######## sprite_line_scheduler_flat ########
### src/rtl/sprite_line_scheduler_if.sv
// Object attribute RAM read port between the sprite line scheduler (master)
// and the active object RAM (slave).
interface sprite_line_scheduler_if #(
  parameter int IDX_W = 3
);
  logic             obj_rd_en;
  logic [IDX_W-1:0] obj_rd_idx;
  logic [7:0]       obj_rd_y;
  logic [7:0]       obj_rd_size;

  modport master (output obj_rd_en, obj_rd_idx, input obj_rd_y, obj_rd_size);
  modport slave  (input obj_rd_en, obj_rd_idx, output obj_rd_y, obj_rd_size);
endinterface

### src/rtl/sprite_line_scheduler.sv
// Per-scanline sprite evaluator: scans the attribute table at hblank and commits up to SLOTS hits.
// Optional macro SPRITE_LINE_SCHED_EARLY_EXIT_EN stops reading on the first overflowing hit.
module sprite_line_scheduler #(
  parameter int NUM_SPRITES = 8,
  parameter int IDX_W       = 3,
  parameter int SLOTS       = 4
) (
  input  logic                   clk,
  input  logic                   rst,
  input  logic                   enable,
  input  logic                   line_start,
  input  logic [7:0]             next_line,
  sprite_line_scheduler_if.master obj,
  output logic [SLOTS-1:0]       slot_valid,
  output logic [SLOTS*IDX_W-1:0] slot_idx,
  output logic [SLOTS*4-1:0]     slot_row,
  output logic                   busy,
  output logic                   done,
  output logic                   overflow,
  output logic                   line_miss
);

  localparam int CNT_W = $clog2(SLOTS + 1);
  localparam logic [IDX_W-1:0] LAST_IDX = IDX_W'(NUM_SPRITES - 1);

  typedef enum logic [1:0] {IDLE, SCAN, DRAIN, COMMIT} state_t;

  // Returns {hit, row}; the 9-bit difference keeps lines above the sprite from wrapping.
  function automatic logic [4:0] cmp_hit(input logic [7:0] line, input logic [7:0] y,
                                         input logic [3:0] h_m1);
    logic [8:0] diff;
    diff    = {1'b0, line} - {1'b0, y};
    cmp_hit = {(y != 8'hFF) && !diff[8] && (diff <= {5'b0, h_m1}), diff[3:0]};
  endfunction

  state_t                   state_q, state_d;
  logic [IDX_W-1:0]         rd_cnt_q, rd_cnt_d;
  logic [7:0]               line_q, line_d;
  logic [CNT_W-1:0]         hits_q, hits_d;
  logic                     wovf_q, wovf_d;
  logic [IDX_W-1:0]         wl_idx_q [SLOTS];
  logic [IDX_W-1:0]         wl_idx_d [SLOTS];
  logic [3:0]               wl_row_q [SLOTS];
  logic [3:0]               wl_row_d [SLOTS];
  logic                     vld_p1_q, vld_p1_d;
  logic [IDX_W-1:0]         idx_p1_q, idx_p1_d;
  logic [SLOTS-1:0]         slot_valid_q, slot_valid_d;
  logic [SLOTS*IDX_W-1:0]   slot_idx_q, slot_idx_d;
  logic [SLOTS*4-1:0]       slot_row_q, slot_row_d;
  logic                     ovf_q, ovf_d;
  logic                     miss_q, miss_d;
  logic [4:0]               cmp_res;
  logic                     cmp_fire;
  logic                     unused_size_hi;

  assign unused_size_hi = &{1'b0, obj.obj_rd_size[7:4]};

  always_comb begin
    state_d      = state_q;
    rd_cnt_d     = rd_cnt_q;
    line_d       = line_q;
    hits_d       = hits_q;
    wovf_d       = wovf_q;
    wl_idx_d     = wl_idx_q;
    wl_row_d     = wl_row_q;
    vld_p1_d     = 1'b0;
    idx_p1_d     = idx_p1_q;
    slot_valid_d = slot_valid_q;
    slot_idx_d   = slot_idx_q;
    slot_row_d   = slot_row_q;
    ovf_d        = ovf_q;
    miss_d       = miss_q;
    obj.obj_rd_en  = 1'b0;
    obj.obj_rd_idx = rd_cnt_q;

    // p1: compare the attribute returned for the index read last cycle
    cmp_res  = cmp_hit(line_q, obj.obj_rd_y, obj.obj_rd_size[3:0]);
    cmp_fire = vld_p1_q && cmp_res[4];
    if (cmp_fire) begin
      if (hits_q < CNT_W'(SLOTS)) begin
        for (int k = 0; k < SLOTS; k++) begin
          if (CNT_W'(k) == hits_q) begin
            wl_idx_d[k] = idx_p1_q;
            wl_row_d[k] = cmp_res[3:0];
          end
        end
        hits_d = hits_q + 1'b1;
      end else begin
        wovf_d = 1'b1;
      end
    end

    case (state_q)
      IDLE: begin
        if (line_start && enable) begin
          state_d  = SCAN;
          line_d   = next_line;
          hits_d   = '0;
          wovf_d   = 1'b0;
          rd_cnt_d = '0;
          miss_d   = 1'b0;
          for (int k = 0; k < SLOTS; k++) begin
            wl_idx_d[k] = '0;
            wl_row_d[k] = '0;
          end
        end
      end
      SCAN: begin
        obj.obj_rd_en = 1'b1;
        vld_p1_d      = 1'b1;
        idx_p1_d      = rd_cnt_q;
        rd_cnt_d      = rd_cnt_q + 1'b1;
`ifdef SPRITE_LINE_SCHED_EARLY_EXIT_EN
        if (rd_cnt_q == LAST_IDX || (cmp_fire && hits_q == CNT_W'(SLOTS))) state_d = DRAIN;
`else
        if (rd_cnt_q == LAST_IDX) state_d = DRAIN;
`endif
      end
      DRAIN: begin
        state_d = COMMIT;
        ovf_d   = wovf_d;
        for (int k = 0; k < SLOTS; k++) begin
          slot_valid_d[k]              = (CNT_W'(k) < hits_d);
          slot_idx_d[k*IDX_W +: IDX_W] = wl_idx_d[k];
          slot_row_d[k*4 +: 4]         = wl_row_d[k];
        end
      end
      COMMIT: state_d = IDLE;
      default: state_d = IDLE;
    endcase

    if (line_start && enable && state_q != IDLE) miss_d = 1'b1;
  end

  always_ff @(posedge clk) begin
    if (rst) begin
      state_q      <= IDLE;
      rd_cnt_q     <= '0;
      hits_q       <= '0;
      wovf_q       <= 1'b0;
      vld_p1_q     <= 1'b0;
      slot_valid_q <= '0;
      slot_idx_q   <= '0;
      slot_row_q   <= '0;
      ovf_q        <= 1'b0;
      miss_q       <= 1'b0;
    end else begin
      state_q      <= state_d;
      rd_cnt_q     <= rd_cnt_d;
      hits_q       <= hits_d;
      wovf_q       <= wovf_d;
      vld_p1_q     <= vld_p1_d;
      slot_valid_q <= slot_valid_d;
      slot_idx_q   <= slot_idx_d;
      slot_row_q   <= slot_row_d;
      ovf_q        <= ovf_d;
      miss_q       <= miss_d;
    end
  end

  // Working-list data is cleared on every accepted line, so it needs no reset.
  always_ff @(posedge clk) begin
    line_q   <= line_d;
    idx_p1_q <= idx_p1_d;
    wl_idx_q <= wl_idx_d;
    wl_row_q <= wl_row_d;
  end

  assign slot_valid = slot_valid_q;
  assign slot_idx   = slot_idx_q;
  assign slot_row   = slot_row_q;
  assign overflow   = ovf_q;
  assign line_miss  = miss_q;
  assign busy       = (state_q != IDLE);
  assign done       = (state_q == COMMIT);

endmodule

### src/flat_wrapper.sv
// flat-port wrapper written by rule: the top's interface ports become plain ports
module sprite_line_scheduler_flat 
#(
  parameter int NUM_SPRITES = 8,
  parameter int IDX_W       = 3,
  parameter int SLOTS       = 4
)
  (clk, rst, enable, line_start, next_line, slot_valid, slot_idx, slot_row, busy, done, overflow, line_miss, obj_obj_rd_en, obj_obj_rd_idx, obj_obj_rd_y, obj_obj_rd_size);
  sprite_line_scheduler_if #(.IDX_W(IDX_W)) obj_i ();
  input  logic clk;
  input  logic rst;
  input  logic enable;
  input  logic line_start;
  input  logic [7:0] next_line;
  output logic [SLOTS-1:0] slot_valid;
  output logic [SLOTS*IDX_W-1:0] slot_idx;
  output logic [SLOTS*4-1:0] slot_row;
  output logic busy;
  output logic done;
  output logic overflow;
  output logic line_miss;
  output wire logic [$bits(obj_i.obj_rd_en)-1:0] obj_obj_rd_en;
  output wire logic [$bits(obj_i.obj_rd_idx)-1:0] obj_obj_rd_idx;
  input wire logic [$bits(obj_i.obj_rd_y)-1:0] obj_obj_rd_y;
  input wire logic [$bits(obj_i.obj_rd_size)-1:0] obj_obj_rd_size;
  assign obj_obj_rd_en = obj_i.obj_rd_en;
  assign obj_obj_rd_idx = obj_i.obj_rd_idx;
  assign obj_i.obj_rd_y = obj_obj_rd_y;
  assign obj_i.obj_rd_size = obj_obj_rd_size;
  sprite_line_scheduler #(.NUM_SPRITES(NUM_SPRITES), .IDX_W(IDX_W), .SLOTS(SLOTS)) u_core (.clk(clk), .rst(rst), .enable(enable), .line_start(line_start), .next_line(next_line), .obj(obj_i), .slot_valid(slot_valid), .slot_idx(slot_idx), .slot_row(slot_row), .busy(busy), .done(done), .overflow(overflow), .line_miss(line_miss));
endmodule
### config.mk
export PLATFORM = sky130hd
export DESIGN_NAME = sprite_line_scheduler_flat
export DESIGN_NICKNAME = d
export VERILOG_FILES = /design/src/rtl/sprite_line_scheduler_if.sv /design/src/rtl/sprite_line_scheduler.sv /design/src/flat_wrapper.sv
export SDC_FILE = /design/constraint.sdc
export NUM_CORES = 1
export LEC_CHECK = 0
export CAP_MARGIN = 20
export CORE_ASPECT_RATIO = 0.75
export CORE_MARGIN = 2
export CORE_UTILIZATION = 55
export CTS_BUF_LIST = sky130_fd_sc_hd__clkbuf_4 sky130_fd_sc_hd__clkbuf_8
export CTS_CLUSTER_SIZE = 20
export DETAILED_ROUTE_END_ITERATION = 6
export GPL_TIMING_DRIVEN = 0
export PLACE_DENSITY = 0.87
export SYNTH_ARGS = -nofsm -noshare
export SYNTH_HDL_FRONTEND = slang
export SYNTH_SLANG_ARGS = --single-unit
### constraint.sdc
create_clock -name clk -period 3.65 [get_ports clk]
set_input_delay 0.5475 -clock clk [delete_from_list [all_inputs] [get_ports clk]]
set_output_delay 0.5475 -clock clk [all_outputs]
set_load 0.005 [all_outputs]
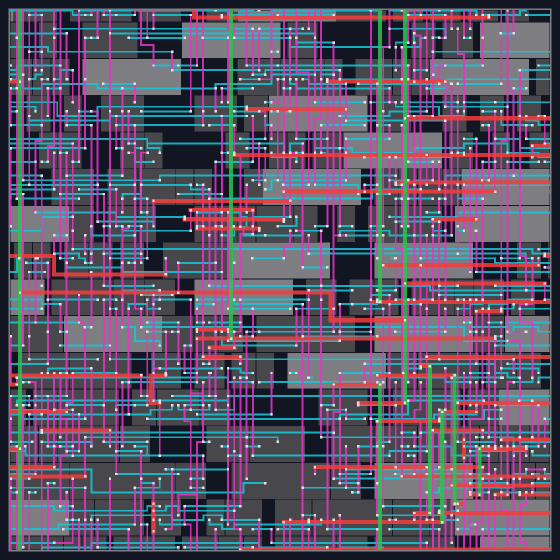
**Above:** sprite_line_scheduler_flat (close-up of the layout).
Region (31, 18) to (71, 58) um. Cells in gray, sequential cells in the stronger gray; small squares are vias.
legend:
  M1:
    color: cyan
  M3:
    color: red
  M2:
    color: magenta
  M4:
    color: green
most frequent: dfxtp_1 (19), nand4_1 (17), clkbuf_1 (13)
netlist names of flops here include: u_core.wl_row_q (9), u_core.slot_row (5), u_core.wl_idx_q (3)
sequential cells in the window: 19
cells with their middle in the window: 146

==> results.toml <==
# synthesis and place-and-route metrics
[finish]
stdcell_count = 583
fin_util_pct = 70.8

[power_and_ir_drop]
powerDensity_mw_per_mm2 = 561
comb_power_uw = 933

[worst_setup_path]
path_cells = "clkdlybuf4s50_1 -> inv_1 -> ha_1 -> nor2b_1 -> o21a_1 -> nor2_2 -> xnor2_2 -> ha_1 -> nand2_1 -> o21bai_1 -> o2bb2ai_2 -> and4_1 -> buf_6 -> buf_12 -> nand4_1 -> a311oi_1"
cp.required_ps = 3940

[place]
dp_hpwl_mm = 7.55

[final_timing]
setup_viol = 0
slew_violations = 0

[synth]
yosys.area_share.xor_xnor_pct = 0.677
synth-seq-cells = 83
syn_area_per_cell_um2 = 9.27

[cts]
clk_latency_ps = 370
cts_resized = 4

[run_status]
status = "finished, final reports clean"

[drt]
antenna_left = 0
wire_per_inst_um = 18.2

[hold_path]
whs_path_depth = 2
sequential cells by signal, summed over array words and instances, names as in the netlist:
signal                 count
u_core.overflow            1
u_core.line_miss           1
u_core.wovf_q              1
u_core.slot_row           16
u_core.state_q             2
u_core.hits_q              3
u_core.wl_row_q           16
u_core.line_q              8
u_core.wl_idx_q           12
u_core.idx_p1_q            3
u_core.slot_idx           12
u_core.slot_valid          4
u_core.vld_p1_q            1
u_core.obj.obj_rd_idx      3
stage by stage:
| stage | TNS [ps] | hold slack [ps] |
|---|---|---|
| 2_1_floorplan | 0 | 424 |
| 3_3_place_gp | -17960 | 437 |
| 3_5_place_dp | -25100 | 446 |
| 4_1_cts | 0 | 466 |
| 5_1_grt | -582 | 483 |
| 6_report | 0 | 465 |
layer usage:
| layer | vias to the layer above | global-route usage [%] | routed length, um |
|---|---|---|---|
| met5 | - | 0 | 0 |
| met4 | 0 | 10.8 | 265 |
| met3 | 30 | 5.56 | 785 |
| met2 | 190 | 44.1 | 4920 |
| met1 | 1757 | 38.1 | 4650 |
| li1 | 1706 | - | - |

######## huffman_bit_packer ########
<file path="src/rtl/huffman_bit_packer.sv">
// Packs right-aligned variable-length codewords MSB-first into a byte stream.
// On flush the residual bits are zero-padded and tagged with dataLast/padBits.
module huffman_bit_packer #(
    parameter int BYTE_WIDTH   = 8,
    parameter int MAX_CODE_LEN = 16,
    parameter int ACC_WIDTH    = 32,
    parameter int LEN_WIDTH    = 5
) (
    input  logic                    clock,
    input  logic                    reset,
    input  logic [MAX_CODE_LEN-1:0] codeIn,
    input  logic [LEN_WIDTH-1:0]    codeLen,
    input  logic                    codeValid,
    output logic                    codeReady,
    input  logic                    flush,
    output logic [BYTE_WIDTH-1:0]   dataOut,
    output logic                    dataValid,
    input  logic                    dataReady,
    output logic                    dataLast,
    output logic [2:0]              padBits,
    output logic                    flushDone,
    output logic                    busy
);

    localparam int CW = $clog2(ACC_WIDTH + 1);
    localparam logic [0:0] RUN   = 1'b0;
    localparam logic [0:0] FLUSH = 1'b1;

    function automatic logic [LEN_WIDTH-1:0] sat_len(input logic [LEN_WIDTH-1:0] len);
        if (len > LEN_WIDTH'(MAX_CODE_LEN))
            return LEN_WIDTH'(MAX_CODE_LEN);
        return len;
    endfunction

    // Masks off bits above len, MSB-aligns the codeword, then slides it behind cnt held bits.
    function automatic logic [ACC_WIDTH-1:0] align_code(input logic [MAX_CODE_LEN-1:0] code,
                                                        input logic [LEN_WIDTH-1:0]    len,
                                                        input logic [CW-1:0]           cnt);
        logic [ACC_WIDTH-1:0] wide;
        wide = {{(ACC_WIDTH-MAX_CODE_LEN){1'b0}}, code};
        wide = wide & ~({ACC_WIDTH{1'b1}} << len);
        wide = wide << (ACC_WIDTH - int'(len));
        return wide >> cnt;
    endfunction

    logic [0:0]           state;
    logic                 flushPending;
    logic [ACC_WIDTH-1:0] acc;
    logic [CW-1:0]        bitCount;

    logic [LEN_WIDTH-1:0] lenSat;
    logic                 take, outFree, extract, isLast;
    logic                 lastXfer, emptyFlush, startFlush;
    logic [ACC_WIDTH-1:0] accShift, accNext;
    logic [CW-1:0]        cntAfter, cntNext;
    logic [CW:0]          cntSum;
    logic [0:0]           stateNext;
    logic                 pendNext;

    // Stage p0: accumulator append/extract and flush control
    always_comb begin
        lenSat  = sat_len(codeLen);
        take    = codeValid && codeReady;
        outFree = !dataValid || dataReady;
        if (state == FLUSH)
            extract = outFree && (bitCount != '0);
        else
            extract = outFree && (bitCount > CW'(BYTE_WIDTH));
        isLast   = extract && (state == FLUSH) && (bitCount <= CW'(BYTE_WIDTH));
        accShift = extract ? (acc << BYTE_WIDTH) : acc;

        cntAfter = bitCount;
        if (isLast)
            cntAfter = '0;
        else if (extract)
            cntAfter = bitCount - CW'(BYTE_WIDTH);

        accNext = accShift;
        cntNext = cntAfter;
        if (take) begin
            accNext = accShift | align_code(codeIn, lenSat, cntAfter);
            cntNext = cntAfter + CW'(lenSat);
        end

        lastXfer   = dataValid && dataReady && dataLast;
        emptyFlush = flush && (state == RUN) && (bitCount == '0) && !dataValid
                     && !(take && (lenSat != '0));
        startFlush = flush && (state == RUN) && !emptyFlush;

        stateNext = state;
        pendNext  = flushPending;
        if (startFlush) begin
            stateNext = FLUSH;
            pendNext  = 1'b1;
        end else if (lastXfer) begin
            stateNext = RUN;
            pendNext  = 1'b0;
        end
        cntSum = {1'b0, cntNext} + (CW+1)'(MAX_CODE_LEN);
    end

    // Stage p1: output byte register
    always_ff @(posedge clock) begin
        if (reset) begin
            state        <= RUN;
            flushPending <= 1'b0;
            acc          <= '0;
            bitCount     <= '0;
            codeReady    <= 1'b0;
            dataValid    <= 1'b0;
            dataOut      <= '0;
            dataLast     <= 1'b0;
            padBits      <= '0;
            flushDone    <= 1'b0;
        end else begin
            state        <= stateNext;
            flushPending <= pendNext;
            acc          <= accNext;
            bitCount     <= cntNext;
            codeReady    <= (stateNext == RUN) && !pendNext && (cntSum <= (CW+1)'(ACC_WIDTH));
            flushDone    <= lastXfer || emptyFlush;
            if (extract) begin
                dataValid <= 1'b1;
                dataOut   <= acc[ACC_WIDTH-1 -: BYTE_WIDTH];
                dataLast  <= isLast;
                padBits   <= isLast ? 3'(BYTE_WIDTH - int'(bitCount)) : 3'd0;
            end else if (dataValid && dataReady) begin
                dataValid <= 1'b0;
                dataLast  <= 1'b0;
                padBits   <= '0;
            end
        end
    end

    assign busy = (bitCount != '0) || flushPending || dataValid;

endmodule

</file>
<file path="config.mk">
export PLATFORM = sky130hd
export DESIGN_NAME = huffman_bit_packer
export DESIGN_NICKNAME = d
export VERILOG_FILES = /design/src/rtl/huffman_bit_packer.sv
export SDC_FILE = /design/constraint.sdc
export NUM_CORES = 1
export LEC_CHECK = 0
export ABC_AREA = 1
export CAP_MARGIN = 5
export CORE_ASPECT_RATIO = 1.4
export CORE_MARGIN = 1.5
export CORE_UTILIZATION = 35
export CTS_CLUSTER_SIZE = 16
export DETAILED_ROUTE_END_ITERATION = 8
export GPL_TIMING_DRIVEN = 0
export PLACE_DENSITY_LB_ADDON = 0.08
export SKIP_CTS_REPAIR_TIMING = 1
export SLEW_MARGIN = 5
export SYNTH_ARGS = -nofsm -noshare
export SYNTH_HDL_FRONTEND = slang
export SYNTH_SLANG_ARGS = --single-unit
export TNS_END_PERCENT = 20
</file>
<file path="constraint.sdc">
create_clock -name clock -period 6 [get_ports clock]
set_input_delay 0.6 -clock clock [delete_from_list [all_inputs] [get_ports clock]]
set_output_delay 0.6 -clock clock [all_outputs]
set_load 0.005 [all_outputs]
</file>
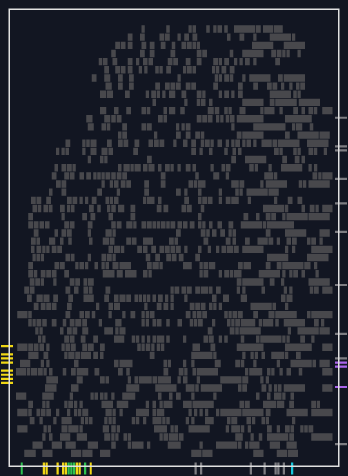
**Above:** huffman_bit_packer (pin map).
Drawn at 3 px/um. Pins as bars across the die edge, other pins in gray.
legend:
  flushDone:
    color: cyan
    pins: 1
    direction: output
    edge: south
  codeLen:
    color: green
    pins: 5
    direction: input
    edge: south
  padBits:
    color: purple
    pins: 3
    direction: output
    edge: east
  codeIn:
    color: yellow
    pins: 16
    direction: input
    edge: 8 south, 8 west
all pins by edge: 21 south, 13 east, 8 west
PortBufs: 39
die y size: 152 um

==> results.toml <==
# synthesis and place-and-route metrics
[final_timing]
setup_viol = 0
hold_viol_final = 0
skew_ps = 6.61
slew_violations = 0
worst_pin_slew_ps = 866
holdWs_ps = 456

[finish]
design_area_mm2 = 0.00635
fillCellCount = 1802
n_all_buffers = 106
stdcell_count = 1218
register_area_mm2 = 0.00110
clk_share_pct = 2.74
synthToLayoutAreaGrowth_pct = 14.6

[synth]
yosys.area_share.xor_xnor_pct = 0.474
synth_warnings = 0
ys_cells = 975
muxShareOfSynthArea_pct = 1.08
syn_area_per_cell_um2 = 5.68
async_flop_share_pct = 0
syn-num-nets = 1012

[floorplan]
taps = 196
initial_core_util_pct = 35.6
rows = 54
fp.dieW_um = 109
chipArea_mm2 = 0.0166

[worst_setup_path]
worstSetupStartpoint = "codeLen[2]"
crit_cells = 27
worstPathArrival_ps = 5010
slowest_delay_ps = 480
worst_setup_path_start_kind = "input port"
setup.worst_path.end_class = "flop"
cp_slowest_cell = "clkdlybuf4s50_1"
reg2reg_to = "codeReady$_SDFF_PP0_"

[place]
gp_congestion = 0.993

[cts]
cts_buffers = 5
htreeDepth = 2
root_buffer = "clkbuf_16"

[global_route]
grt_pass1_vias = 6437

[power_and_ir_drop]
p_leak_nw = 2.94

[hold_path]
min_to = "dataOut[3]$_SDFFE_PP0N_"
hold_start = "acc[27]$_SDFF_PP0_"

[drt]
antenna_left = 0

[run_status]
status = "finished, final reports clean"
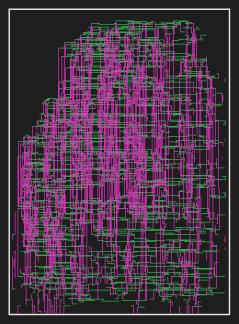
**Above:** huffman_bit_packer (routed metal, one color a layer).
Drawn at 2 px/um. Two of the layers only.
legend:
  M2:
    color: magenta
    wire_length: 11400 um
  M1:
    color: green
    wire_length: 8360 um
Routed WL: 21.7 mm
Vias: 6707
per-cell routed wire length: 17.8 um

[power by group through the flow]
stage               clock [mW]  sequential (mW)  combinational (mW)
floorplan                    0            0.497                1.26
global route             0.360            0.507                2.02
CTS                      0.348            0.496                1.81
finish                   0.340            0.496                1.82
detailed placement           0            0.504                1.80
global placement             0            0.503                1.81
[metrics by stage]
stage | utilization [%] | power [mW] | setup slack (ps)
after floorplan | - | 1.76 | 2370
after global placement | 39.7 | 2.31 | 973
after detailed placement | 39.7 | 2.31 | 981
after CTS | 40.9 | 2.66 | 1280
after global routing | 40.9 | 2.89 | 882
final | 40.9 | 2.66 | 1210
[state kept, by name, indices dropped and copies added, names as in the netlist]
name / count
bitCount: 6
state: 1
dataOut: 8
acc: 32
dataValid: 1
dataLast: 1
codeReady: 1
flushPending: 1
flushDone: 1
padBits: 3
[routing by layer]
| layer | wire (um) | track usage, % | up-vias | part of all wire (%) |
|---|---|---|---|---|
| met3 | 523 | 1.97 | 84 | 2.4 |
| met2 | 11400 | 48.9 | 194 | 53 |
| met4 | 1320 | 16.4 | 0 | 6.1 |
| met5 | 0 | 0 | - | 0 |
| li1 | - | - | 3378 | - |
| met1 | 8360 | 28.6 | 3051 | 39 |

######## schmitt_scan_ctrl ########
**schmitt_scan_ctrl: close-up of the layout**

Region (38, 38) to (78, 78) um. Cells in gray, sequential cells in the stronger gray; small squares are vias.
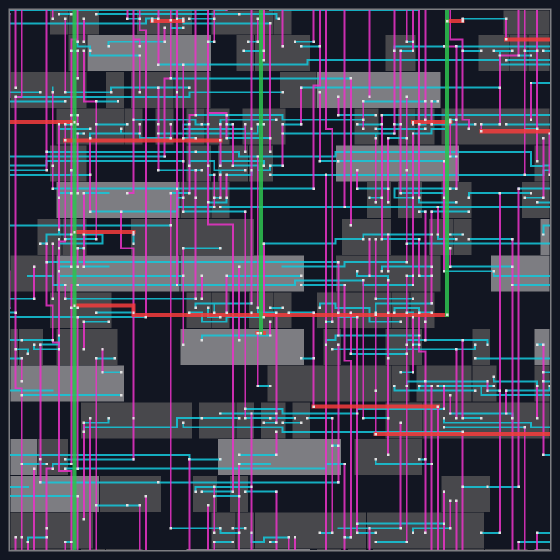
**schmitt_scan_ctrl: pin map**

Drawn at 4 px/um. Pins as bars across the die edge, other pins in gray.
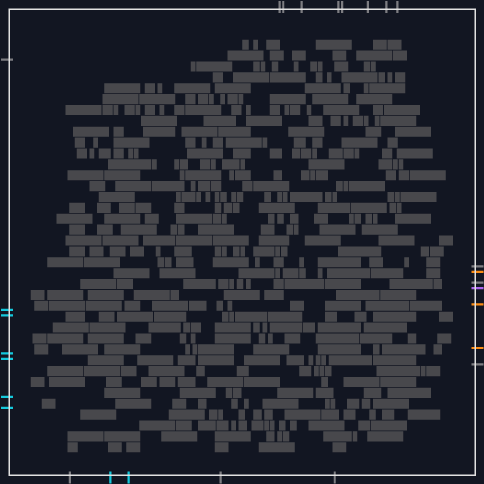
$ cat config.mk
export PLATFORM = sky130hd
export DESIGN_NAME = schmitt_scan_ctrl
export DESIGN_NICKNAME = d
export VERILOG_FILES = /design/src/rtl/schmitt_scan_ctrl.sv
export SDC_FILE = /design/constraint.sdc
export NUM_CORES = 1
export LEC_CHECK = 0
export CAP_MARGIN = 20
export CORE_MARGIN = 5
export CORE_UTILIZATION = 45
export CTS_CLUSTER_DIAMETER = 200
export DETAILED_ROUTE_END_ITERATION = 10
export SYNTH_ARGS = -nofsm -noshare
export SYNTH_HDL_FRONTEND = slang
export SYNTH_SLANG_ARGS = --single-unit
$ cat constraint.sdc
create_clock -name i_clk -period 4.7 [get_ports i_clk]
set_input_delay 0.705 -clock i_clk [delete_from_list [all_inputs] [get_ports i_clk]]
set_output_delay 0.705 -clock i_clk [all_outputs]
set_load 0.1 [all_outputs]
$ cat src/rtl/schmitt_scan_ctrl.sv
// schmitt_scan_ctrl: time-multiplexed debounce/hysteresis engine for slow inputs,
// one shared evaluator walking all channels per sample tick, with an event FIFO.
module schmitt_scan_ctrl #(
  parameter int p_channels = 8,
  parameter int p_scale    = 5,
  parameter int p_div      = 100,
  parameter int p_depth    = 4,
  localparam int cw = (p_channels > 1) ? $clog2(p_channels) : 1
) (
  input  logic                  i_clk,
  input  logic                  i_rst_n,
  input  logic                  i_en,
  input  logic [p_channels-1:0] i_in,
  output logic [p_channels-1:0] o_level,
  output logic                  o_evt_valid,
  input  logic                  i_evt_ready,
  output logic [cw-1:0]         o_evt_chan,
  output logic                  o_evt_level,
  output logic                  o_overflow,
  input  logic                  i_clr_ovf
);
  localparam int kw = $clog2(p_scale + 1);
  localparam int pw = $clog2(p_div);
  localparam int aw = $clog2(p_depth);
  localparam logic [2:0] st_start = 3'd0, st_low = 3'd1, st_rise = 3'd2, st_high = 3'd3, st_fall = 3'd4;
  localparam logic [1:0] sc_idle = 2'd0, sc_snap = 2'd1, sc_scan = 2'd2;

  if (p_div < p_channels + 2) begin : g_bad_div
    $error("schmitt_scan_ctrl: p_div must be >= p_channels+2");
  end
  if (p_depth < 2 || (p_depth & (p_depth - 1)) != 0) begin : g_bad_depth
    $error("schmitt_scan_ctrl: p_depth must be a power of two >= 2");
  end

  logic [p_channels-1:0] sync1_q, sync2_q, snap_q, level_q;
  logic [pw-1:0] psc_q;
  logic [1:0] sc_q, sc_d;
  logic [cw-1:0] idx_q;
  logic [2:0] st_q [p_channels];
  logic [kw-1:0] cnt_q [p_channels];
  logic [2:0] st_d, cur;
  logic [kw-1:0] cnt_d, c;
  logic s, hi, pend, commit, tick, last, scanning;
  logic [cw-1:0] fc_q [p_depth];
  logic fl_q [p_depth];
  logic [aw-1:0] wr_q, rd_q;
  logic [aw:0] fill_q;
  logic ovf_q, push, pop, full, accept, drop;

  assign tick = i_en && (psc_q == pw'(p_div - 1));
  assign last = idx_q == cw'(p_channels - 1);
  assign scanning = sc_q == sc_scan;
  assign sc_d = (sc_q == sc_idle) ? (tick ? sc_snap : sc_idle) :
                (sc_q == sc_snap) ? sc_scan : (last ? sc_idle : sc_scan);

  // A sample disagreeing with the committed level either advances the pending
  // count or commits; an agreeing one always falls back to the stable state.
  always_comb begin
    s = snap_q[idx_q];
    cur = st_q[idx_q];
    c = cnt_q[idx_q];
    hi = (cur == st_high) || (cur == st_fall);
    pend = (cur == st_rise) || (cur == st_fall);
    commit = 1'b0;
    st_d = s ? st_high : st_low;
    cnt_d = '0;
    if (cur != st_start && s != hi) begin
      commit = pend ? (c == kw'(p_scale - 1)) : (p_scale == 1);
      st_d = commit ? (s ? st_high : st_low) : (hi ? st_fall : st_rise);
      cnt_d = commit ? '0 : c + 1'b1;
    end
  end

  assign push = scanning && commit;
  assign pop = o_evt_valid && i_evt_ready;
  assign full = fill_q == (aw + 1)'(p_depth);
  assign accept = push && (!full || pop);
  assign drop = push && full && !pop;

  always_ff @(posedge i_clk or negedge i_rst_n) begin
    if (!i_rst_n) begin
      sync1_q <= '0;
      sync2_q <= '0;
      snap_q <= '0;
      level_q <= '0;
      psc_q <= '0;
      sc_q <= sc_idle;
      idx_q <= '0;
      wr_q <= '0;
      rd_q <= '0;
      fill_q <= '0;
      ovf_q <= 1'b0;
      for (int i = 0; i < p_channels; i++) begin
        st_q[i] <= st_start;
        cnt_q[i] <= '0;
      end
    end else begin
      sync1_q <= i_in;
      sync2_q <= sync1_q;
      if (i_en) psc_q <= tick ? '0 : psc_q + 1'b1;
      sc_q <= sc_d;
      if (sc_q == sc_snap) begin
        snap_q <= sync2_q;
        idx_q <= '0;
      end
      if (scanning) begin
        st_q[idx_q] <= st_d;
        cnt_q[idx_q] <= cnt_d;
        level_q[idx_q] <= (st_d == st_high) || (st_d == st_fall);
        idx_q <= idx_q + 1'b1;
      end
      wr_q <= wr_q + aw'(accept);
      rd_q <= rd_q + aw'(pop);
      fill_q <= fill_q + (aw + 1)'(accept) - (aw + 1)'(pop);
      ovf_q <= drop || (ovf_q && !i_clr_ovf);
    end
  end

  always_ff @(posedge i_clk) begin
    if (accept) begin
      fc_q[wr_q] <= idx_q;
      fl_q[wr_q] <= s;
    end
  end

  assign o_level = level_q;
  assign o_evt_valid = fill_q != '0;
  assign o_evt_chan = o_evt_valid ? fc_q[rd_q] : '0;
  assign o_evt_level = o_evt_valid && fl_q[rd_q];
  assign o_overflow = ovf_q;
endmodule

==> results.toml <==
# synthesis and place-and-route metrics
[run_status]
status = "finished, final reports clean"

[global_route]
met1_usage_pct = 22.4
grt_start_max_net_pins = 72

[final_timing]
holdWs_ps = 347
worst_pin_slew_ps = 969
fin_crit_ps = 4010
slew_violations = 0
skew_ps = 9.86

[drt]
met2WireLength_mm = 4.63
drt-met1-wl_mm = 4.55
vias = 3040
antenna_left = 0
drtIter0Drc = 184

[synth]
synthAdderAreaFrac_pct = 3.36
ys_cells = 394
syn_area_mm2 = 0.00507

[finish]
fillCellCount = 954
lay_top_count = "dfrtp_1"
clk_share_pct = 9.49
synthToLayoutAreaGrowth_pct = 18.4
diodes = 0

[hold_path]
min_to = "sync2_q[3]$_DFF_PN0_"

[worst_setup_path]
endpoint = "fill_q[2]$_DFF_PN0_"
r2r_setup_slack_ps = 690
setup.worst_path.end_class = "flop"

[cts]
clk_path_buf_depth = 2
cts_sinks = 116
postCtsHoldBufs = 0
clk_pin_slew_worst_paths_ps = 60

[floorplan]
ios = 27
Notes on 'close-up of the layout' of schmitt_scan_ctrl above:
legend:
  M4:
    color: green
  M2:
    color: magenta
  M1:
    color: cyan
  M3:
    color: red
cells with their middle in the window: 93
netlist names of flops here include: st_q (5), idx_q (3)
most frequent: nand2_1 (19), dfrtp_1 (10), o21ai_0 (9)
sequential cells in the window: 10

Notes on 'pin map' of schmitt_scan_ctrl above:
legend:
  i_clr_ovf:
    color: purple
    pins: 1
    direction: input
    edge: east
  o_evt_chan:
    color: orange
    pins: 3
    direction: output
    edge: east
  i_in:
    color: cyan
    pins: 8
    direction: input
    edge: 6 west, 2 south
all pins by edge: 8 north, 7 west, 7 east, 5 south
DIE WIDTH: 116 um
PortBufs: 26

==> worst max-delay path, stage by stage, from the launching register on <==
cell	delay, ps
dfrtp_1	760
mux4_2	580
mux2_2	370
inv_1	90
ha_1	180
nand3_1	190
a2111oi_4	470
inv_2	80
ha_1	280
inv_1	40
ha_1	180
fa_1	390
xor2_1	160
xnor2_1	120
==> report_power, final <==
group	switching, mW	internal, mW	total (mW)
Combinational	0.279	0.139	0.418
Sequential	0.0628	1.07	1.13
Clock	0.478	0.742	1.22
Total	0.819	1.95	2.77
==> Yosys cell counts, types with 2 or more instances <==
master	number
and2_1	3
ha_1	12
nor2b_1	9
mux2_2	20
nand3_1	10
nor3_1	3
xnor2_1	4
clkbuf_1	9
buf_6	5
inv_2	2
inv_1	13
xor2_1	4
a21oi_1	4
nand4_1	3
buf_2	3
nor2_1	11
buf_1	3
mux2i_1	11
o31ai_1	24
nand2b_1	2
or3_1	2
dfrtp_1	100
mux4_2	15
edfxtp_1	16
o21ai_0	28
nand2_1	62
==> sequential cells by signal, summed over array words and instances, names as in the netlist, 7 cells and up <==
register	cells
cnt_q	24
st_q	24
fc_q	12
o_level	8
snap_q	8
sync1_q	8
sync2_q	8
psc_q	7

######## frame_sample_tx ########
`src/rtl/frame_sample_tx_pkg.sv`:
```
// rtl/frame_sample_tx_pkg.sv - shared types and constants for the frame sample transmitter
package frame_sample_tx_pkg;

  // Defaults shared with the capture block on the far side of the link
  localparam int DATA_SIZE_DEF   = 4;
  localparam int LENGTH_DEF      = 64;
  localparam int LENGTH_SIZE_DEF = 6;

  typedef enum logic [1:0] {
    ST_IDLE = 2'd0,
    ST_PRE  = 2'd1,
    ST_SEND = 2'd2,
    ST_GAP  = 2'd3
  } txState_t;

  localparam logic [1:0] MODE_BUF   = 2'd0;
  localparam logic [1:0] MODE_RAMP  = 2'd1;
  localparam logic [1:0] MODE_LFSR  = 2'd2;
  localparam logic [1:0] MODE_CONST = 2'd3;

  // x^8 + x^6 + x^5 + x^4 + 1, taps on bits 7,5,4,3
  localparam logic [7:0] LFSR_SEED = 8'h01;
  localparam logic [7:0] LFSR_TAPS = 8'hB8;

  // Fibonacci step: shift left, feedback parity enters at bit 0
  function automatic logic [7:0] lfsrNext(input logic [7:0] s);
    return {s[6:0], ^(s & LFSR_TAPS)};
  endfunction

endpackage

```
`src/rtl/frame_sample_buf.sv`:
```
// rtl/frame_sample_buf.sv - frame sample buffer, sync write port and registered read port
module frame_sample_buf #(
  parameter int DATA_SIZE   = 4,
  parameter int LENGTH      = 64,
  parameter int LENGTH_SIZE = 6
) (
  input  logic                   clk200,
  input  logic                   wrEn,
  input  logic [LENGTH_SIZE-1:0] wrAdd,
  input  logic [DATA_SIZE-1:0]   wrData,
  input  logic [LENGTH_SIZE-1:0] rdAdd,
  output logic [DATA_SIZE-1:0]   rdData
);

  logic [DATA_SIZE-1:0] mem [LENGTH];

  // Write port
  always_ff @(posedge clk200) begin
    if (wrEn) mem[wrAdd] <= wrData;
  end

  // Registered read; a same-address write is forwarded so a write issued with Start is seen by beat 0
  always_ff @(posedge clk200) begin
    if (wrEn && (wrAdd == rdAdd)) rdData <= wrData;
    else                          rdData <= mem[rdAdd];
  end

endmodule

```
`src/rtl/frame_sample_tx.sv`:
```
// rtl/frame_sample_tx.sv - framed sample burst generator feeding the histogram capture block
module frame_sample_tx
  import frame_sample_tx_pkg::*;
#(
  parameter int DATA_SIZE   = DATA_SIZE_DEF,
  parameter int LENGTH      = LENGTH_DEF,
  parameter int LENGTH_SIZE = LENGTH_SIZE_DEF,
  parameter int PRE_CYCLES  = 2,
  parameter int GAP_CYCLES  = 128
) (
  input  logic                   clk200,
  input  logic                   rstn,
  input  logic                   WrEn,
  input  logic [LENGTH_SIZE-1:0] WrAdd,
  input  logic [DATA_SIZE-1:0]   WrData,
  input  logic [1:0]             Mode,
  input  logic [3:0]             IdleEvery,
  input  logic                   Start,
  output logic                   Busy,
  output logic                   FrameDone,
  output logic                   Collect,
  output logic                   Valid,
  output logic [DATA_SIZE-1:0]   Data,
  output logic [LENGTH_SIZE:0]   SentCount
);

  localparam int CNT_MAX = (GAP_CYCLES > PRE_CYCLES) ? GAP_CYCLES : PRE_CYCLES;
  localparam int CNT_W   = $clog2(CNT_MAX + 1);
  localparam logic [LENGTH_SIZE:0] LAST_COUNT = (LENGTH_SIZE+1)'(LENGTH);

  txState_t               state;
  logic [CNT_W-1:0]       waitCnt;
  logic [3:0]             runCnt;
  logic [1:0]             modeLat;
  logic [3:0]             idleLat;
  logic [DATA_SIZE-1:0]   constLat;
  logic [7:0]             lfsr;
  logic [DATA_SIZE-1:0]   bufData;
  logic [LENGTH_SIZE-1:0] rdAdd;
  logic [LENGTH_SIZE-1:0] beatIdx;
  logic [DATA_SIZE-1:0]   beatValue;
  logic                   bufWrEn;
  logic                   emitValid;

  // SentCount doubles as the index of the next sample to send
  assign beatIdx = SentCount[LENGTH_SIZE-1:0];

  // The buffer is frozen for the whole frame and guard gap
  assign bufWrEn = WrEn && (state == ST_IDLE);

  frame_sample_buf #(
    .DATA_SIZE   (DATA_SIZE),
    .LENGTH      (LENGTH),
    .LENGTH_SIZE (LENGTH_SIZE)
  ) u_buf (
    .clk200 (clk200),
    .wrEn   (bufWrEn),
    .wrAdd  (WrAdd),
    .wrData (WrData),
    .rdAdd  (rdAdd),
    .rdData (bufData)
  );

  // Decide whether this edge launches a valid beat: end of PRE, or SEND when neither finished nor owing an idle beat
  always_comb begin
    emitValid = 1'b0;
    if (state == ST_PRE) begin
      emitValid = (waitCnt == '0);
    end else if (state == ST_SEND) begin
      emitValid = (SentCount != LAST_COUNT) && !((idleLat != 4'd0) && (runCnt == idleLat));
    end
  end

  // Read address runs one beat ahead: it is the index current after this edge, so bufData is ready when that beat goes out
  always_comb begin
    rdAdd = beatIdx;
    if (state == ST_IDLE) rdAdd = '0;
    else if (emitValid)   rdAdd = beatIdx + 1'b1;
  end

  // Sample value for the beat about to be launched, chosen by the mode latched at Start
  always_comb begin
    beatValue = bufData;
    case (modeLat)
      MODE_RAMP:  beatValue = DATA_SIZE'(beatIdx);
      MODE_LFSR:  beatValue = DATA_SIZE'(lfsr);
      MODE_CONST: beatValue = constLat;
      default:    beatValue = bufData;
    endcase
  end

  // Frame sequencer with registered outputs; beat launch is shared between the last PRE cycle and SEND
  always_ff @(posedge clk200 or negedge rstn) begin
    if (!rstn) begin
      state     <= ST_IDLE;
      waitCnt   <= '0;
      runCnt    <= '0;
      modeLat   <= MODE_BUF;
      idleLat   <= '0;
      constLat  <= '0;
      lfsr      <= LFSR_SEED;
      Busy      <= 1'b0;
      FrameDone <= 1'b0;
      Collect   <= 1'b0;
      Valid     <= 1'b0;
      Data      <= '0;
      SentCount <= '0;
    end else begin
      FrameDone <= 1'b0;
      case (state)
        ST_IDLE: begin
          if (Start) begin
            state     <= ST_PRE;
            Busy      <= 1'b1;
            Collect   <= 1'b1;
            waitCnt   <= CNT_W'(PRE_CYCLES - 1);
            runCnt    <= '0;
            modeLat   <= Mode;
            idleLat   <= IdleEvery;
            constLat  <= WrData;
            lfsr      <= LFSR_SEED;
            SentCount <= '0;
          end
        end
        ST_PRE: begin
          if (waitCnt != '0) waitCnt <= waitCnt - 1'b1;
          else               state   <= ST_SEND;
        end
        ST_SEND: begin
          if (SentCount == LAST_COUNT) begin
            state     <= ST_GAP;
            Collect   <= 1'b0;
            FrameDone <= 1'b1;
            waitCnt   <= CNT_W'(GAP_CYCLES - 1);
          end
        end
        default: begin
          if (waitCnt != '0) begin
            waitCnt <= waitCnt - 1'b1;
          end else begin
            state <= ST_IDLE;
            Busy  <= 1'b0;
          end
        end
      endcase

      if (emitValid) begin
        Valid     <= 1'b1;
        Data      <= beatValue;
        SentCount <= SentCount + 1'b1;
        runCnt    <= runCnt + 1'b1;
        lfsr      <= lfsrNext(lfsr);
      end else if (state == ST_SEND) begin
        Valid <= 1'b0;
        if (SentCount != LAST_COUNT) runCnt <= '0;
      end
    end
  end

endmodule

```
`config.mk`:
```
export PLATFORM = sky130hd
export DESIGN_NAME = frame_sample_tx
export DESIGN_NICKNAME = d
export VERILOG_FILES = /design/src/rtl/frame_sample_tx_pkg.sv /design/src/rtl/frame_sample_buf.sv /design/src/rtl/frame_sample_tx.sv
export SDC_FILE = /design/constraint.sdc
export NUM_CORES = 1
export LEC_CHECK = 0
export CORE_ASPECT_RATIO = 1.4
export CORE_UTILIZATION = 40
export CTS_CLUSTER_SIZE = 20
export DETAILED_ROUTE_END_ITERATION = 16
export SLEW_MARGIN = 30
export SYNTH_ARGS = -nofsm -noshare
export SYNTH_HDL_FRONTEND = slang
export SYNTH_SLANG_ARGS = --single-unit
```
`constraint.sdc`:
```
create_clock -name clk200 -period 2.8 [get_ports clk200]
set_clock_uncertainty 0.1 [all_clocks]
set_input_delay 0.56 -clock clk200 [delete_from_list [all_inputs] [get_ports clk200]]
set_output_delay 0.56 -clock clk200 [all_outputs]
set_load 0.1 [all_outputs]
```
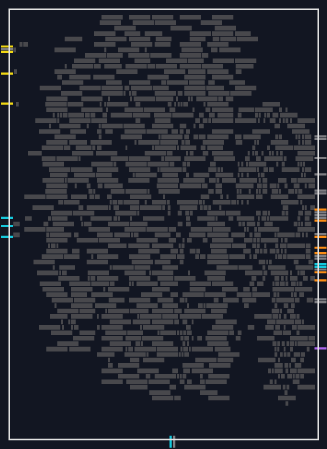
**Above:** frame_sample_tx (pin map).
Drawn at 2 px/um. Pins as bars across the die edge, other pins in gray.
legend:
  rstn:
    color: purple
    pins: 1
    direction: input
    edge: east
  SentCount:
    color: orange
    pins: 7
    direction: output
    edge: east
  WrData:
    color: yellow
    pins: 4
    direction: input
    edge: west
  WrAdd:
    color: cyan
    pins: 6
    direction: input
    edge: 3 west, 2 east, 1 south
PortBufs: 34
DIE WIDTH: 154 um
die y size: 214 um

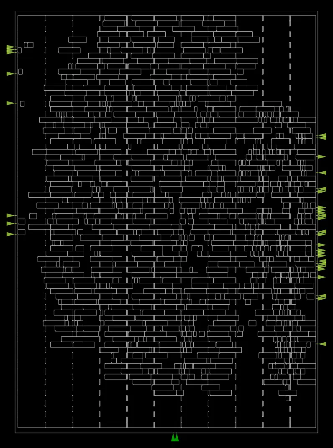
**Above:** frame_sample_tx (cell outlines without signal wires).
fraction of area in registers: 59.6%
flip-flop and latch count: 309
fin cells: 1323
tapcells inserted: 395
total core area: 0.0317 mm^2

==> results.toml <==
# synthesis and place-and-route metrics
[run_status]
status = "finished, final reports clean"

[synth]
synth_warnings = 0
syn_inst = 808
yosys_area_mm2 = 0.0129
flop_cell = "edfxtp_1"
yosysSeqAreaShare_pct = 69.7
synth-seq-cells = 309
async_flop_share_pct = 15.2
top_logic_kind = "multiplexers"

[power_and_ir_drop]
powerDensity_mw_per_mm2 = 882
switching_share_pct = 31.1
pwr-share-comb_pct = 26.9
power_switching_mw = 4.14

[final_timing]
slew_headroom_pct = 41.5
setup_tns_ps = 0
setup_ws_ps = 261
worst_pin_slew_ps = 878

[place]
gp_congestion = 0.808
placed_cell_area_mm2 = 0.0141
dp_hpwl_mm = 19.8

[hold_path]
hp-class = "in -> async"

[cts]
cts_tree = "done"
clk_pin_slew_worst_paths_ps = 60
cts_sinks = 309
clk_latency_ps = 560
cts_resized = 0

[worst_setup_path]
slowest_delay_ps = 530
endpoint = "Data[2]$_DFFE_PN0N_"
setup.worst_path.end_class = "flop"
path_max_fanout = 12
cp.required_ps = 3140
r2r_setup_slack_ps = 260
rr_worst_depth = 8

[finish]
synthToLayoutAreaGrowth_pct = 17.0
fin_nets = 935
lay_top_cells = "edfxtp_1, nor2_1, buf_4"

[drt]
via_per_inst = 5.49
route.detailed.drc = 0
dr.pass1.iters = 5

[floorplan]
ios = 35
initial_core_util_pct = 40.7
rows = 77

[global_route]
grt-ovfl-total = 0
grt_first_pass_wirelength_mm = 45.6
grt_pass1_vias = 7589
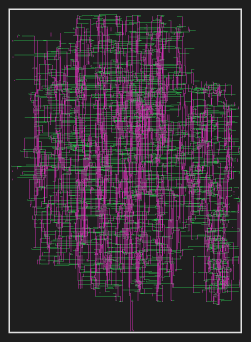
**Above:** frame_sample_tx (routed metal, one color a layer).
Drawn at 1.5 px/um. Two of the layers only.
legend:
  M1:
    color: green
    wire_length: 12000 um
  M2:
    color: magenta
    wire_length: 15400 um
Tot GR Track Use: 18.5%
Routed WL: 29.8 mm
Vias: 7263
per-cell routed wire length: 22.6 um

[layer usage]
metal	GRT usage (%)	part of all wire, %
met5	0	0
met4	6.70	3.1
met3	2.41	5.0
met2	32.4	52
met1	23.4	40
[repair_timing]
action,CTS,global route
hold buffers,1,0
setup endpoints to repair,0,1
buffers inserted,0,1
hold endpoints to repair,11,0
[synth_stat cells (all sizes together), types with 3 or more instances]
cell	count	share of area, %
buf	19	0.98
o22ai	3	0.15
nand3b	3	0.17
and3	4	0.19
nand3	24	0.93
a221o	4	0.31
nor4	5	0.34
nand2b	6	0.29
or3	5	0.24
mux2i	22	1.7
mux4	63	11
xnor2	6	0.41
a2111oi	3	0.20
a31oi	5	0.24
mux2	13	1.1
ha	10	0.97
a21oi	17	0.66
a211oi	4	0.23
nor2	82	2.4
nor2b	11	0.53
dfrtp	46	8.9
o211ai	8	0.47
dfxtp	6	0.93
nor3	12	0.47
edfxtp	256	60
o21ai	26	1.0
nand2	77	2.2
inv	14	0.41
clkbuf	25	0.73
[cell type report]
cell class                 instances  area (um^2)
fill                            2674        16600
sequential                       309         8990
multi-input combinational        441         3630
timing repair buffer             109          936
clock buffer                      39          826
tap                              395          494
clock inverter                    15          150
inverter                          14         52.6
antenna                            1         2.50

######## clb_lvds_tx_ctrl ########
**clb_lvds_tx_ctrl: close-up of the layout**

Region (35, 35) to (75, 75) um. Cells in gray, sequential cells in the stronger gray; small squares are vias.
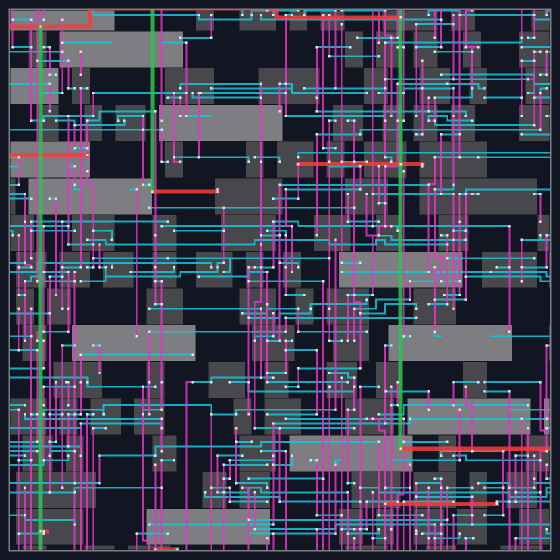
## config.mk

```make
export PLATFORM = sky130hd
export DESIGN_NAME = clb_lvds_tx_ctrl
export DESIGN_NICKNAME = d
export VERILOG_FILES = /design/src/rtl/clb_pkg.sv /design/src/rtl/clb_lvds_ser7.sv /design/src/rtl/clb_lvds_tx_ctrl.sv
export SDC_FILE = /design/constraint.sdc
export NUM_CORES = 1
export LEC_CHECK = 0
export CELL_PAD_IN_SITES_DETAIL_PLACEMENT = 1
export CELL_PAD_IN_SITES_GLOBAL_PLACEMENT = 1
export CORE_MARGIN = 2
export CORE_UTILIZATION = 41
export DETAILED_ROUTE_END_ITERATION = 10
export PLACE_DENSITY = 0.76
export SLEW_MARGIN = 0
export SYNTH_ARGS = -nofsm -noshare
export SYNTH_HDL_FRONTEND = slang
export SYNTH_SLANG_ARGS = --single-unit
```

## constraint.sdc

```tcl
create_clock -name clk -period 3.1 [get_ports clk]
set_clock_uncertainty 0.1 [all_clocks]
set_input_delay 0.62 -clock clk [delete_from_list [all_inputs] [get_ports clk]]
set_output_delay 0.62 -clock clk [all_outputs]
set_load 0.02 [all_outputs]
```

## src/rtl/clb_pkg.sv

```systemverilog
// Shared types and constants for the Camera Link base transmit controller.
//   clb_word_t    : one 28-bit Camera Link word (data plus timing flags)
//   clb_state_e   : raster FSM states
//   CLB_CLK_PAT   : serial clock-lane pattern, MSB sent first
//   clb_lane_map  : maps a word onto the four 7-bit data lanes (index 0 = d0)
package clb_pkg;

   localparam int unsigned CLB_DW  = 24;
   localparam int unsigned CLB_SER = 7;

   localparam logic [CLB_SER-1:0] CLB_CLK_PAT = 7'b1100011;

   typedef enum logic [1:0] {
      IDLE   = 2'd0,
      VBLANK = 2'd1,
      LINE   = 2'd2,
      HBLANK = 2'd3
   } clb_state_e;

   typedef struct packed {
      logic              spare;
      logic              dval;
      logic              fval;
      logic              lval;
      logic [CLB_DW-1:0] data;
   } clb_word_t;

   // Lane bit 6 is transmitted first on each pair.
   function automatic logic [3:0][CLB_SER-1:0] clb_lane_map(input clb_word_t w);
      logic [3:0][CLB_SER-1:0] lanes;
      lanes[0] = w.data[6:0];
      lanes[1] = w.data[13:7];
      lanes[2] = w.data[20:14];
      lanes[3] = {w.spare, w.dval, w.fval, w.lval, w.data[23:21]};
      return lanes;
   endfunction

endpackage

```

## src/rtl/clb_lvds_ser7.sv

```systemverilog
// 7:1 parallel-load serializer for one LVDS pair.
//   clk, rst : bit clock, async active-high reset
//   ld       : load din at this edge (slot boundary); din[6] appears next cycle
//   din      : 7-bit lane word, MSB first
//   p, n     : registered complementary serial outputs
module clb_lvds_ser7
   import clb_pkg::*;
(
   input  logic               clk,
   input  logic               rst,
   input  logic               ld,
   input  logic [CLB_SER-1:0] din,
   output logic               p,
   output logic               n
);

   // Holds the bits still to be sent after the one currently on p.
   logic [CLB_SER-2:0] sr;

   always_ff @(posedge clk or posedge rst) begin
      if (rst) begin
         sr <= '0;
         p  <= 1'b0;
         n  <= 1'b1;
      end else if (ld) begin
         sr <= din[CLB_SER-2:0];
         p  <= din[CLB_SER-1];
         n  <= ~din[CLB_SER-1];
      end else begin
         sr <= {sr[CLB_SER-3:0], 1'b0};
         p  <= sr[CLB_SER-2];
         n  <= ~sr[CLB_SER-2];
      end
   end

endmodule

```

## src/rtl/clb_lvds_tx_ctrl.sv

```systemverilog
// Camera Link base transmit controller: raster timing FSM, word packing and
// 7:1 serialization onto one clock pair and four data pairs.
//   clk, rst          : serial bit clock, async active-high reset
//   en                : start/continue frames, sampled at slot boundaries
//   pix_data/valid    : pixel stream input; pix_ready marks the accept cycle
//   busy              : FSM not idle
//   frame_done        : pulse after the last pixel slot of a frame is loaded
//   underrun          : pulse when a line slot is loaded without a pixel
//   clk_p/n, d0..d3_p/n : serial LVDS pairs
module clb_lvds_tx_ctrl
   import clb_pkg::*;
#(
   parameter int unsigned H_ACT   = 640,
   parameter int unsigned V_ACT   = 480,
   parameter int unsigned H_BLANK = 16,
   parameter int unsigned V_BLANK = 64,
   parameter int unsigned CW      = 16
) (
   input  logic              clk,
   input  logic              rst,
   input  logic              en,
   input  logic [CLB_DW-1:0] pix_data,
   input  logic              pix_valid,
   output logic              pix_ready,
   output logic              busy,
   output logic              frame_done,
   output logic              underrun,
   output logic              clk_p,
   output logic              clk_n,
   output logic              d0_p,
   output logic              d0_n,
   output logic              d1_p,
   output logic              d1_n,
   output logic              d2_p,
   output logic              d2_n,
   output logic              d3_p,
   output logic              d3_n
);

   localparam int unsigned PW = 3;
   localparam logic [PW-1:0] PH_LAST = PW'(CLB_SER - 1);
   localparam logic [PW-1:0] PH_PRE  = PW'(CLB_SER - 2);

   localparam logic [CW-1:0] H_LAST  = CW'(H_ACT - 1);
   localparam logic [CW-1:0] V_LAST  = CW'(V_ACT - 1);
   localparam logic [CW-1:0] HB_LAST = CW'(H_BLANK - 1);
   localparam logic [CW-1:0] VB_LAST = CW'(V_BLANK - 1);

   logic [PW-1:0] ph;
   logic          slot_end_c;
   logic          accept_c;
   logic          frame_done_c;
   logic          underrun_c;
   clb_state_e    state;
   clb_state_e    state_nxt;
   logic [CW-1:0] blank_cnt;
   logic [CW-1:0] pix_cnt;
   logic [CW-1:0] line_cnt;
   clb_word_t     word_c;
   logic [3:0][CLB_SER-1:0] lanes_c;

   assign slot_end_c = (ph == PH_LAST);
   assign accept_c   = slot_end_c && (state == LINE) && pix_valid;

   // Free-running slot phase.
   always_ff @(posedge clk or posedge rst) begin
      if (rst) ph <= '0;
      else     ph <= slot_end_c ? '0 : ph + PW'(1);
   end

   // State register.
   always_ff @(posedge clk or posedge rst) begin
      if (rst) state <= IDLE;
      else     state <= state_nxt;
   end

   // Next-state logic; decisions only at slot boundaries.
   always_comb begin
      state_nxt = state;
      if (slot_end_c) begin
         case (state)
            IDLE:    if (en) state_nxt = VBLANK;
            VBLANK:  if (blank_cnt == VB_LAST) state_nxt = LINE;
            LINE: begin
               if (accept_c && (pix_cnt == H_LAST)) begin
                  if (line_cnt == V_LAST) state_nxt = en ? VBLANK : IDLE;
                  else                    state_nxt = HBLANK;
               end
            end
            HBLANK:  if (blank_cnt == HB_LAST) state_nxt = LINE;
            default: state_nxt = IDLE;
         endcase
      end
   end

   // Word to load and event pulses for the current slot.
   always_comb begin
      word_c       = '0;
      frame_done_c = 1'b0;
      underrun_c   = 1'b0;
      case (state)
         LINE: begin
            word_c.fval = 1'b1;
            word_c.lval = 1'b1;
            if (pix_valid) begin
               word_c.dval = 1'b1;
               word_c.data = pix_data;
            end
            if (slot_end_c) begin
               if (!pix_valid)
                  underrun_c = 1'b1;
               else if ((pix_cnt == H_LAST) && (line_cnt == V_LAST))
                  frame_done_c = 1'b1;
            end
         end
         HBLANK:  word_c.fval = 1'b1;
         default: word_c = '0;
      endcase
   end

   // Raster counters. Leaving VBLANK also clears pix_cnt, which the previous
   // frame's last line left at H_ACT.
   always_ff @(posedge clk or posedge rst) begin
      if (rst) begin
         blank_cnt <= '0;
         pix_cnt   <= '0;
         line_cnt  <= '0;
      end else if (slot_end_c) begin
         case (state)
            IDLE: begin
               blank_cnt <= '0;
               pix_cnt   <= '0;
               line_cnt  <= '0;
            end
            VBLANK: begin
               if (blank_cnt == VB_LAST) begin
                  blank_cnt <= '0;
                  pix_cnt   <= '0;
                  line_cnt  <= '0;
               end else begin
                  blank_cnt <= blank_cnt + CW'(1);
               end
            end
            LINE: begin
               if (accept_c) begin
                  pix_cnt <= pix_cnt + CW'(1);
                  if ((pix_cnt == H_LAST) && (line_cnt != V_LAST))
                     line_cnt <= line_cnt + CW'(1);
               end
            end
            HBLANK: begin
               if (blank_cnt == HB_LAST) begin
                  blank_cnt <= '0;
                  pix_cnt   <= '0;
               end else begin
                  blank_cnt <= blank_cnt + CW'(1);
               end
            end
            default: blank_cnt <= '0;
         endcase
      end
   end

   // Registered status; pix_ready covers exactly the ph==6 cycle of a line slot.
   always_ff @(posedge clk or posedge rst) begin
      if (rst) begin
         pix_ready  <= 1'b0;
         busy       <= 1'b0;
         frame_done <= 1'b0;
         underrun   <= 1'b0;
      end else begin
         pix_ready  <= (ph == PH_PRE) && (state == LINE);
         busy       <= (state_nxt != IDLE);
         frame_done <= frame_done_c;
         underrun   <= underrun_c;
      end
   end

   assign lanes_c = clb_lane_map(word_c);

   clb_lvds_ser7 u_ser_clk (
      .clk (clk), .rst (rst), .ld (slot_end_c), .din (CLB_CLK_PAT),
      .p   (clk_p), .n (clk_n)
   );
   clb_lvds_ser7 u_ser_d0 (
      .clk (clk), .rst (rst), .ld (slot_end_c), .din (lanes_c[0]),
      .p   (d0_p), .n (d0_n)
   );
   clb_lvds_ser7 u_ser_d1 (
      .clk (clk), .rst (rst), .ld (slot_end_c), .din (lanes_c[1]),
      .p   (d1_p), .n (d1_n)
   );
   clb_lvds_ser7 u_ser_d2 (
      .clk (clk), .rst (rst), .ld (slot_end_c), .din (lanes_c[2]),
      .p   (d2_p), .n (d2_n)
   );
   clb_lvds_ser7 u_ser_d3 (
      .clk (clk), .rst (rst), .ld (slot_end_c), .din (lanes_c[3]),
      .p   (d3_p), .n (d3_n)
   );

endmodule

```

==> results.toml <==
# synthesis and place-and-route metrics
[drt]
vias = 3623
dr.pass1.iters = 4
wire_per_inst_um = 17.5

[final_timing]
max_freq_mhz = 381
rsz0062_at_grt = "false"
setup_tns_ps = 0
fin_crit_ps = 2630
setup_ws_ps = 474

[synth]
synth_warnings = 0
synthAdderAreaFrac_pct = 0.824
syn_area_mm2 = 0.00456
flop_cell = "dfrtp_1"
ys_top_cells_by_area = "dfrtp_1, a22o_1, nand2_1"
edf_count = 0
muxShareOfSynthArea_pct = 0.659
yosysTopAreaCell = "dfrtp_1"
synth_top_area_share_pct = 50.5
yosysSeqAreaShare_pct = 53.4

[finish]
inv_count = 16
n_all_buffers = 51
top_area_cell_class = "sequential cells"
logic_gate_count = 311
register_area_mm2 = 0.00243
clock_buffers = 9
area.combinational_mm2 = 0.00196

[worst_setup_path]
r2r_setup_slack_ps = 470
setup.worst_path.end_class = "flop"
slowest_delay_ps = 570
endpoint = "line_cnt[12]$_DFFE_PP0P_"
rr_worst_depth = 5

[floorplan]
chipArea_mm2 = 0.0120
rows = 38
ios = 42

[power_and_ir_drop]
vdd.ir_drop.worst_uv = 220
powerDensity_mw_per_mm2 = 420

[cts]
postCtsHoldBufs = 0
cts_setup_buffers = 0
cts_buffers = 9
htreeDepth = 3
root_buffer = "clkbuf_8"

[global_route]
grt_pass1_vias = 3768

[run]
warning_count = 26

[hold_path]
hold_start = "u_ser_d3.sr[5]$_DFF_PP0_"

[run_status]
status = "finished, final reports clean"
About 'close-up of the layout' of clb_lvds_tx_ctrl:
legend:
  M2:
    color: magenta
  M1:
    color: cyan
  M3:
    color: red
  M4:
    color: green
cells with their middle in the window: 106
sequential cells in the window: 11
netlist names of flops here include: blank_cnt (3), line_cnt (2), pix_cnt (2)
most frequent: nand2_1 (18), dfrtp_1 (11), nor2_1 (6)

==> per-layer routing <==
layer  global-route usage [%]  vias up  routed length (um)
met5                        0        -                   0
met4                     8.68        0                 196
met3                     3.14       17                 280
met2                     32.1       52                5440
met1                     26.2     1820                5090
li1                         -     1734                   -
==> placed cells by master (no fill, tap or decap), drive strengths merged, types with 10 or more instances in the layout <==
master / netlist / final
dfrtp: 92 / 92
buf: 7 / 10
nand3: 23 / 23
clkdlybuf4s50: 0 / 41
o21ai: 24 / 24
nor2: 25 / 25
o31ai: 12 / 12
nand2: 45 / 45
a22o: 22 / 22
nand4: 11 / 11
inv: 16 / 18
a21oi: 22 / 22
==> report_power, final <==
group	switching [mW]	total, mW	leakage, nW	internal [mW]
clock network	0.523	0.921	0.108	0.398
logic	0.0305	0.0629	0.898	0.0324
registers	0	1.26	1.20	1.26
==> stage by stage <==
step / cell area (um^2) / power (mW) / util (%)
after floorplan: 4560 / 1.31 / -
after global placement: 5130 / 1.35 / 47.4
after detailed placement: 5130 / 1.36 / 47.4
after CTS: 5360 / 2.27 / 49.4
after global routing: 5360 / 2.33 / 49.4
final: 5360 / 2.25 / 49.4

######## brick_map_tracker ########
**brick_map_tracker: signal wires on met2**

Drawn at 4 px/um. Cells faint in the background.
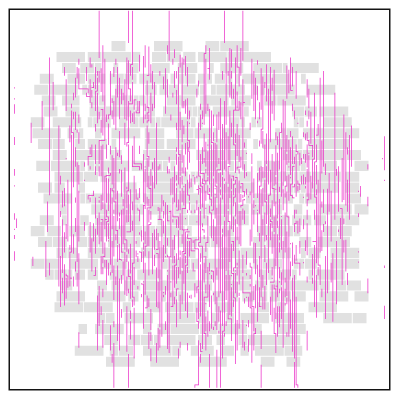
**brick_map_tracker: cell outlines without signal wires**

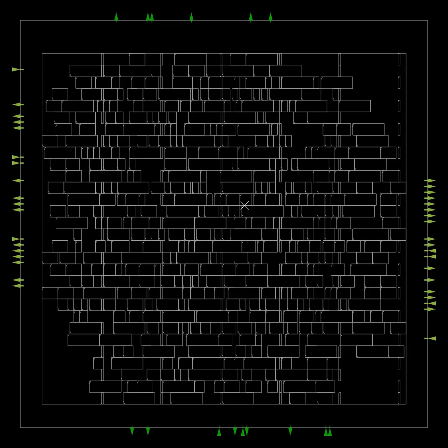
File: config.mk
export PLATFORM = sky130hd
export DESIGN_NAME = brick_map_tracker
export DESIGN_NICKNAME = d
export VERILOG_FILES = /design/src/rtl/brick_map_tracker.sv
export SDC_FILE = /design/constraint.sdc
export NUM_CORES = 1
export LEC_CHECK = 0
export CORE_MARGIN = 5
export CORE_UTILIZATION = 55
export CTS_CLUSTER_SIZE = 30
export DETAILED_ROUTE_END_ITERATION = 8
export GPL_ROUTABILITY_DRIVEN = 0
export PLACE_DENSITY = 0.8
export SYNTH_ARGS = -nofsm -noshare
export SYNTH_HDL_FRONTEND = slang
export SYNTH_SLANG_ARGS = --single-unit
File: constraint.sdc
create_clock -name clk -period 9.7 [get_ports clk]
set_input_delay 1.94 -clock clk [delete_from_list [all_inputs] [get_ports clk]]
set_output_delay 1.94 -clock clk [all_outputs]
set_load 0.01 [all_outputs]
File: src/rtl/brick_map_tracker.sv
// Live brick bitmap for a 4x8 breakout grid: level loading, LFSR-randomised
// layouts, hit removal with acknowledge pulses and a remaining-brick count.
module brick_map_tracker #(
    parameter logic [31:0] L1_MAP    = 32'h00FF_FF00,
    parameter logic [31:0] L2_MAP    = 32'hA5A5_5A5A,
    parameter logic [15:0] LFSR_SEED = 16'hACE1
) (
    input  logic        clk,
    input  logic        resetN,
    input  logic [1:0]  lvl,
    input  logic        preState,
    input  logic        random,
    input  logic        brickHit,
    input  logic [1:0]  hitRow,
    input  logic [2:0]  hitCol,
    output logic [31:0] brickMap,
    output logic [5:0]  bricksLeft,
    output logic        hitAck,
    output logic        noBrick
);

    logic [15:0] lfsr;
    logic [15:0] lfsr_next;
    logic [31:0] rnd_pattern;
    logic [31:0] load_map;
    logic [4:0]  hit_idx;

    function automatic logic [5:0] popcount(input logic [31:0] m);
        logic [5:0] cnt;
        cnt = 6'd0;
        for (int i = 0; i < 32; i++) begin
            cnt = cnt + {5'd0, m[i]};
        end
        return cnt;
    endfunction

    always_comb begin
        lfsr_next   = {lfsr[14:0], lfsr[15] ^ lfsr[13] ^ lfsr[12] ^ lfsr[10]};
        rnd_pattern = {lfsr, lfsr ^ {lfsr[7:0], lfsr[15:8]}};
        // An empty random layout would end the level instantly; fall back to level 1.
        if (rnd_pattern == 32'd0) begin
            rnd_pattern = L1_MAP;
        end
        hit_idx = {hitRow, hitCol};
        case (lvl)
            2'd0:    load_map = 32'd0;
            2'd1:    load_map = L1_MAP;
            2'd2:    load_map = L2_MAP;
            default: load_map = random ? rnd_pattern : brickMap;
        endcase
    end

    always_ff @(posedge clk) begin
        if (!resetN) begin
            lfsr       <= LFSR_SEED;
            brickMap   <= 32'd0;
            bricksLeft <= 6'd0;
            hitAck     <= 1'b0;
            noBrick    <= 1'b0;
        end else begin
            lfsr    <= lfsr_next;
            hitAck  <= 1'b0;
            noBrick <= 1'b0;
            if (preState) begin
                // Loading always wins over a coincident hit.
                brickMap   <= load_map;
                bricksLeft <= popcount(load_map);
            end else if (brickHit && brickMap[hit_idx]) begin
                brickMap[hit_idx] <= 1'b0;
                bricksLeft        <= bricksLeft - 6'd1;
                hitAck            <= 1'b1;
                noBrick           <= (bricksLeft == 6'd1);
            end
        end
    end

endmodule

==> results.toml <==
# synthesis and place-and-route metrics
[hold_path]
hp-class = "reg -> reg"
hold_start = "brickMap[20]$_SDFFE_PN0P_"

[drt]
antenna_left = 0
wire_per_inst_um = 20.6
route.detailed.drc = 1
via_per_inst = 6.39
dr.pass1.iters = 8

[finish]
fin_util_pct = 66.5

[worst_setup_path]
cp.required_ps = 9910
path_cells = "clkdlybuf4s50_1 -> nand2_1 -> o221ai_1 -> nand2_1 -> fa_1 -> inv_1 -> fa_1 -> fa_1 -> inv_1 -> fa_1 -> fa_1 -> inv_1 -> fa_1 -> inv_1 -> ha_1 -> inv_1 -> fa_1 -> inv_1 -> a21o_1 -> a21oi_1 -> xor2_1 -> o21ai_0 -> a311o_1"

[run_status]
status = "finished, violations left"
failed_checks = "design-rule violations"

[synth]
yosys.area_share.xor_xnor_pct = 3.33

[power_and_ir_drop]
vdd.ir_drop.worst_uv = 179

[cts]
cts_tree = "done"
About 'signal wires on met2' of brick_map_tracker:
share of all routed wire: 43%
longest straight run: 43.5 um
main direction: vertical
Routed WL: 11.8 mm
routing usage on met2: 41.5%

About 'cell outlines without signal wires' of brick_map_tracker:
Core Rows: 30
flip-flop and latch count: 56

flip-flops by register name, summed over array words and instances (netlist names):
signal,cells
noBrick,1
bricksLeft,6
hitAck,1
lfsr,16
brickMap,32
layout by cell type (no fill, tap or decap), drive strengths merged, types with 2 or more instances in the layout:
cell	count
nand2	66
dfxtp	56
clkdlybuf4s50	51
inv	36
fa	24
o221ai	17
and2	16
nor2	16
a22o	16
mux2i	12
nand3	12
ha	12
o21ai	12
o211ai	11
nand2b	11
xnor2	9
a21o	8
mux2	7
nor3	7
clkbuf	7
xor2	6
a211oi	6
nor4	5
buf	5
o2bb2ai	4
nor2b	4
a21boi	4
mux4	4
or2	3
o311ai	3
a32oi	3
a221o	3
or3b	2
o22a	2
o2111a	2
or3	2
a21oi	2
a311o	2
metrics by stage:
step,setup slack (ps),hold WS (ps),instances,area (um^2)
6_report,1530,522,572,4590
2_1_floorplan,2330,472,439,3950
5_1_grt,1150,548,572,4590
4_1_cts,1620,522,572,4590
3_3_place_gp,1460,498,564,4500
3_5_place_dp,1290,507,564,4500

######## mont_mul_serial_flat ########
--- config.mk ---
export PLATFORM = sky130hd
export DESIGN_NAME = mont_mul_serial_flat
export DESIGN_NICKNAME = d
export VERILOG_FILES = /design/src/rtl/mont_mul_serial_if.sv /design/src/rtl/mont_mul_serial.sv /design/src/flat_wrapper.sv
export SDC_FILE = /design/constraint.sdc
export NUM_CORES = 1
export LEC_CHECK = 0
export CAP_MARGIN = 0
export CORE_AREA = 5 5 225 227
export DETAILED_ROUTE_END_ITERATION = 7
export DIE_AREA = 0 0 230 232
export PLACE_DENSITY_LB_ADDON = 0.05
export SLEW_MARGIN = 15
export SYNTH_ARGS = -nofsm -noshare
export SYNTH_HDL_FRONTEND = slang
export SYNTH_SLANG_ARGS = --single-unit
--- constraint.sdc ---
create_clock -name clk -period 7.3 [get_ports clk]
set_input_delay 0.73 -clock clk [delete_from_list [all_inputs] [get_ports clk]]
set_output_delay 0.73 -clock clk [all_outputs]
set_load 0.02 [all_outputs]
--- src/rtl/mont_mul_serial_if.sv ---
// Operand/result bundle between the ECC point-arithmetic controller and the
// Montgomery multiplier, sharing the in_sig/done handshake of the domain-transfer block.
interface mont_mul_serial_if #(
  parameter int WIDTH = 32
);
  logic             in_sig;
  logic [WIDTH-1:0] A_i;
  logic [WIDTH-1:0] B_i;
  logic [WIDTH-1:0] Prime;
  logic [WIDTH-1:0] R_out;
  logic             done;
  logic             busy;

  modport master (
    output in_sig, A_i, B_i, Prime,
    input  R_out, done, busy
  );

  modport slave (
    input  in_sig, A_i, B_i, Prime,
    output R_out, done, busy
  );
endinterface

--- src/rtl/mont_mul_serial.sv ---
// Bit-serial radix-2 Montgomery multiplier: R_out = A*B*2^-WIDTH mod Prime,
// one multiplicand bit per clock, operands and result in the Montgomery domain.
//
// state    | meaning
// ---------+----------------------------------------------------------
// ST_IDLE  | waiting for in_sig; latches reduced operands and Prime
// ST_CALC  | one Montgomery iteration per cycle, WIDTH cycles total
// ST_FINAL | conditional subtract of T into R_out
// ST_OUT   | done pulse, then back to idle
module mont_mul_serial #(
  parameter int WIDTH = 32,
  parameter int CNT_W = 5
) (
  input  logic             clk,
  input  logic             reset_n,
  mont_mul_serial_if.slave bus
);

  typedef enum logic [1:0] {
    ST_IDLE  = 2'd0,
    ST_CALC  = 2'd1,
    ST_FINAL = 2'd2,
    ST_OUT   = 2'd3
  } state_t;

  state_t           state;
  state_t           state_nxt;

  logic [CNT_W-1:0] cnt;
  logic [WIDTH:0]   t;
  logic [WIDTH-1:0] aq;
  logic [WIDTH-1:0] bq;
  logic [WIDTH-1:0] prime_q;
  logic [WIDTH-1:0] r_out_q;
  logic             done_q;

  logic [WIDTH-1:0] a_red;
  logic [WIDTH-1:0] b_red;
  logic [WIDTH+1:0] t1;
  logic [WIDTH:0]   t_nxt;
  logic [WIDTH:0]   p_half_up;
  logic             t_ge_p;
  logic [WIDTH-1:0] r_nxt;

  always_comb begin
    a_red = (bus.A_i >= bus.Prime) ? bus.A_i - bus.Prime : bus.A_i;
    b_red = (bus.B_i >= bus.Prime) ? bus.B_i - bus.Prime : bus.B_i;

    t1 = {1'b0, t} + (aq[cnt] ? {2'b00, bq} : '0);

    // (t1 + P) / 2 with both odd equals (t1 >> 1) + (P >> 1) + 1; the result
    // stays below 2*P, so WIDTH+1 bits hold it without loss.
    p_half_up = {2'b00, prime_q[WIDTH-1:1]} + (WIDTH+1)'(1);
    t_nxt     = t1[WIDTH+1:1] + (t1[0] ? p_half_up : '0);

    // T < 2*P, so when T >= P the difference fits in WIDTH bits.
    t_ge_p = (t >= {1'b0, prime_q});
    r_nxt  = t_ge_p ? (t[WIDTH-1:0] - prime_q) : t[WIDTH-1:0];
  end

  always_ff @(posedge clk or negedge reset_n) begin
    if (!reset_n) begin
      state <= ST_IDLE;
    end else begin
      state <= state_nxt;
    end
  end

  always_comb begin
    state_nxt = state;
    case (state)
      ST_IDLE:  if (bus.in_sig) state_nxt = ST_CALC;
      ST_CALC:  if (cnt == CNT_W'(WIDTH-1)) state_nxt = ST_FINAL;
      ST_FINAL: state_nxt = ST_OUT;
      ST_OUT:   state_nxt = ST_IDLE;
      default:  state_nxt = ST_IDLE;
    endcase
  end

  always_ff @(posedge clk or negedge reset_n) begin
    if (!reset_n) begin
      cnt     <= '0;
      t       <= '0;
      aq      <= '0;
      bq      <= '0;
      prime_q <= '0;
      r_out_q <= '0;
      done_q  <= 1'b0;
    end else begin
      done_q <= (state == ST_FINAL);
      case (state)
        ST_IDLE: begin
          if (bus.in_sig) begin
            aq      <= a_red;
            bq      <= b_red;
            prime_q <= bus.Prime;
            t       <= '0;
            cnt     <= '0;
          end
        end
        ST_CALC: begin
          t   <= t_nxt;
          cnt <= cnt + CNT_W'(1);
        end
        ST_FINAL: r_out_q <= r_nxt;
        default: ;
      endcase
    end
  end

  assign bus.R_out = r_out_q;
  assign bus.done  = done_q;
  assign bus.busy  = (state != ST_IDLE);

endmodule
--- src/flat_wrapper.sv ---
// flat-port wrapper written by rule: the top's interface ports become plain ports
module mont_mul_serial_flat 
#(
  parameter int WIDTH = 32,
  parameter int CNT_W = 5
)
  (clk, reset_n, bus_in_sig, bus_A_i, bus_B_i, bus_Prime, bus_R_out, bus_done, bus_busy);
  mont_mul_serial_if #(.WIDTH(WIDTH)) bus_i ();
  input  logic clk;
  input  logic reset_n;
  input wire logic [$bits(bus_i.in_sig)-1:0] bus_in_sig;
  input wire logic [$bits(bus_i.A_i)-1:0] bus_A_i;
  input wire logic [$bits(bus_i.B_i)-1:0] bus_B_i;
  input wire logic [$bits(bus_i.Prime)-1:0] bus_Prime;
  output wire logic [$bits(bus_i.R_out)-1:0] bus_R_out;
  output wire logic [$bits(bus_i.done)-1:0] bus_done;
  output wire logic [$bits(bus_i.busy)-1:0] bus_busy;
  assign bus_i.in_sig = bus_in_sig;
  assign bus_i.A_i = bus_A_i;
  assign bus_i.B_i = bus_B_i;
  assign bus_i.Prime = bus_Prime;
  assign bus_R_out = bus_i.R_out;
  assign bus_done = bus_i.done;
  assign bus_busy = bus_i.busy;
  mont_mul_serial #(.WIDTH(WIDTH), .CNT_W(CNT_W)) u_core (.clk(clk), .reset_n(reset_n), .bus(bus_i));
endmodule
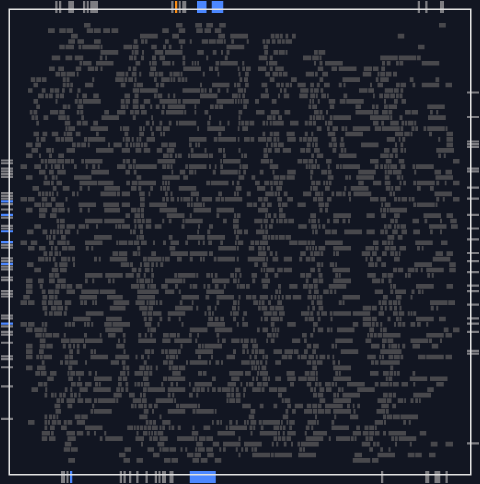
**Above:** mont_mul_serial_flat (pin map).
Drawn at 2 px/um. Pins as bars across the die edge, other pins in gray.
legend:
  bus_Prime:
    color: blue
    pins: 32
    direction: input
    edge: 15 south, 11 north, 6 west
  bus_busy:
    color: orange
    pins: 1
    direction: output
    edge: north
all pins by edge: 42 west, 36 south, 31 north, 24 east
die y size: 232 um
PortBufs: 132

==> results.toml <==
# synthesis and place-and-route metrics
[power_and_ir_drop]
comb_power_mw = 6.24
powerDensity_mw_per_mm2 = 468
pwr-share-comb_pct = 69.4
switching_share_pct = 49.7

[drt]
dr.pass1.iters = 7

[final_timing]
setup_tns_ps = 0
hold_viol_final = 0

[run]
cap_violations = 0
warning_count = 30

[synth]
yosysTopAreaCell = "dfrtp_1"
synth_warnings = 0
yosys.area_share.xor_xnor_pct = 8.05
yosysUniqueCellTypes = 80

[place]
placed_cell_area_mm2 = 0.0186

[worst_setup_path]
setup.worst_path.class = "reg -> reg"

[global_route]
grt_start_max_net_pins = 112

[finish]
fin_nets = 2444
lay_top_cells = "nand2_1, a21oi_1, o21ai_0"

[run_status]
status = "finished, final reports clean"

[cts]
clk_path_buf_depth = 2
cts_setup_buffers = 0

[floorplan]
taps = 622
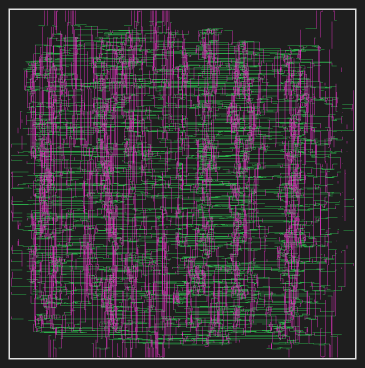
**Above:** mont_mul_serial_flat (routed metal, one color a layer).
Drawn at 1.5 px/um. Two of the layers only.
legend:
  M1:
    color: green
    wire_length: 26.5 mm
  M2:
    color: magenta
    wire_length: 24.2 mm
Tot GR Track Use: 19.9%
Vias: 14900
per-cell routed wire length: 19.2 um

final timing paths:
check	from	endpoint	slack, ps	depth (start not counted)
min in group clk	u_core.bq[16]$_DFFE_PN0P_	u_core.bq[16]$_DFFE_PN0P_	470	2
worst max-delay path	u_core.cnt[0]$_DFFE_PN0P_	u_core.t[30]$_DFFE_PN0P_	440	27
worst max register to register	u_core.cnt[0]$_DFFE_PN0P_	u_core.t[30]$_DFFE_PN0P_	440	27
worst min register to register	u_core.bq[16]$_DFFE_PN0P_	u_core.bq[16]$_DFFE_PN0P_	470	2
worst min-delay path	reset_n	u_core.bus.R_out[6]$_DFFE_PN0P_	210	1
max in group asynchronous	reset_n	u_core.bq[28]$_DFFE_PN0P_	5890	2
metal layers:
layer | GRT usage, % | vias up | part of all wire [%]
met2 | 32.5 | 286 | 45
met3 | 1.93 | 60 | 2.7
li1 | - | 7671 | -
met4 | 6.89 | 0 | 3.0
met1 | 27.6 | 6892 | 49
met5 | 0 | - | 0
registers in the layout, indices dropped and copies added, names as in the netlist:
register          cells
u_core.state          2
u_core.aq            32
u_core.cnt            5
u_core.bus.done       1
u_core.t             33
u_core.bus.R_out     32
u_core.prime_q       32
u_core.bq            32

######## bp_btb_predictor ########
**bp_btb_predictor: cell outlines without signal wires**

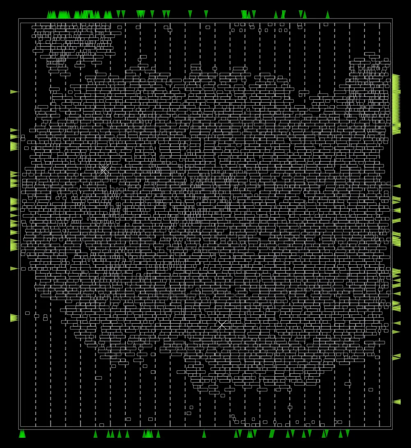
**bp_btb_predictor: routed metal, one color a layer**

Drawn at 1 px/um. Two of the layers only.
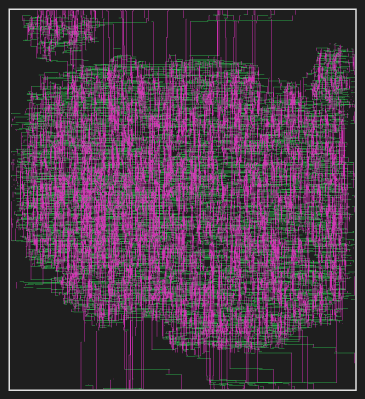
### config.mk
export PLATFORM = sky130hd
export DESIGN_NAME = bp_btb_predictor
export DESIGN_NICKNAME = d
export VERILOG_FILES = /design/src/rtl/bp_btb_predictor.sv
export SDC_FILE = /design/constraint.sdc
export NUM_CORES = 2
export LEC_CHECK = 0
export CAP_MARGIN = 20
export CORE_ASPECT_RATIO = 1.1
export CORE_MARGIN = 1.5
export CORE_UTILIZATION = 45
export DETAILED_ROUTE_END_ITERATION = 6
export GPL_ROUTABILITY_DRIVEN = 0
export PLACE_DENSITY = 0.73
export SLEW_MARGIN = 20
export SYNTH_ARGS = -nofsm -noshare
export SYNTH_HDL_FRONTEND = slang
export SYNTH_SLANG_ARGS = --single-unit
### constraint.sdc
create_clock -name i_clk -period 6 [get_ports i_clk]
set_clock_uncertainty 0.1 [all_clocks]
set_input_delay 0.6 -clock i_clk [delete_from_list [all_inputs] [get_ports i_clk]]
set_output_delay 0.6 -clock i_clk [all_outputs]
set_load 0.02 [all_outputs]
### src/rtl/bp_btb_predictor.sv
// Direct-mapped branch target buffer with saturating direction counters.
// Looked up combinationally from the fetch PC and trained from resolved EX outcomes.
module bp_btb_predictor #(
  parameter int ADDR_W  = 32,
  parameter int ENTRIES = 16,
  parameter int CNT_W   = 2,
  parameter int PERF_W  = 32
) (
  input  logic              i_clk,
  input  logic              i_rst_n,
  input  logic              i_lookup_vld,
  input  logic [ADDR_W-1:0] i_pcF,
  output logic              o_hit,
  output logic              o_pred_taken,
  output logic [ADDR_W-1:0] o_pred_target,
  input  logic              i_upd_vld,
  input  logic [ADDR_W-1:0] i_upd_pc,
  input  logic              i_upd_uncond,
  input  logic              i_upd_taken,
  input  logic [ADDR_W-1:0] i_upd_target,
  input  logic              i_upd_mispred,
  input  logic              i_inval_all,
  output logic [PERF_W-1:0] o_hit_cnt,
  output logic [PERF_W-1:0] o_mispred_cnt
);

  localparam int INDEX_W = $clog2(ENTRIES);
  localparam int TAG_W   = ADDR_W - INDEX_W - 2;
  localparam logic [CNT_W-1:0]  CTR_MAX  = '1;
  // Weakly-taken: only the MSB set.
  localparam logic [CNT_W-1:0]  CTR_WEAK = CTR_MAX ^ (CTR_MAX >> 1);
  localparam logic [PERF_W-1:0] PERF_MAX = '1;

  function automatic logic [CNT_W-1:0] ctrInc(input logic [CNT_W-1:0] c);
    return (c == CTR_MAX) ? c : c + CNT_W'(1);
  endfunction

  function automatic logic [CNT_W-1:0] ctrDec(input logic [CNT_W-1:0] c);
    return (c == '0) ? c : c - CNT_W'(1);
  endfunction

  function automatic logic [PERF_W-1:0] perfInc(input logic [PERF_W-1:0] c);
    return (c == PERF_MAX) ? c : c + PERF_W'(1);
  endfunction

  logic [ENTRIES-1:0] validMem;
  logic [TAG_W-1:0]   tagMem [ENTRIES];
  logic [ADDR_W-1:0]  tgtMem [ENTRIES];
  logic [CNT_W-1:0]   ctrMem [ENTRIES];
  logic [ENTRIES-1:0] uncMem;

  logic [INDEX_W-1:0] lkIdx;
  logic [TAG_W-1:0]   lkTag;
  logic [INDEX_W-1:0] updIdx;
  logic [TAG_W-1:0]   updTag;
  logic               updHit;
  logic               unusedPcLsbs;

  assign lkIdx  = i_pcF[INDEX_W+1:2];
  assign lkTag  = i_pcF[ADDR_W-1:INDEX_W+2];
  assign updIdx = i_upd_pc[INDEX_W+1:2];
  assign updTag = i_upd_pc[ADDR_W-1:INDEX_W+2];
  // Instructions are word aligned; the byte offset never selects an entry.
  assign unusedPcLsbs = ^{i_pcF[1:0], i_upd_pc[1:0]};

  // Lookup: zero latency, reads pre-update table contents (no bypass).
  assign o_hit         = validMem[lkIdx] && (tagMem[lkIdx] == lkTag);
  assign o_pred_taken  = o_hit && (uncMem[lkIdx] || ctrMem[lkIdx][CNT_W-1]);
  assign o_pred_target = o_hit ? tgtMem[lkIdx] : '0;

  assign updHit = validMem[updIdx] && (tagMem[updIdx] == updTag);

  logic              wrEn;
  logic [ADDR_W-1:0] wrTgt;
  logic [CNT_W-1:0]  wrCtr;
  logic              wrUnc;

  always_comb begin
    wrEn  = 1'b0;
    wrTgt = tgtMem[updIdx];
    wrCtr = ctrMem[updIdx];
    wrUnc = uncMem[updIdx];
    if (i_upd_vld && !i_inval_all) begin
      if (updHit) begin
        wrEn = 1'b1;
        if (i_upd_uncond) begin
          wrCtr = CTR_MAX;
          wrUnc = 1'b1;
          wrTgt = i_upd_target;
        end else begin
          wrUnc = 1'b0;
          if (i_upd_taken) begin
            wrCtr = ctrInc(ctrMem[updIdx]);
            wrTgt = i_upd_target;
          end else begin
            wrCtr = ctrDec(ctrMem[updIdx]);
          end
        end
      end else if (i_upd_taken || i_upd_uncond) begin
        // Allocate only for taken outcomes; not-taken misses leave the table alone.
        wrEn  = 1'b1;
        wrTgt = i_upd_target;
        wrCtr = i_upd_uncond ? CTR_MAX : CTR_WEAK;
        wrUnc = i_upd_uncond;
      end
    end
  end

  always_ff @(posedge i_clk or negedge i_rst_n) begin
    if (!i_rst_n) begin
      validMem <= '0;
      uncMem   <= '0;
      for (int i = 0; i < ENTRIES; i++) begin
        tagMem[i] <= '0;
        tgtMem[i] <= '0;
        ctrMem[i] <= '0;
      end
    end else if (i_inval_all) begin
      validMem <= '0;
    end else if (wrEn) begin
      validMem[updIdx] <= 1'b1;
      tagMem[updIdx]   <= updTag;
      tgtMem[updIdx]   <= wrTgt;
      ctrMem[updIdx]   <= wrCtr;
      uncMem[updIdx]   <= wrUnc;
    end
  end

  // Perf counters survive invalidation and saturate instead of wrapping.
  always_ff @(posedge i_clk or negedge i_rst_n) begin
    if (!i_rst_n) begin
      o_hit_cnt     <= '0;
      o_mispred_cnt <= '0;
    end else begin
      if (i_lookup_vld && o_hit)
        o_hit_cnt <= perfInc(o_hit_cnt);
      if (i_upd_vld && i_upd_mispred)
        o_mispred_cnt <= perfInc(o_mispred_cnt);
    end
  end

endmodule

==> results.toml <==
# synthesis and place-and-route metrics
[synth]
syn_inst = 3696
top_logic_kind = "multiplexers"
async_flop_share_pct = 100
synth-seq-cells = 1056
edf_count = 0
ys_top_cells_by_area = "dfrtp_1, mux4_2, mux2_2"
muxShareOfSynthArea_pct = 44.3

[final_timing]
setup_tns_ps = 0
setup_ws_ps = 408
max_freq_mhz = 179
slew_headroom_pct = 33.5

[cts]
htreeDepth = 3
clk_pin_slew_worst_paths_ps = 60
clk_path_buf_depth = 3
cts_setup_buffers = 0

[global_route]
grt_pass1_vias = 36700
antenna_found_initial = 12

[drt]
route.detailed.drc = 4
routed_wl_mm = 158
antenna_left = 0

[run_status]
status = "finished, violations left"
failed_checks = "design-rule violations"

[power_and_ir_drop]
comb_power_mw = 3.27
switching_share_pct = 26.5
p_clk_mw = 7.42
p_int_mw = 14.2

[floorplan]
fp.dieW_um = 345
die_y_um = 379

[worst_setup_path]
rr_worst_depth = 10
crit_cells = 12
Notes on 'cell outlines without signal wires' of bp_btb_predictor above:
tapcells inserted: 1668
total core area: 0.127 mm^2

Notes on 'routed metal, one color a layer' of bp_btb_predictor above:
legend:
  M1:
    color: green
    wire_length: 66.2 mm
  M2:
    color: magenta
    wire_length: 74.5 mm
per-cell routed wire length: 28.5 um
Vias: 35200

registers in the layout (all words and copies together) (netlist names):
register,cells
ctrMem,32
o_mispred_cnt,32
uncMem,16
o_hit_cnt,32
tagMem,416
tgtMem,512
validMem,16
repair_timing:
action	4_1_cts	5_1_grt
hold buffers	1	0
hold endpoints to repair	72	0
setup endpoints to repair	0	0
metrics by stage:
stage / std cells / power (mW) / cell area (um^2)
floorplan: 3696 / 10.9 / 58000
global placement: 5333 / 11.8 / 61700
detailed placement: 5333 / 11.9 / 61700
CTS: 5546 / 19.4 / 65600
global route: 5546 / 20.0 / 65700
finish: 5546 / 19.3 / 65700
cell type report:
cell class | count | area [um^2] | share of cell area, %
Sequential cell | 1056 | 26400 | 40.3
Timing Repair Buffer | 323 | 3290 | 5.01
Inverter | 46 | 175 | 0.267
Clock buffer | 165 | 3320 | 5.06
Clock inverter | 47 | 646 | 0.983
Tap cell | 1668 | 2090 | 3.18
Multi-Input combinational cell | 2241 | 29700 | 45.2
metal layers:
layer,vias up,share of wire (%),global-route usage [%]
li1,14400,-,-
met1,19100,42,33.1
met2,1376,47,38.4
met3,319,7.4,5.22
met4,14,3.6,8.77
met5,-,0.056,0

######## fetch_unit ########
**fetch_unit: routed metal, one color a layer**

Drawn at 4 px/um. Two of the layers only.
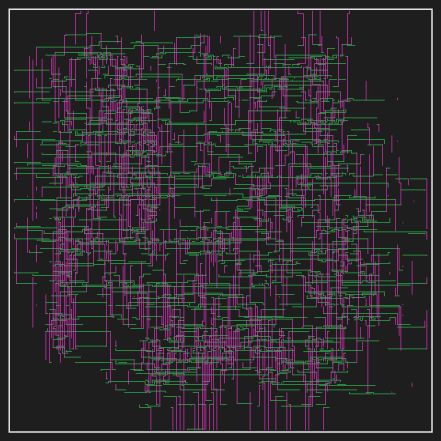
**fetch_unit: signal wires on met2**

Drawn at 4 px/um. Cells faint in the background.
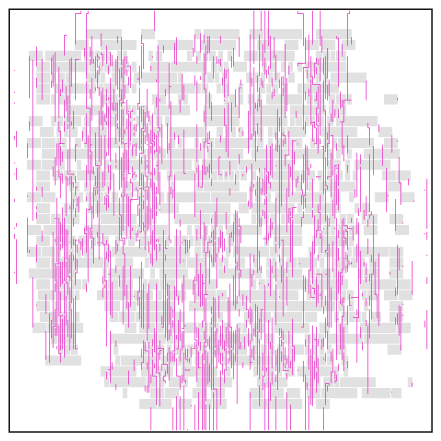
## config.mk

```make
export PLATFORM = sky130hd
export DESIGN_NAME = fetch_unit
export DESIGN_NICKNAME = d
export VERILOG_FILES = /design/src/rtl/fetch_unit.sv
export SDC_FILE = /design/constraint.sdc
export NUM_CORES = 1
export LEC_CHECK = 0
export ABC_AREA = 1
export CAP_MARGIN = 20
export CORE_MARGIN = 4
export CORE_UTILIZATION = 53
export DETAILED_ROUTE_END_ITERATION = 10
export GPL_TIMING_DRIVEN = 1
export PLACE_DENSITY = 0.8
export SLEW_MARGIN = 20
export SYNTH_ARGS = -nofsm -noshare
export SYNTH_HDL_FRONTEND = slang
export SYNTH_SLANG_ARGS = --single-unit
```

## constraint.sdc

```tcl
create_clock -name clk -period 2.4 [get_ports clk]
set_input_delay 0.6 -clock clk [delete_from_list [all_inputs] [get_ports clk]]
set_output_delay 0.6 -clock clk [all_outputs]
set_load 0.05 [all_outputs]
```

## src/rtl/fetch_unit.sv

```systemverilog
// fetch_unit: instruction fetch front end with a single outstanding memory
// request and a 2-entry {inst, pc} buffer towards decode.
//
// Ports:
//   clk, rst_n         clock (rising edge), asynchronous active-low reset
//   imem_req/addr      fetch request and its byte address
//   imem_gnt           memory accepts the request (imem_req & imem_gnt)
//   imem_rvalid/rdata  in-order response, one per accepted request
//   redirect/_pc       taken branch/jump pulse and its target address
//   inst_valid/inst    head of the instruction buffer
//   inst_pc            byte address of the head instruction
//   inst_ready         decode accepts the head (inst_valid & inst_ready)
module fetch_unit #(
    parameter logic [15:0] RESET_PC = 16'h0000
) (
    input  logic        clk,
    input  logic        rst_n,
    output logic        imem_req,
    output logic [15:0] imem_addr,
    input  logic        imem_gnt,
    input  logic        imem_rvalid,
    input  logic [15:0] imem_rdata,
    input  logic        redirect,
    input  logic [15:0] redirect_pc,
    output logic        inst_valid,
    output logic [15:0] inst,
    output logic [15:0] inst_pc,
    input  logic        inst_ready
);

    localparam logic [1:0] IDLE    = 2'd0;
    localparam logic [1:0] FETCH   = 2'd1;
    localparam logic [1:0] WAIT    = 2'd2;
    localparam logic [1:0] DISCARD = 2'd3;

    localparam logic [15:0] PC0 = {RESET_PC[15:1], 1'b0};

    logic [1:0]  state_q, state_d;
    logic [15:0] fetch_pc_q, fetch_pc_d;
    logic [15:0] req_pc_q, req_pc_d;
    logic [1:0]  count_q, count_d;
    logic [15:0] e0_inst_q, e0_inst_d;
    logic [15:0] e0_pc_q, e0_pc_d;
    logic [15:0] e1_inst_q, e1_inst_d;
    logic [15:0] e1_pc_q, e1_pc_d;

    logic        outstanding;
    logic        credit;
    logic        push;
    logic        pop;
    logic [1:0]  cnt_after;

    // A response still owed by memory reserves a buffer slot.
    assign outstanding = (state_q == WAIT) || (state_q == DISCARD);
    assign credit = ({1'b0, count_q} + {2'b00, outstanding}) < 3'd2;

    assign imem_addr  = fetch_pc_q;
    assign inst_valid = (count_q != 2'd0);
    assign inst       = e0_inst_q;
    assign inst_pc    = e0_pc_q;

    // A redirect turns a same-cycle pop into a no-op: the flush wins.
    assign pop       = inst_valid & inst_ready & ~redirect;
    assign cnt_after = count_q - {1'b0, pop};

    always_comb begin
        state_d    = state_q;
        fetch_pc_d = fetch_pc_q;
        req_pc_d   = req_pc_q;
        imem_req   = 1'b0;
        push       = 1'b0;
        unique case (state_q)
            IDLE: begin
                state_d = FETCH;
            end
            FETCH: begin
                imem_req = credit & ~redirect;
                if (imem_req && imem_gnt) begin
                    req_pc_d   = fetch_pc_q;
                    fetch_pc_d = fetch_pc_q + 16'd2;
                    state_d    = WAIT;
                end
            end
            WAIT: begin
                if (imem_rvalid) begin
                    push    = ~redirect;
                    state_d = FETCH;
                end else if (redirect) begin
                    state_d = DISCARD;
                end
            end
            DISCARD: begin
                if (imem_rvalid) begin
                    state_d = FETCH;
                end
            end
        endcase
        if (redirect) begin
            fetch_pc_d = {redirect_pc[15:1], 1'b0};
        end
    end

    // Entry 0 is the head. It only changes on a shift or a write into it,
    // so inst/inst_pc keep their last value once the buffer drains.
    always_comb begin
        count_d   = count_q;
        e0_inst_d = e0_inst_q;
        e0_pc_d   = e0_pc_q;
        e1_inst_d = e1_inst_q;
        e1_pc_d   = e1_pc_q;
        if (redirect) begin
            count_d = 2'd0;
        end else begin
            if (pop && (count_q == 2'd2)) begin
                e0_inst_d = e1_inst_q;
                e0_pc_d   = e1_pc_q;
            end
            if (push) begin
                if (cnt_after == 2'd0) begin
                    e0_inst_d = imem_rdata;
                    e0_pc_d   = req_pc_q;
                end else begin
                    e1_inst_d = imem_rdata;
                    e1_pc_d   = req_pc_q;
                end
            end
            count_d = count_q + {1'b0, push} - {1'b0, pop};
        end
    end

    always_ff @(posedge clk or negedge rst_n) begin
        if (!rst_n) begin
            state_q    <= IDLE;
            fetch_pc_q <= PC0;
            req_pc_q   <= 16'h0000;
            count_q    <= 2'd0;
            e0_inst_q  <= 16'h0000;
            e0_pc_q    <= 16'h0000;
            e1_inst_q  <= 16'h0000;
            e1_pc_q    <= 16'h0000;
        end else begin
            state_q    <= state_d;
            fetch_pc_q <= fetch_pc_d;
            req_pc_q   <= req_pc_d;
            count_q    <= count_d;
            e0_inst_q  <= e0_inst_d;
            e0_pc_q    <= e0_pc_d;
            e1_inst_q  <= e1_inst_d;
            e1_pc_q    <= e1_pc_d;
        end
    end

    // Credit makes a push into a full buffer impossible; a response while
    // nothing is outstanding is a memory protocol error and is ignored.
    always @(posedge clk) begin
        if (rst_n) begin
            assert (!(push && (count_q == 2'd2)));
            assert (!(imem_rvalid && ((state_q == IDLE) || (state_q == FETCH))));
        end
    end

endmodule

```

==> results.toml <==
# synthesis and place-and-route metrics
[run_status]
status = "finished, final reports clean"

[synth]
edf_count = 0
top_cells_by_count = "nand2_1, dfrtp_1, inv_1"
syn_area_mm2 = 0.00502
yosys_area_mm2 = 0.00502
ys_top_cells_by_area = "dfrtp_1, nand2_1, nand3_1"
yosys.area_share.xor_xnor_pct = 0.873
synth_warnings = 0
yosysUniqueCellTypes = 27

[power_and_ir_drop]
switching_share_pct = 45.5
power.group.top = "combinational logic"
pwr-share-comb_pct = 46.7

[finish]
logic_gate_count = 423
design_area_mm2 = 0.00625
fin_nets = 767
lay_top_cells = "nand2_1, dfrtp_1, inv_1"
synthToLayoutAreaGrowth_pct = 24.5
seq-cell-share_pct = 38.9

[final_timing]
hold_viol_final = 0
skew_ps = 11.2
fin_crit_ps = 2300

[cts]
cts_sinks = 97
cts_buffers = 9
htreeDepth = 3
postCtsHoldBufs = 0

[floorplan]
chipArea_mm2 = 0.0111

[global_route]
grt_first_pass_wirelength_mm = 20.0
grt.total_usage_pct = 22.0
grt-ovfl-total = 0

[worst_setup_path]
worst_setup_path_start_kind = "flop"
worstPathArrival_ps = 1700

[drt]
drtIter0Drc = 260

[run]
cap_violations = 0
warning_count = 30
Notes on 'routed metal, one color a layer' of fetch_unit above:
legend:
  M2:
    color: magenta
    wire_length: 5510 um
  M1:
    color: green
    wire_length: 5170 um
Vias: 4428
per-cell routed wire length: 13.4 um

Notes on 'signal wires on met2' of fetch_unit above:
longest straight run: 40.1 um
nets with wire on the layer: 577
Routed WL: 11.5 mm
routing usage on met2: 34.9%

routing by layer:
layer / part of all wire [%] / track usage, % / vias up
met1: 45 / 31.0 / 2066
met2: 48 / 34.9 / 156
met3: 5.9 / 3.43 / 16
met5: 0 / 0 / -
li1: - / - / 2190
met4: 1.2 / 7.12 / 0
registers in the layout, summed over array words and instances (netlist names):
name / flops
inst: 16
e1_pc_q: 15
state_q: 2
count_q: 2
e1_inst_q: 16
req_pc_q: 15
inst_pc: 16
imem_addr: 15
final timing paths:
kind,start,endpoint,slack (ps)
max in group asynchronous,rst_n,inst[0]$_DFFE_PN0N_,1720
min,rst_n,inst[5]$_DFFE_PN0N_,240
min reg2reg,e1_inst_q[13]$_DFFE_PN0P_,e1_inst_q[13]$_DFFE_PN0P_,490
min in group clk,e1_inst_q[13]$_DFFE_PN0P_,e1_inst_q[13]$_DFFE_PN0P_,490
max reg2reg,state_q[0]$_DFFE_PN0P_,e1_inst_q[11]$_DFFE_PN0P_,440
max,imem_addr[10]$_DFFE_PN0P_,imem_addr[10],100

######## tx_arbiter_flat ########
$ cat config.mk
export PLATFORM = sky130hd
export DESIGN_NAME = tx_arbiter_flat
export DESIGN_NICKNAME = d
export VERILOG_FILES = /design/src/rtl/tx_arbiter_pkg.sv /design/src/rtl/tx_arbiter_if.sv /design/src/rtl/tx_arbiter_read_credit_counter.sv /design/src/rtl/tx_arbiter.sv /design/src/flat_wrapper.sv
export SDC_FILE = /design/constraint.sdc
export NUM_CORES = 1
export LEC_CHECK = 0
export ABC_AREA = 0
export CAP_MARGIN = 20
export CORE_MARGIN = 2
export CORE_UTILIZATION = 64
export CTS_BUF_LIST = sky130_fd_sc_hd__clkbuf_8 sky130_fd_sc_hd__clkbuf_16
export CTS_CLUSTER_DIAMETER = 200
export CTS_CLUSTER_SIZE = 24
export DETAILED_ROUTE_END_ITERATION = 10
export DONT_BUFFER_PORTS = 1
export PLACE_DENSITY = 0.78
export SLEW_MARGIN = 30
export SYNTH_ARGS = -nofsm -noshare
export SYNTH_HDL_FRONTEND = slang
export SYNTH_SLANG_ARGS = --single-unit
$ cat constraint.sdc
create_clock -name clk -period 5.25 [get_ports clk]
set_clock_uncertainty 0.2 [all_clocks]
set_input_delay 1.05 -clock clk [delete_from_list [all_inputs] [get_ports clk]]
set_output_delay 1.05 -clock clk [all_outputs]
set_load 0.05 [all_outputs]
$ cat src/rtl/tx_arbiter_pkg.sv
// Shared TX command codes, arbiter state type and small helpers.
// Command macros are guarded so another shared header can define them first.
`ifndef TX_CMD_BITS
`define TX_CMD_BITS 2
`endif
`ifndef TX_HEADER_READ_16
`define TX_HEADER_READ_16 2'd1
`endif
`ifndef TX_HEADER_WRITE_8
`define TX_HEADER_WRITE_8 2'd2
`endif
`ifndef TX_HEADER_WRITE_16
`define TX_HEADER_WRITE_16 2'd3
`endif

package tx_arbiter_pkg;

  localparam int CMD_BITS = `TX_CMD_BITS;

  typedef logic [CMD_BITS-1:0] tx_cmd_t;

  localparam tx_cmd_t CMD_READ_16  = `TX_HEADER_READ_16;
  localparam tx_cmd_t CMD_WRITE_8  = `TX_HEADER_WRITE_8;
  localparam tx_cmd_t CMD_WRITE_16 = `TX_HEADER_WRITE_16;

  typedef enum logic [1:0] {
    IDLE,
    HEADER,
    PAYLOAD
  } tx_state_t;

  function automatic logic is_read(input tx_cmd_t cmd);
    return cmd == CMD_READ_16;
  endfunction

endpackage

$ cat src/rtl/tx_arbiter_if.sv
// Requester-side bundle of the TX arbiter: scheduler and prefetch handshakes,
// RX reply notification and the serial/status outputs.
interface tx_arbiter_if #(
  parameter int NSHIFT         = 2,
  parameter int PAYLOAD_CYCLES = 8,
  parameter int MAX_READS      = 2
);
  import tx_arbiter_pkg::*;

  logic                               sched_cmd_valid;
  tx_cmd_t                            sched_cmd;
  logic                               sched_reserve;
  logic                               sched_reply_wanted;
  logic [NSHIFT-1:0]                  sched_data;
  logic                               sched_cmd_started;
  logic                               pf_cmd_valid;
  logic [NSHIFT-1:0]                  pf_data;
  logic                               pf_cmd_started;
  logic                               rx_reply_done;
  logic                               tx_active;
  logic                               tx_owner_sched;
  logic                               tx_data_next;
  logic [$clog2(PAYLOAD_CYCLES):0]    tx_counter;
  logic                               tx_done;
  logic [NSHIFT-1:0]                  tx_pins;
  logic [$clog2(MAX_READS+1)-1:0]     reads_outstanding;

  modport master (
    output sched_cmd_valid, sched_cmd, sched_reserve, sched_reply_wanted, sched_data,
    output pf_cmd_valid, pf_data, rx_reply_done,
    input  sched_cmd_started, pf_cmd_started, tx_active, tx_owner_sched,
    input  tx_data_next, tx_counter, tx_done, tx_pins, reads_outstanding
  );

  modport slave (
    input  sched_cmd_valid, sched_cmd, sched_reserve, sched_reply_wanted, sched_data,
    input  pf_cmd_valid, pf_data, rx_reply_done,
    output sched_cmd_started, pf_cmd_started, tx_active, tx_owner_sched,
    output tx_data_next, tx_counter, tx_done, tx_pins, reads_outstanding
  );

endinterface

$ cat src/rtl/tx_arbiter_read_credit_counter.sv
// Saturating count of read replies still owed by the RX side; can_read says
// another counted read may be issued.
module read_credit_counter #(
  parameter int MAX_READS = 2,
  parameter int RD_W      = $clog2(MAX_READS+1)
) (
  input  logic            clk,
  input  logic            reset,
  input  logic            inc,
  input  logic            dec,
  output logic [RD_W-1:0] count,
  output logic            can_read
);

  assign can_read = count < RD_W'(MAX_READS);

  // Simultaneous issue and reply cancel out; a stray reply at zero is dropped.
  always_ff @(posedge clk or posedge reset) begin
    if (reset) begin
      count <= '0;
    end else if (inc && !dec && can_read) begin
      count <= count + 1'b1;
    end else if (dec && !inc && count != '0) begin
      count <= count - 1'b1;
    end
  end

endmodule

$ cat src/rtl/tx_arbiter.sv
// Shares the serial TX pins between the scheduler and the prefetcher, serializes
// header + payload and tracks outstanding reads. Optional: TX_ARB_ROUND_ROBIN_EN.
module tx_arbiter
  import tx_arbiter_pkg::*;
#(
  parameter int NSHIFT         = 2,
  parameter int PAYLOAD_CYCLES = 8,
  parameter int MAX_READS      = 2
) (
  input  logic clk,
  input  logic reset,
  tx_arbiter_if.slave bus
);

  localparam int CNT_W = $clog2(PAYLOAD_CYCLES) + 1;
  localparam int RD_W  = $clog2(MAX_READS + 1);
  localparam logic [CNT_W-1:0] LAST_FULL = CNT_W'(PAYLOAD_CYCLES - 1);
  localparam logic [CNT_W-1:0] LAST_HALF = CNT_W'(PAYLOAD_CYCLES / 2 - 1);

  tx_state_t        state, state_next;
  logic             owner_sched;
  tx_cmd_t          cmd_q;
  logic [CNT_W-1:0] counter_q;
  logic             sched_started_q, pf_started_q;
  logic             can_read;
  logic [RD_W-1:0]  reads;
  logic             tx_done, arb_en, sched_elig, pf_elig;
  logic             grant_sched, grant_pf, grant, grant_counted;

`ifdef TX_ARB_ROUND_ROBIN_EN
  logic favour_pf;
`endif

  read_credit_counter #(.MAX_READS(MAX_READS), .RD_W(RD_W)) u_credit (
    .clk      (clk),
    .reset    (reset),
    .inc      (grant_counted),
    .dec      (bus.rx_reply_done),
    .count    (reads),
    .can_read (can_read)
  );

  // Arbitration is open when idle and in the last payload cycle so frames can abut.
  always_comb begin
    tx_done     = (state == PAYLOAD) &&
                  (counter_q == ((cmd_q == CMD_WRITE_8) ? LAST_HALF : LAST_FULL));
    arb_en      = (state == IDLE) || tx_done;
    sched_elig  = bus.sched_cmd_valid &&
                  (!is_read(bus.sched_cmd) || !bus.sched_reply_wanted || can_read);
    pf_elig     = bus.pf_cmd_valid && can_read && !bus.sched_reserve;
    grant_sched = 1'b0;
    grant_pf    = 1'b0;
    if (arb_en) begin
`ifdef TX_ARB_ROUND_ROBIN_EN
      if (sched_elig && pf_elig) begin
        grant_pf    = favour_pf;
        grant_sched = !favour_pf;
      end else begin
        grant_sched = sched_elig;
        grant_pf    = pf_elig;
      end
`else
      grant_sched = sched_elig;
      grant_pf    = pf_elig && !sched_elig;
`endif
    end
    grant         = grant_sched || grant_pf;
    grant_counted = grant_pf ||
                    (grant_sched && is_read(bus.sched_cmd) && bus.sched_reply_wanted);

    state_next = state;
    case (state)
      IDLE:    if (grant) state_next = HEADER;
      HEADER:  state_next = PAYLOAD;
      PAYLOAD: if (tx_done) state_next = grant ? HEADER : IDLE;
      default: state_next = IDLE;
    endcase
  end

  always_ff @(posedge clk or posedge reset) begin
    if (reset) begin
      state           <= IDLE;
      owner_sched     <= 1'b0;
      cmd_q           <= '0;
      counter_q       <= '0;
      sched_started_q <= 1'b0;
      pf_started_q    <= 1'b0;
    end else begin
      state           <= state_next;
      sched_started_q <= grant_sched;
      pf_started_q    <= grant_pf;
      if (grant) begin
        owner_sched <= grant_sched;
        cmd_q       <= grant_sched ? bus.sched_cmd : CMD_READ_16;
      end
      if (state == PAYLOAD && !tx_done) begin
        counter_q <= counter_q + 1'b1;
      end else begin
        counter_q <= '0;
      end
    end
  end

`ifdef TX_ARB_ROUND_ROBIN_EN
  // Only contested grants move the preference, so solo traffic does not skew it.
  always_ff @(posedge clk or posedge reset) begin
    if (reset) begin
      favour_pf <= 1'b0;
    end else if (grant && sched_elig && pf_elig) begin
      favour_pf <= grant_sched;
    end
  end
`endif

  always_comb begin
    bus.tx_pins = '0;
    case (state)
      HEADER:  bus.tx_pins = NSHIFT'(cmd_q);
      PAYLOAD: bus.tx_pins = owner_sched ? bus.sched_data : bus.pf_data;
      default: bus.tx_pins = '0;
    endcase
  end

  assign bus.sched_cmd_started = sched_started_q;
  assign bus.pf_cmd_started    = pf_started_q;
  assign bus.tx_active         = (state != IDLE);
  assign bus.tx_owner_sched    = owner_sched;
  assign bus.tx_data_next      = (state == PAYLOAD);
  assign bus.tx_counter        = counter_q;
  assign bus.tx_done           = tx_done;
  assign bus.reads_outstanding = reads;

endmodule

$ cat src/flat_wrapper.sv
// flat-port wrapper written by rule: the top's interface ports become plain ports
module tx_arbiter_flat import tx_arbiter_pkg::*;
#(
  parameter int NSHIFT         = 2,
  parameter int PAYLOAD_CYCLES = 8,
  parameter int MAX_READS      = 2
)
  (clk, reset, bus_sched_cmd_valid, bus_sched_cmd, bus_sched_reserve, bus_sched_reply_wanted, bus_sched_data, bus_pf_cmd_valid, bus_pf_data, bus_rx_reply_done, bus_sched_cmd_started, bus_pf_cmd_started, bus_tx_active, bus_tx_owner_sched, bus_tx_data_next, bus_tx_counter, bus_tx_done, bus_tx_pins, bus_reads_outstanding);
  tx_arbiter_if #(.NSHIFT(NSHIFT), .PAYLOAD_CYCLES(PAYLOAD_CYCLES), .MAX_READS(MAX_READS)) bus_i ();
  input  logic clk;
  input  logic reset;
  input wire logic [$bits(bus_i.sched_cmd_valid)-1:0] bus_sched_cmd_valid;
  input wire logic [$bits(bus_i.sched_cmd)-1:0] bus_sched_cmd;
  input wire logic [$bits(bus_i.sched_reserve)-1:0] bus_sched_reserve;
  input wire logic [$bits(bus_i.sched_reply_wanted)-1:0] bus_sched_reply_wanted;
  input wire logic [$bits(bus_i.sched_data)-1:0] bus_sched_data;
  input wire logic [$bits(bus_i.pf_cmd_valid)-1:0] bus_pf_cmd_valid;
  input wire logic [$bits(bus_i.pf_data)-1:0] bus_pf_data;
  input wire logic [$bits(bus_i.rx_reply_done)-1:0] bus_rx_reply_done;
  output wire logic [$bits(bus_i.sched_cmd_started)-1:0] bus_sched_cmd_started;
  output wire logic [$bits(bus_i.pf_cmd_started)-1:0] bus_pf_cmd_started;
  output wire logic [$bits(bus_i.tx_active)-1:0] bus_tx_active;
  output wire logic [$bits(bus_i.tx_owner_sched)-1:0] bus_tx_owner_sched;
  output wire logic [$bits(bus_i.tx_data_next)-1:0] bus_tx_data_next;
  output wire logic [$bits(bus_i.tx_counter)-1:0] bus_tx_counter;
  output wire logic [$bits(bus_i.tx_done)-1:0] bus_tx_done;
  output wire logic [$bits(bus_i.tx_pins)-1:0] bus_tx_pins;
  output wire logic [$bits(bus_i.reads_outstanding)-1:0] bus_reads_outstanding;
  assign bus_i.sched_cmd_valid = bus_sched_cmd_valid;
  assign bus_i.sched_cmd = bus_sched_cmd;
  assign bus_i.sched_reserve = bus_sched_reserve;
  assign bus_i.sched_reply_wanted = bus_sched_reply_wanted;
  assign bus_i.sched_data = bus_sched_data;
  assign bus_i.pf_cmd_valid = bus_pf_cmd_valid;
  assign bus_i.pf_data = bus_pf_data;
  assign bus_i.rx_reply_done = bus_rx_reply_done;
  assign bus_sched_cmd_started = bus_i.sched_cmd_started;
  assign bus_pf_cmd_started = bus_i.pf_cmd_started;
  assign bus_tx_active = bus_i.tx_active;
  assign bus_tx_owner_sched = bus_i.tx_owner_sched;
  assign bus_tx_data_next = bus_i.tx_data_next;
  assign bus_tx_counter = bus_i.tx_counter;
  assign bus_tx_done = bus_i.tx_done;
  assign bus_tx_pins = bus_i.tx_pins;
  assign bus_reads_outstanding = bus_i.reads_outstanding;
  tx_arbiter #(.NSHIFT(NSHIFT), .PAYLOAD_CYCLES(PAYLOAD_CYCLES), .MAX_READS(MAX_READS)) u_core (.clk(clk), .reset(reset), .bus(bus_i));
endmodule
==> results.toml <==
# synthesis and place-and-route metrics
[drt]
met3_length_um = 124
drt-met1-wl_um = 655
antenna_left = 0

[synth]
synth_top_area_share_pct = 39.1
syn_area_um2 = 832
flop_cell = "dfrtp_1"
simple_gate_share_pct = 17.4
yosys.area_share.xor_xnor_pct = 5.41
syn-num-nets = 103
synthAdderAreaFrac_pct = 9.02
async_flop_share_pct = 100

[finish]
diodes = 0
seq-cell-share_pct = 36.4
n_all_buffers = 0
top_area_cell_class = "combinational gates"
fin_util_pct = 77.4
inv_count = 11
synthToLayoutAreaGrowth_pct = 7.52
buf_share_pct = 0

[floorplan]
ios = 27
coreArea_mm2 = 0.00116

[place]
gp_congestion = 0.732
dp_cells = 98

[worst_setup_path]
slowest_delay_ps = 810
worstPathArrival_ps = 2370
cp.required_ps = 4000
cp_slowest_cell = "nor3_2"
worst_setup_path_start_kind = "flop"

[power_and_ir_drop]
pwr-share-comb_pct = 42.4
switching_share_pct = 50.1
p_int_uw = 260

[cts]
clk_pin_slew_worst_paths_ps = 50
cts_setup_buffers = 0
clk_path_buf_depth = 2
cts_tree = "done"

[hold_path]
hp-class = "reg -> reg"

[final_timing]
worst_pin_slew_ps = 911
setup_tns_ps = 0

[global_route]
grt_util_met3_pct = 11.7
grt_first_pass_wirelength_mm = 2.35
grt_start_max_net_pins = 14
grt-ovfl-total = 0

[run_status]
status = "finished, final reports clean"
metrics by stage:
stage | cell area (um^2) | worst slack (ps)
2_1_floorplan | 832 | 2040
3_3_place_gp | 850 | 1930
3_5_place_dp | 850 | 1890
4_1_cts | 895 | 1630
5_1_grt | 895 | 1550
6_report | 895 | 1630
registers in the layout, indices dropped and copies added (netlist names):
register,count
u_core.bus.tx_counter,4
u_core.cmd_q,2
u_core.state,2
u_core.u_credit.count,2
u_core.bus.pf_cmd_started,1
u_core.bus.sched_cmd_started,1
u_core.bus.tx_owner_sched,1
path summary, 6_finish.rpt:
kind,cells after the start,start,end
worst max-delay path,4,u_core.state[0]$_DFFE_PP0P_,bus_tx_done
worst min-delay path,2,u_core.cmd_q[0]$_DFFE_PP0P_,u_core.cmd_q[0]$_DFFE_PP0P_
worst max register to register,6,u_core.state[0]$_DFFE_PP0P_,u_core.cmd_q[1]$_DFFE_PP0P_
worst min register to register,2,u_core.cmd_q[0]$_DFFE_PP0P_,u_core.cmd_q[0]$_DFFE_PP0P_
max in group asynchronous,1,reset,u_core.cmd_q[0]$_DFFE_PP0P_
min in group asynchronous,1,reset,u_core.u_credit.count[0]$_DFFE_PP0P_
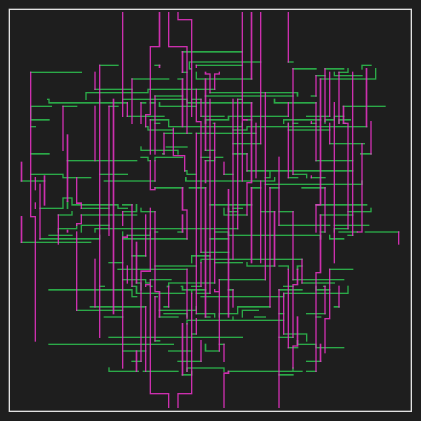
**Above:** tx_arbiter_flat (routed metal, one color a layer).
Drawn at 10 px/um. Two of the layers only.
legend:
  M2:
    color: magenta
    wire_length: 839 um
  M1:
    color: green
    wire_length: 656 um
Tot GR Track Use: 23.5%
Routed WL: 1.63 mm
Vias: 596
per-cell routed wire length: 15.9 um

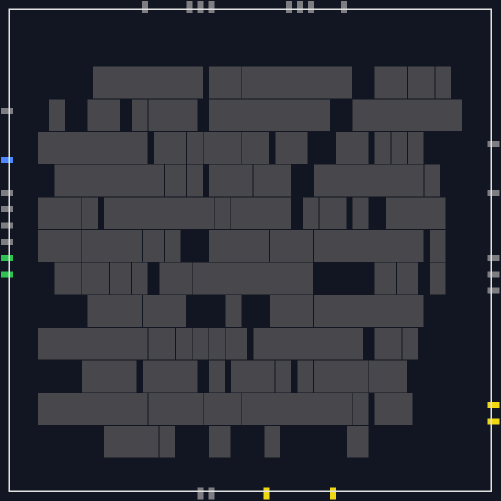
**Above:** tx_arbiter_flat (pin map).
Drawn at 12 px/um. Pins as bars across the die edge, other pins in gray.
legend:
  bus_tx_owner_sched:
    color: blue
    pins: 1
    direction: output
    edge: west
  bus_tx_pins:
    color: green
    pins: 2
    direction: output
    edge: west
  bus_tx_counter:
    color: yellow
    pins: 4
    direction: output
    edge: 2 south, 2 east
all pins by edge: 8 north, 8 west, 7 east, 4 south
DIE WIDTH: 40.1 um
PortBufs: 0
die y size: 40.1 um


######## key_press_judge ########
**key_press_judge: pin map**

Drawn at 3 px/um. Pins as bars across the die edge, other pins in gray.
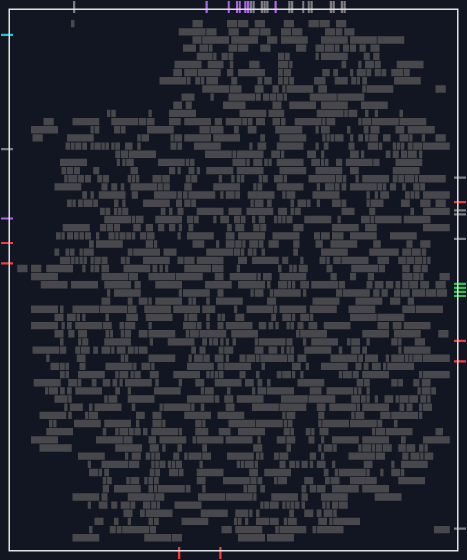
**key_press_judge: signal wires on met2**

Drawn at 2 px/um. Cells faint in the background.
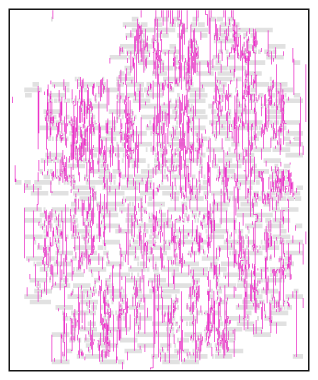
`config.mk`:
```
export PLATFORM = sky130hd
export DESIGN_NAME = key_press_judge
export DESIGN_NICKNAME = d
export VERILOG_FILES = /design/src/rtl/piano_pkg.sv /design/src/rtl/key_debounce.sv /design/src/rtl/key_press_judge.sv
export SDC_FILE = /design/constraint.sdc
export NUM_CORES = 1
export LEC_CHECK = 0
export ABC_CLOCK_PERIOD_IN_PS = 7020
export CAP_MARGIN = 20
export CORE_AREA = 2 2 147 178
export CTS_CLUSTER_DIAMETER = 200
export CTS_CLUSTER_SIZE = 25
export DETAILED_ROUTE_END_ITERATION = 16
export DIE_AREA = 0 0 149 180
export PLACE_DENSITY_LB_ADDON = 0.2
export SLEW_MARGIN = 20
export SYNTH_ARGS = -nofsm -noshare
export SYNTH_HDL_FRONTEND = slang
export SYNTH_SLANG_ARGS = --single-unit
```
`constraint.sdc`:
```
create_clock -name clk -period 7.02 [get_ports clk]
set_input_delay 0.702 -clock clk [delete_from_list [all_inputs] [get_ports clk]]
set_output_delay 0.702 -clock clk [all_outputs]
set_load 0.02 [all_outputs]
```
`src/rtl/piano_pkg.sv`:
```
// Shared piano constants, note indices and the key-judge state encoding.
package piano_pkg;

  localparam int NOTE_W       = 4;
  localparam int DEF_NUM_KEYS = 7;

  localparam logic [NOTE_W-1:0] C = 4'd0;
  localparam logic [NOTE_W-1:0] D = 4'd1;
  localparam logic [NOTE_W-1:0] E = 4'd2;
  localparam logic [NOTE_W-1:0] F = 4'd3;
  localparam logic [NOTE_W-1:0] G = 4'd4;
  localparam logic [NOTE_W-1:0] A = 4'd5;
  localparam logic [NOTE_W-1:0] B = 4'd6;

  typedef enum logic [1:0] {
    RELEASE_WAIT,
    ARMED,
    COOLDOWN
  } judge_state_t;

endpackage

```
`src/rtl/key_debounce.sv`:
```
// Single-button 2-flop synchroniser followed by a stability-count debouncer.
module key_debounce #(
  parameter int DEBOUNCE_CYCLES = 2_000_000
) (
  input  logic clk,
  input  logic rst_n,
  input  logic btn_raw,
  output logic level
);

  localparam int CW = $clog2(DEBOUNCE_CYCLES + 1);

  logic [1:0]    sync;
  logic [CW-1:0] cnt;

  // Any sample that agrees with the current level restarts the count.
  always_ff @(posedge clk or negedge rst_n) begin
    if (!rst_n) begin
      sync  <= '0;
      cnt   <= '0;
      level <= 1'b0;
    end else begin
      sync <= {sync[0], btn_raw};
      if (sync[1] == level) begin
        cnt <= '0;
      end else if (cnt == CW'(DEBOUNCE_CYCLES)) begin
        level <= ~level;
        cnt   <= '0;
      end else begin
        cnt <= cnt + 1'b1;
      end
    end
  end

endmodule

```
`src/rtl/key_press_judge.sv`:
```
// Debounces piano buttons and judges each new press against the expected note.
// Optional armed-wait timeout is enabled by defining KEY_JUDGE_TIMEOUT_EN.
module key_press_judge
  import piano_pkg::*;
#(
  parameter int NUM_KEYS        = DEF_NUM_KEYS,
  parameter int DEBOUNCE_CYCLES = 2_000_000,
  parameter int HOLDOFF_CYCLES  = 10_000_000,
  parameter int CNT_W           = 8,
  parameter int TIMEOUT_CYCLES  = 500_000_000
) (
  input  logic                clk,
  input  logic                rst_n,
  input  logic [NOTE_W-1:0]   key,
  input  logic [NUM_KEYS-1:0] btn_raw,
  output logic                correct_key_press,
  output logic                wrong_key,
  output logic [CNT_W-1:0]    hit_count,
  output logic [CNT_W-1:0]    miss_count,
  output logic [CNT_W-1:0]    streak,
  output logic                armed,
  output logic                timeout
);

  localparam int HW = $clog2(HOLDOFF_CYCLES + 1);

  logic [NUM_KEYS-1:0] db;
  logic [NUM_KEYS-1:0] db_d1;
  logic [NUM_KEYS-1:0] press_vec;
  logic                hit_ok;

  judge_state_t state, state_n;
  logic [HW-1:0]    cd_cnt, cd_n;
  logic [CNT_W-1:0] hit_n, miss_n, streak_n;
  logic             cor_n, wrong_n, to_n;

  for (genvar i = 0; i < NUM_KEYS; i++) begin : g_deb
    key_debounce #(
      .DEBOUNCE_CYCLES(DEBOUNCE_CYCLES)
    ) u_deb (
      .clk    (clk),
      .rst_n  (rst_n),
      .btn_raw(btn_raw[i]),
      .level  (db[i])
    );
  end

  assign press_vec = db & ~db_d1;
  assign hit_ok    = (32'(key) < NUM_KEYS) &&
                     (press_vec == (NUM_KEYS'(1) << key));
  assign armed     = (state == ARMED);

`ifdef KEY_JUDGE_TIMEOUT_EN
  localparam int WW = $clog2(TIMEOUT_CYCLES + 1);
  logic [WW-1:0] wait_cnt, wait_n;
`endif

  always_comb begin
    state_n  = state;
    cd_n     = cd_cnt;
    hit_n    = hit_count;
    miss_n   = miss_count;
    streak_n = streak;
    cor_n    = 1'b0;
    wrong_n  = 1'b0;
    to_n     = 1'b0;
`ifdef KEY_JUDGE_TIMEOUT_EN
    wait_n   = wait_cnt;
`endif
    unique case (state)
      RELEASE_WAIT: begin
        if (db == '0) begin
          state_n = ARMED;
`ifdef KEY_JUDGE_TIMEOUT_EN
          wait_n  = '0;
`endif
        end
      end
      ARMED: begin
        if (press_vec != '0) begin
`ifdef KEY_JUDGE_TIMEOUT_EN
          wait_n = '0;
`endif
          if (hit_ok) begin
            cor_n    = 1'b1;
            hit_n    = (hit_count == '1) ? hit_count : hit_count + 1'b1;
            streak_n = (streak == '1) ? streak : streak + 1'b1;
            cd_n     = '0;
            state_n  = COOLDOWN;
          end else begin
            wrong_n  = 1'b1;
            miss_n   = (miss_count == '1) ? miss_count : miss_count + 1'b1;
            streak_n = '0;
          end
        end
`ifdef KEY_JUDGE_TIMEOUT_EN
        else if (wait_cnt == WW'(TIMEOUT_CYCLES - 1)) begin
          to_n     = 1'b1;
          miss_n   = (miss_count == '1) ? miss_count : miss_count + 1'b1;
          streak_n = '0;
          wait_n   = '0;
        end else begin
          wait_n = wait_cnt + 1'b1;
        end
`endif
      end
      COOLDOWN: begin
        if (cd_cnt == HW'(HOLDOFF_CYCLES - 1)) begin
          state_n = RELEASE_WAIT;
        end else begin
          cd_n = cd_cnt + 1'b1;
        end
      end
      default: state_n = RELEASE_WAIT;
    endcase
  end

  always_ff @(posedge clk or negedge rst_n) begin
    if (!rst_n) begin
      state             <= RELEASE_WAIT;
      db_d1             <= '0;
      cd_cnt            <= '0;
      hit_count         <= '0;
      miss_count        <= '0;
      streak            <= '0;
      correct_key_press <= 1'b0;
      wrong_key         <= 1'b0;
    end else begin
      state             <= state_n;
      db_d1             <= db;
      cd_cnt            <= cd_n;
      hit_count         <= hit_n;
      miss_count        <= miss_n;
      streak            <= streak_n;
      correct_key_press <= cor_n;
      wrong_key         <= wrong_n;
    end
  end

`ifdef KEY_JUDGE_TIMEOUT_EN
  always_ff @(posedge clk or negedge rst_n) begin
    if (!rst_n) begin
      wait_cnt <= '0;
      timeout  <= 1'b0;
    end else begin
      wait_cnt <= wait_n;
      timeout  <= to_n;
    end
  end
`else
  assign timeout = 1'b0;
`endif

endmodule

```
==> results.toml <==
# synthesis and place-and-route metrics
[run_status]
status = "finished, final reports clean"

[cts]
cts_setup_buffers = 0
cts_sinks = 227

[power_and_ir_drop]
comb_power_uw = 87.4
seq_power_share_pct = 60.8
powerDensity_mw_per_mm2 = 179
p_seq_mw = 1.34
p_leak_nw = 5.11
p_total_mw = 2.20

[final_timing]
worst_pin_slew_ps = 956
slew_violations = 0
skew_ps = 30.1
setup_tns_ps = 0
setup_viol = 0
setup_ws_ps = 3690

[synth]
yosysTopAreaCell = "dfrtp_1"
synthAdderAreaFrac_pct = 2.02
async_flop_share_pct = 100
yosys_area_mm2 = 0.0112
edf_count = 0
top_cell = "dfrtp_1"

[hold_path]
hp-class = "in -> async"

[place]
gp_congestion = 0.751

[worst_setup_path]
worstSetupStartpoint = "key[2]"
setup.worst_path.end_class = "flop"
cp_slowest_cell = "o21ai_1"
r2r-start = "g_deb[0].u_deb.level$_DFFE_PN0P_"
worst_setup_path_start_kind = "input port"

[drt]
wire_per_inst_um = 14.1
met3_length_um = 625
drt-met1-wl_mm = 10.3
drtIter0Drc = 446
dr.pass1.iters = 6
antenna_left = 0

[floorplan]
taps = 330
rows = 64
ios = 41

[run]
cap_violations = 0

[finish]
clk_share_pct = 2.90
fillCellCount = 2369
diodes = 0

[global_route]
grt-ovfl-total = 0
About 'pin map' of key_press_judge:
legend:
  clk:
    color: cyan
    pins: 1
    direction: input
    edge: west
  btn_raw:
    color: red
    pins: 7
    direction: input
    edge: 3 east, 2 south, 2 west
  hit_count:
    color: purple
    pins: 8
    direction: output
    edge: 7 north, 1 west
  key:
    color: green
    pins: 4
    direction: input
    edge: east
all pins by edge: 22 north, 12 east, 5 west, 2 south
DIE WIDTH: 149 um
die y size: 180 um
PortBufs: 39

About 'signal wires on met2' of key_press_judge:
longest straight run: 63.1 um
nets with wire on the layer: 960
share of all routed wire: 47%
wire length on this layer: 9930 um
Routed WL: 21.2 mm
routing usage on met2: 26.5%

sequential cells by signal, indices dropped and copies added, names as in the netlist:
signal	flops
g_deb.u_deb.level	7
miss_count	8
state	2
g_deb.u_deb.cnt	147
hit_count	8
g_deb.u_deb.sync	14
wrong_key	1
cd_cnt	24
streak	8
db_d1	7
correct_key_press	1
cells in the final DEF, fill, tap and decap left out, drive strengths merged, types with 3 or more instances in the layout:
master / Yosys / final
a21o: 3 / 3
a21oi: 16 / 16
a31oi: 19 / 19
and2: 6 / 6
and3: 21 / 21
and4: 14 / 14
and4b: 3 / 3
buf: 10 / 7
clkbuf: 21 / 13
clkdlybuf4s50: 0 / 38
dfrtp: 227 / 227
ha: 18 / 18
inv: 39 / 39
mux2: 12 / 12
nand2: 94 / 94
nand2b: 13 / 13
nand3: 82 / 82
nand4: 30 / 30
nor2: 197 / 197
nor2b: 14 / 14
nor3: 29 / 29
nor3b: 9 / 9
nor4: 23 / 23
nor4b: 9 / 9
o211ai: 9 / 9
o21ai: 23 / 23
or2: 6 / 6
or3: 11 / 11
or4: 7 / 7
or4b: 3 / 3
xnor2: 64 / 64
xor2: 81 / 81


==> screenshots <==
Signal wires on met2.
panel A
Drawn at 10 px/um. Cells faint in the background.
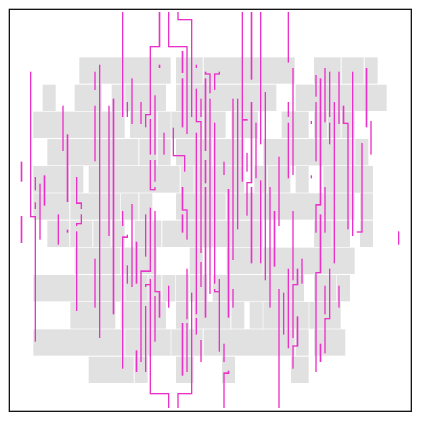
panel B
Drawn at 2 px/um. Cells faint in the background.
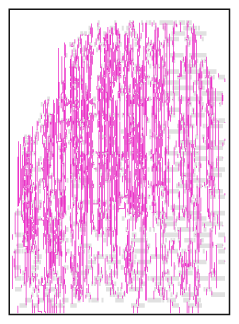
panel C
Drawn at 1.5 px/um. Cells faint in the background.
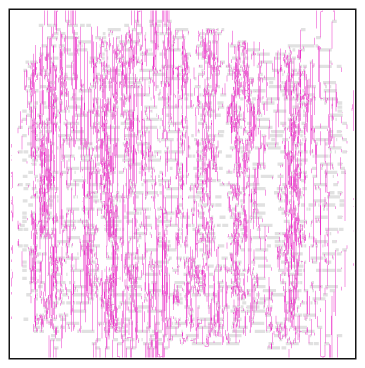
panel D
Drawn at 3 px/um. Cells faint in the background.
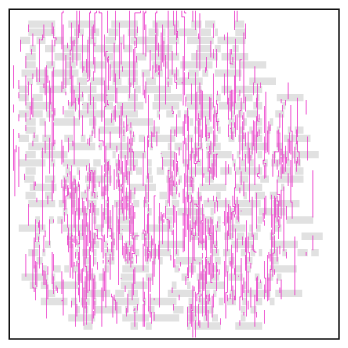
panel E
Drawn at 3 px/um. Cells faint in the background.
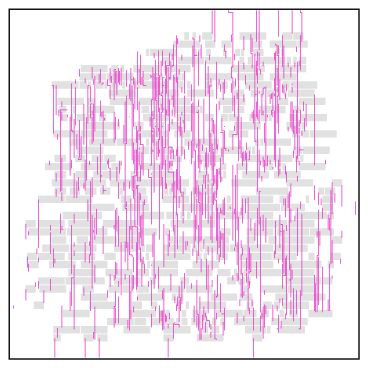
panel F
Drawn at 4 px/um. Cells faint in the background.
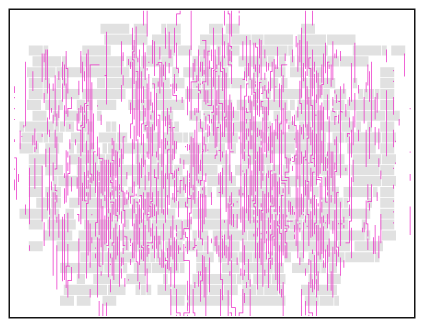
| picture | from |
|---|---|
| panel E | schmitt_scan_ctrl |
| panel B | huffman_bit_packer |
| panel A | tx_arbiter_flat |
| panel C | mont_mul_serial_flat |
| panel F | sprite_line_scheduler_flat |
| panel D | clb_lvds_tx_ctrl |
- smallest die: panel A
- largest die: panel C


## Gallery

Pin map.
shot_01.png
Drawn at 4 px/um. Pins as bars across the die edge, other pins in gray.
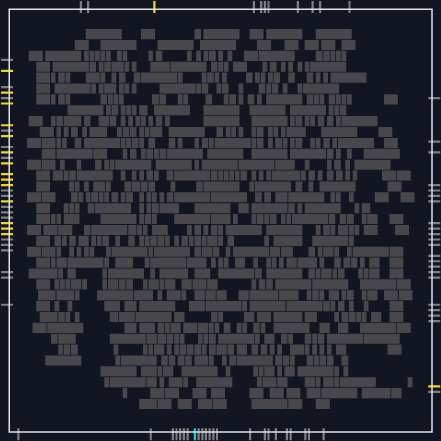
shot_02.png
Drawn at 4 px/um. Pins as bars across the die edge, other pins in gray.
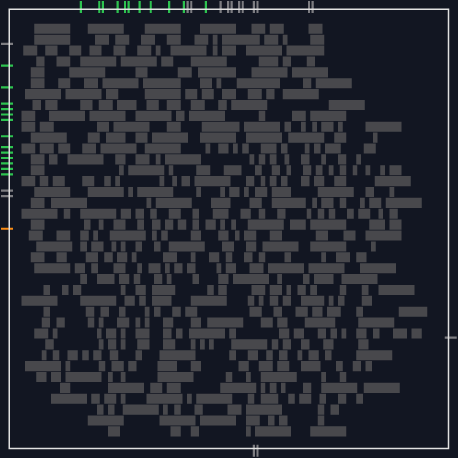
shot_03.png
Drawn at 4 px/um. Pins as bars across the die edge, other pins in gray.
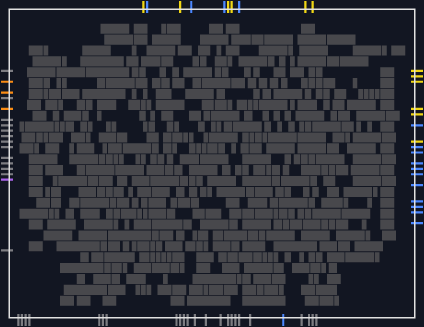
shot_04.png
Drawn at 4 px/um. Pins as bars across the die edge, other pins in gray.
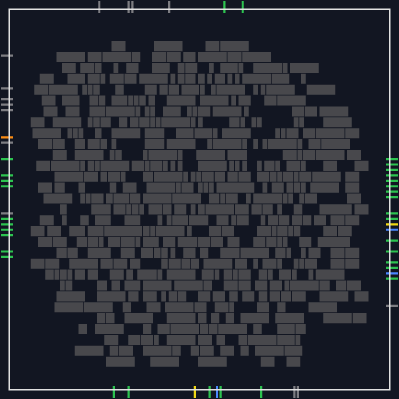
shot_05.png
Drawn at 1 px/um. Pins as bars across the die edge, other pins in gray.
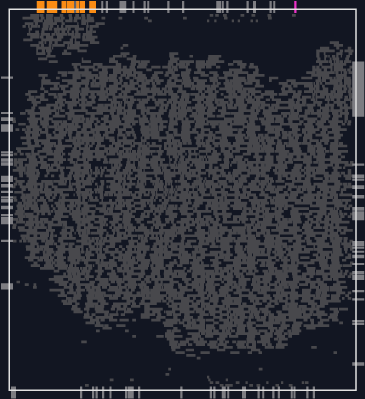
- shot_02.png = clb_lvds_tx_ctrl
- shot_05.png = bp_btb_predictor
- shot_01.png = fetch_unit
- shot_04.png = brick_map_tracker
- shot_03.png = sprite_line_scheduler_flat

No activity file was given, so power comes from the tool's default toggle rates.
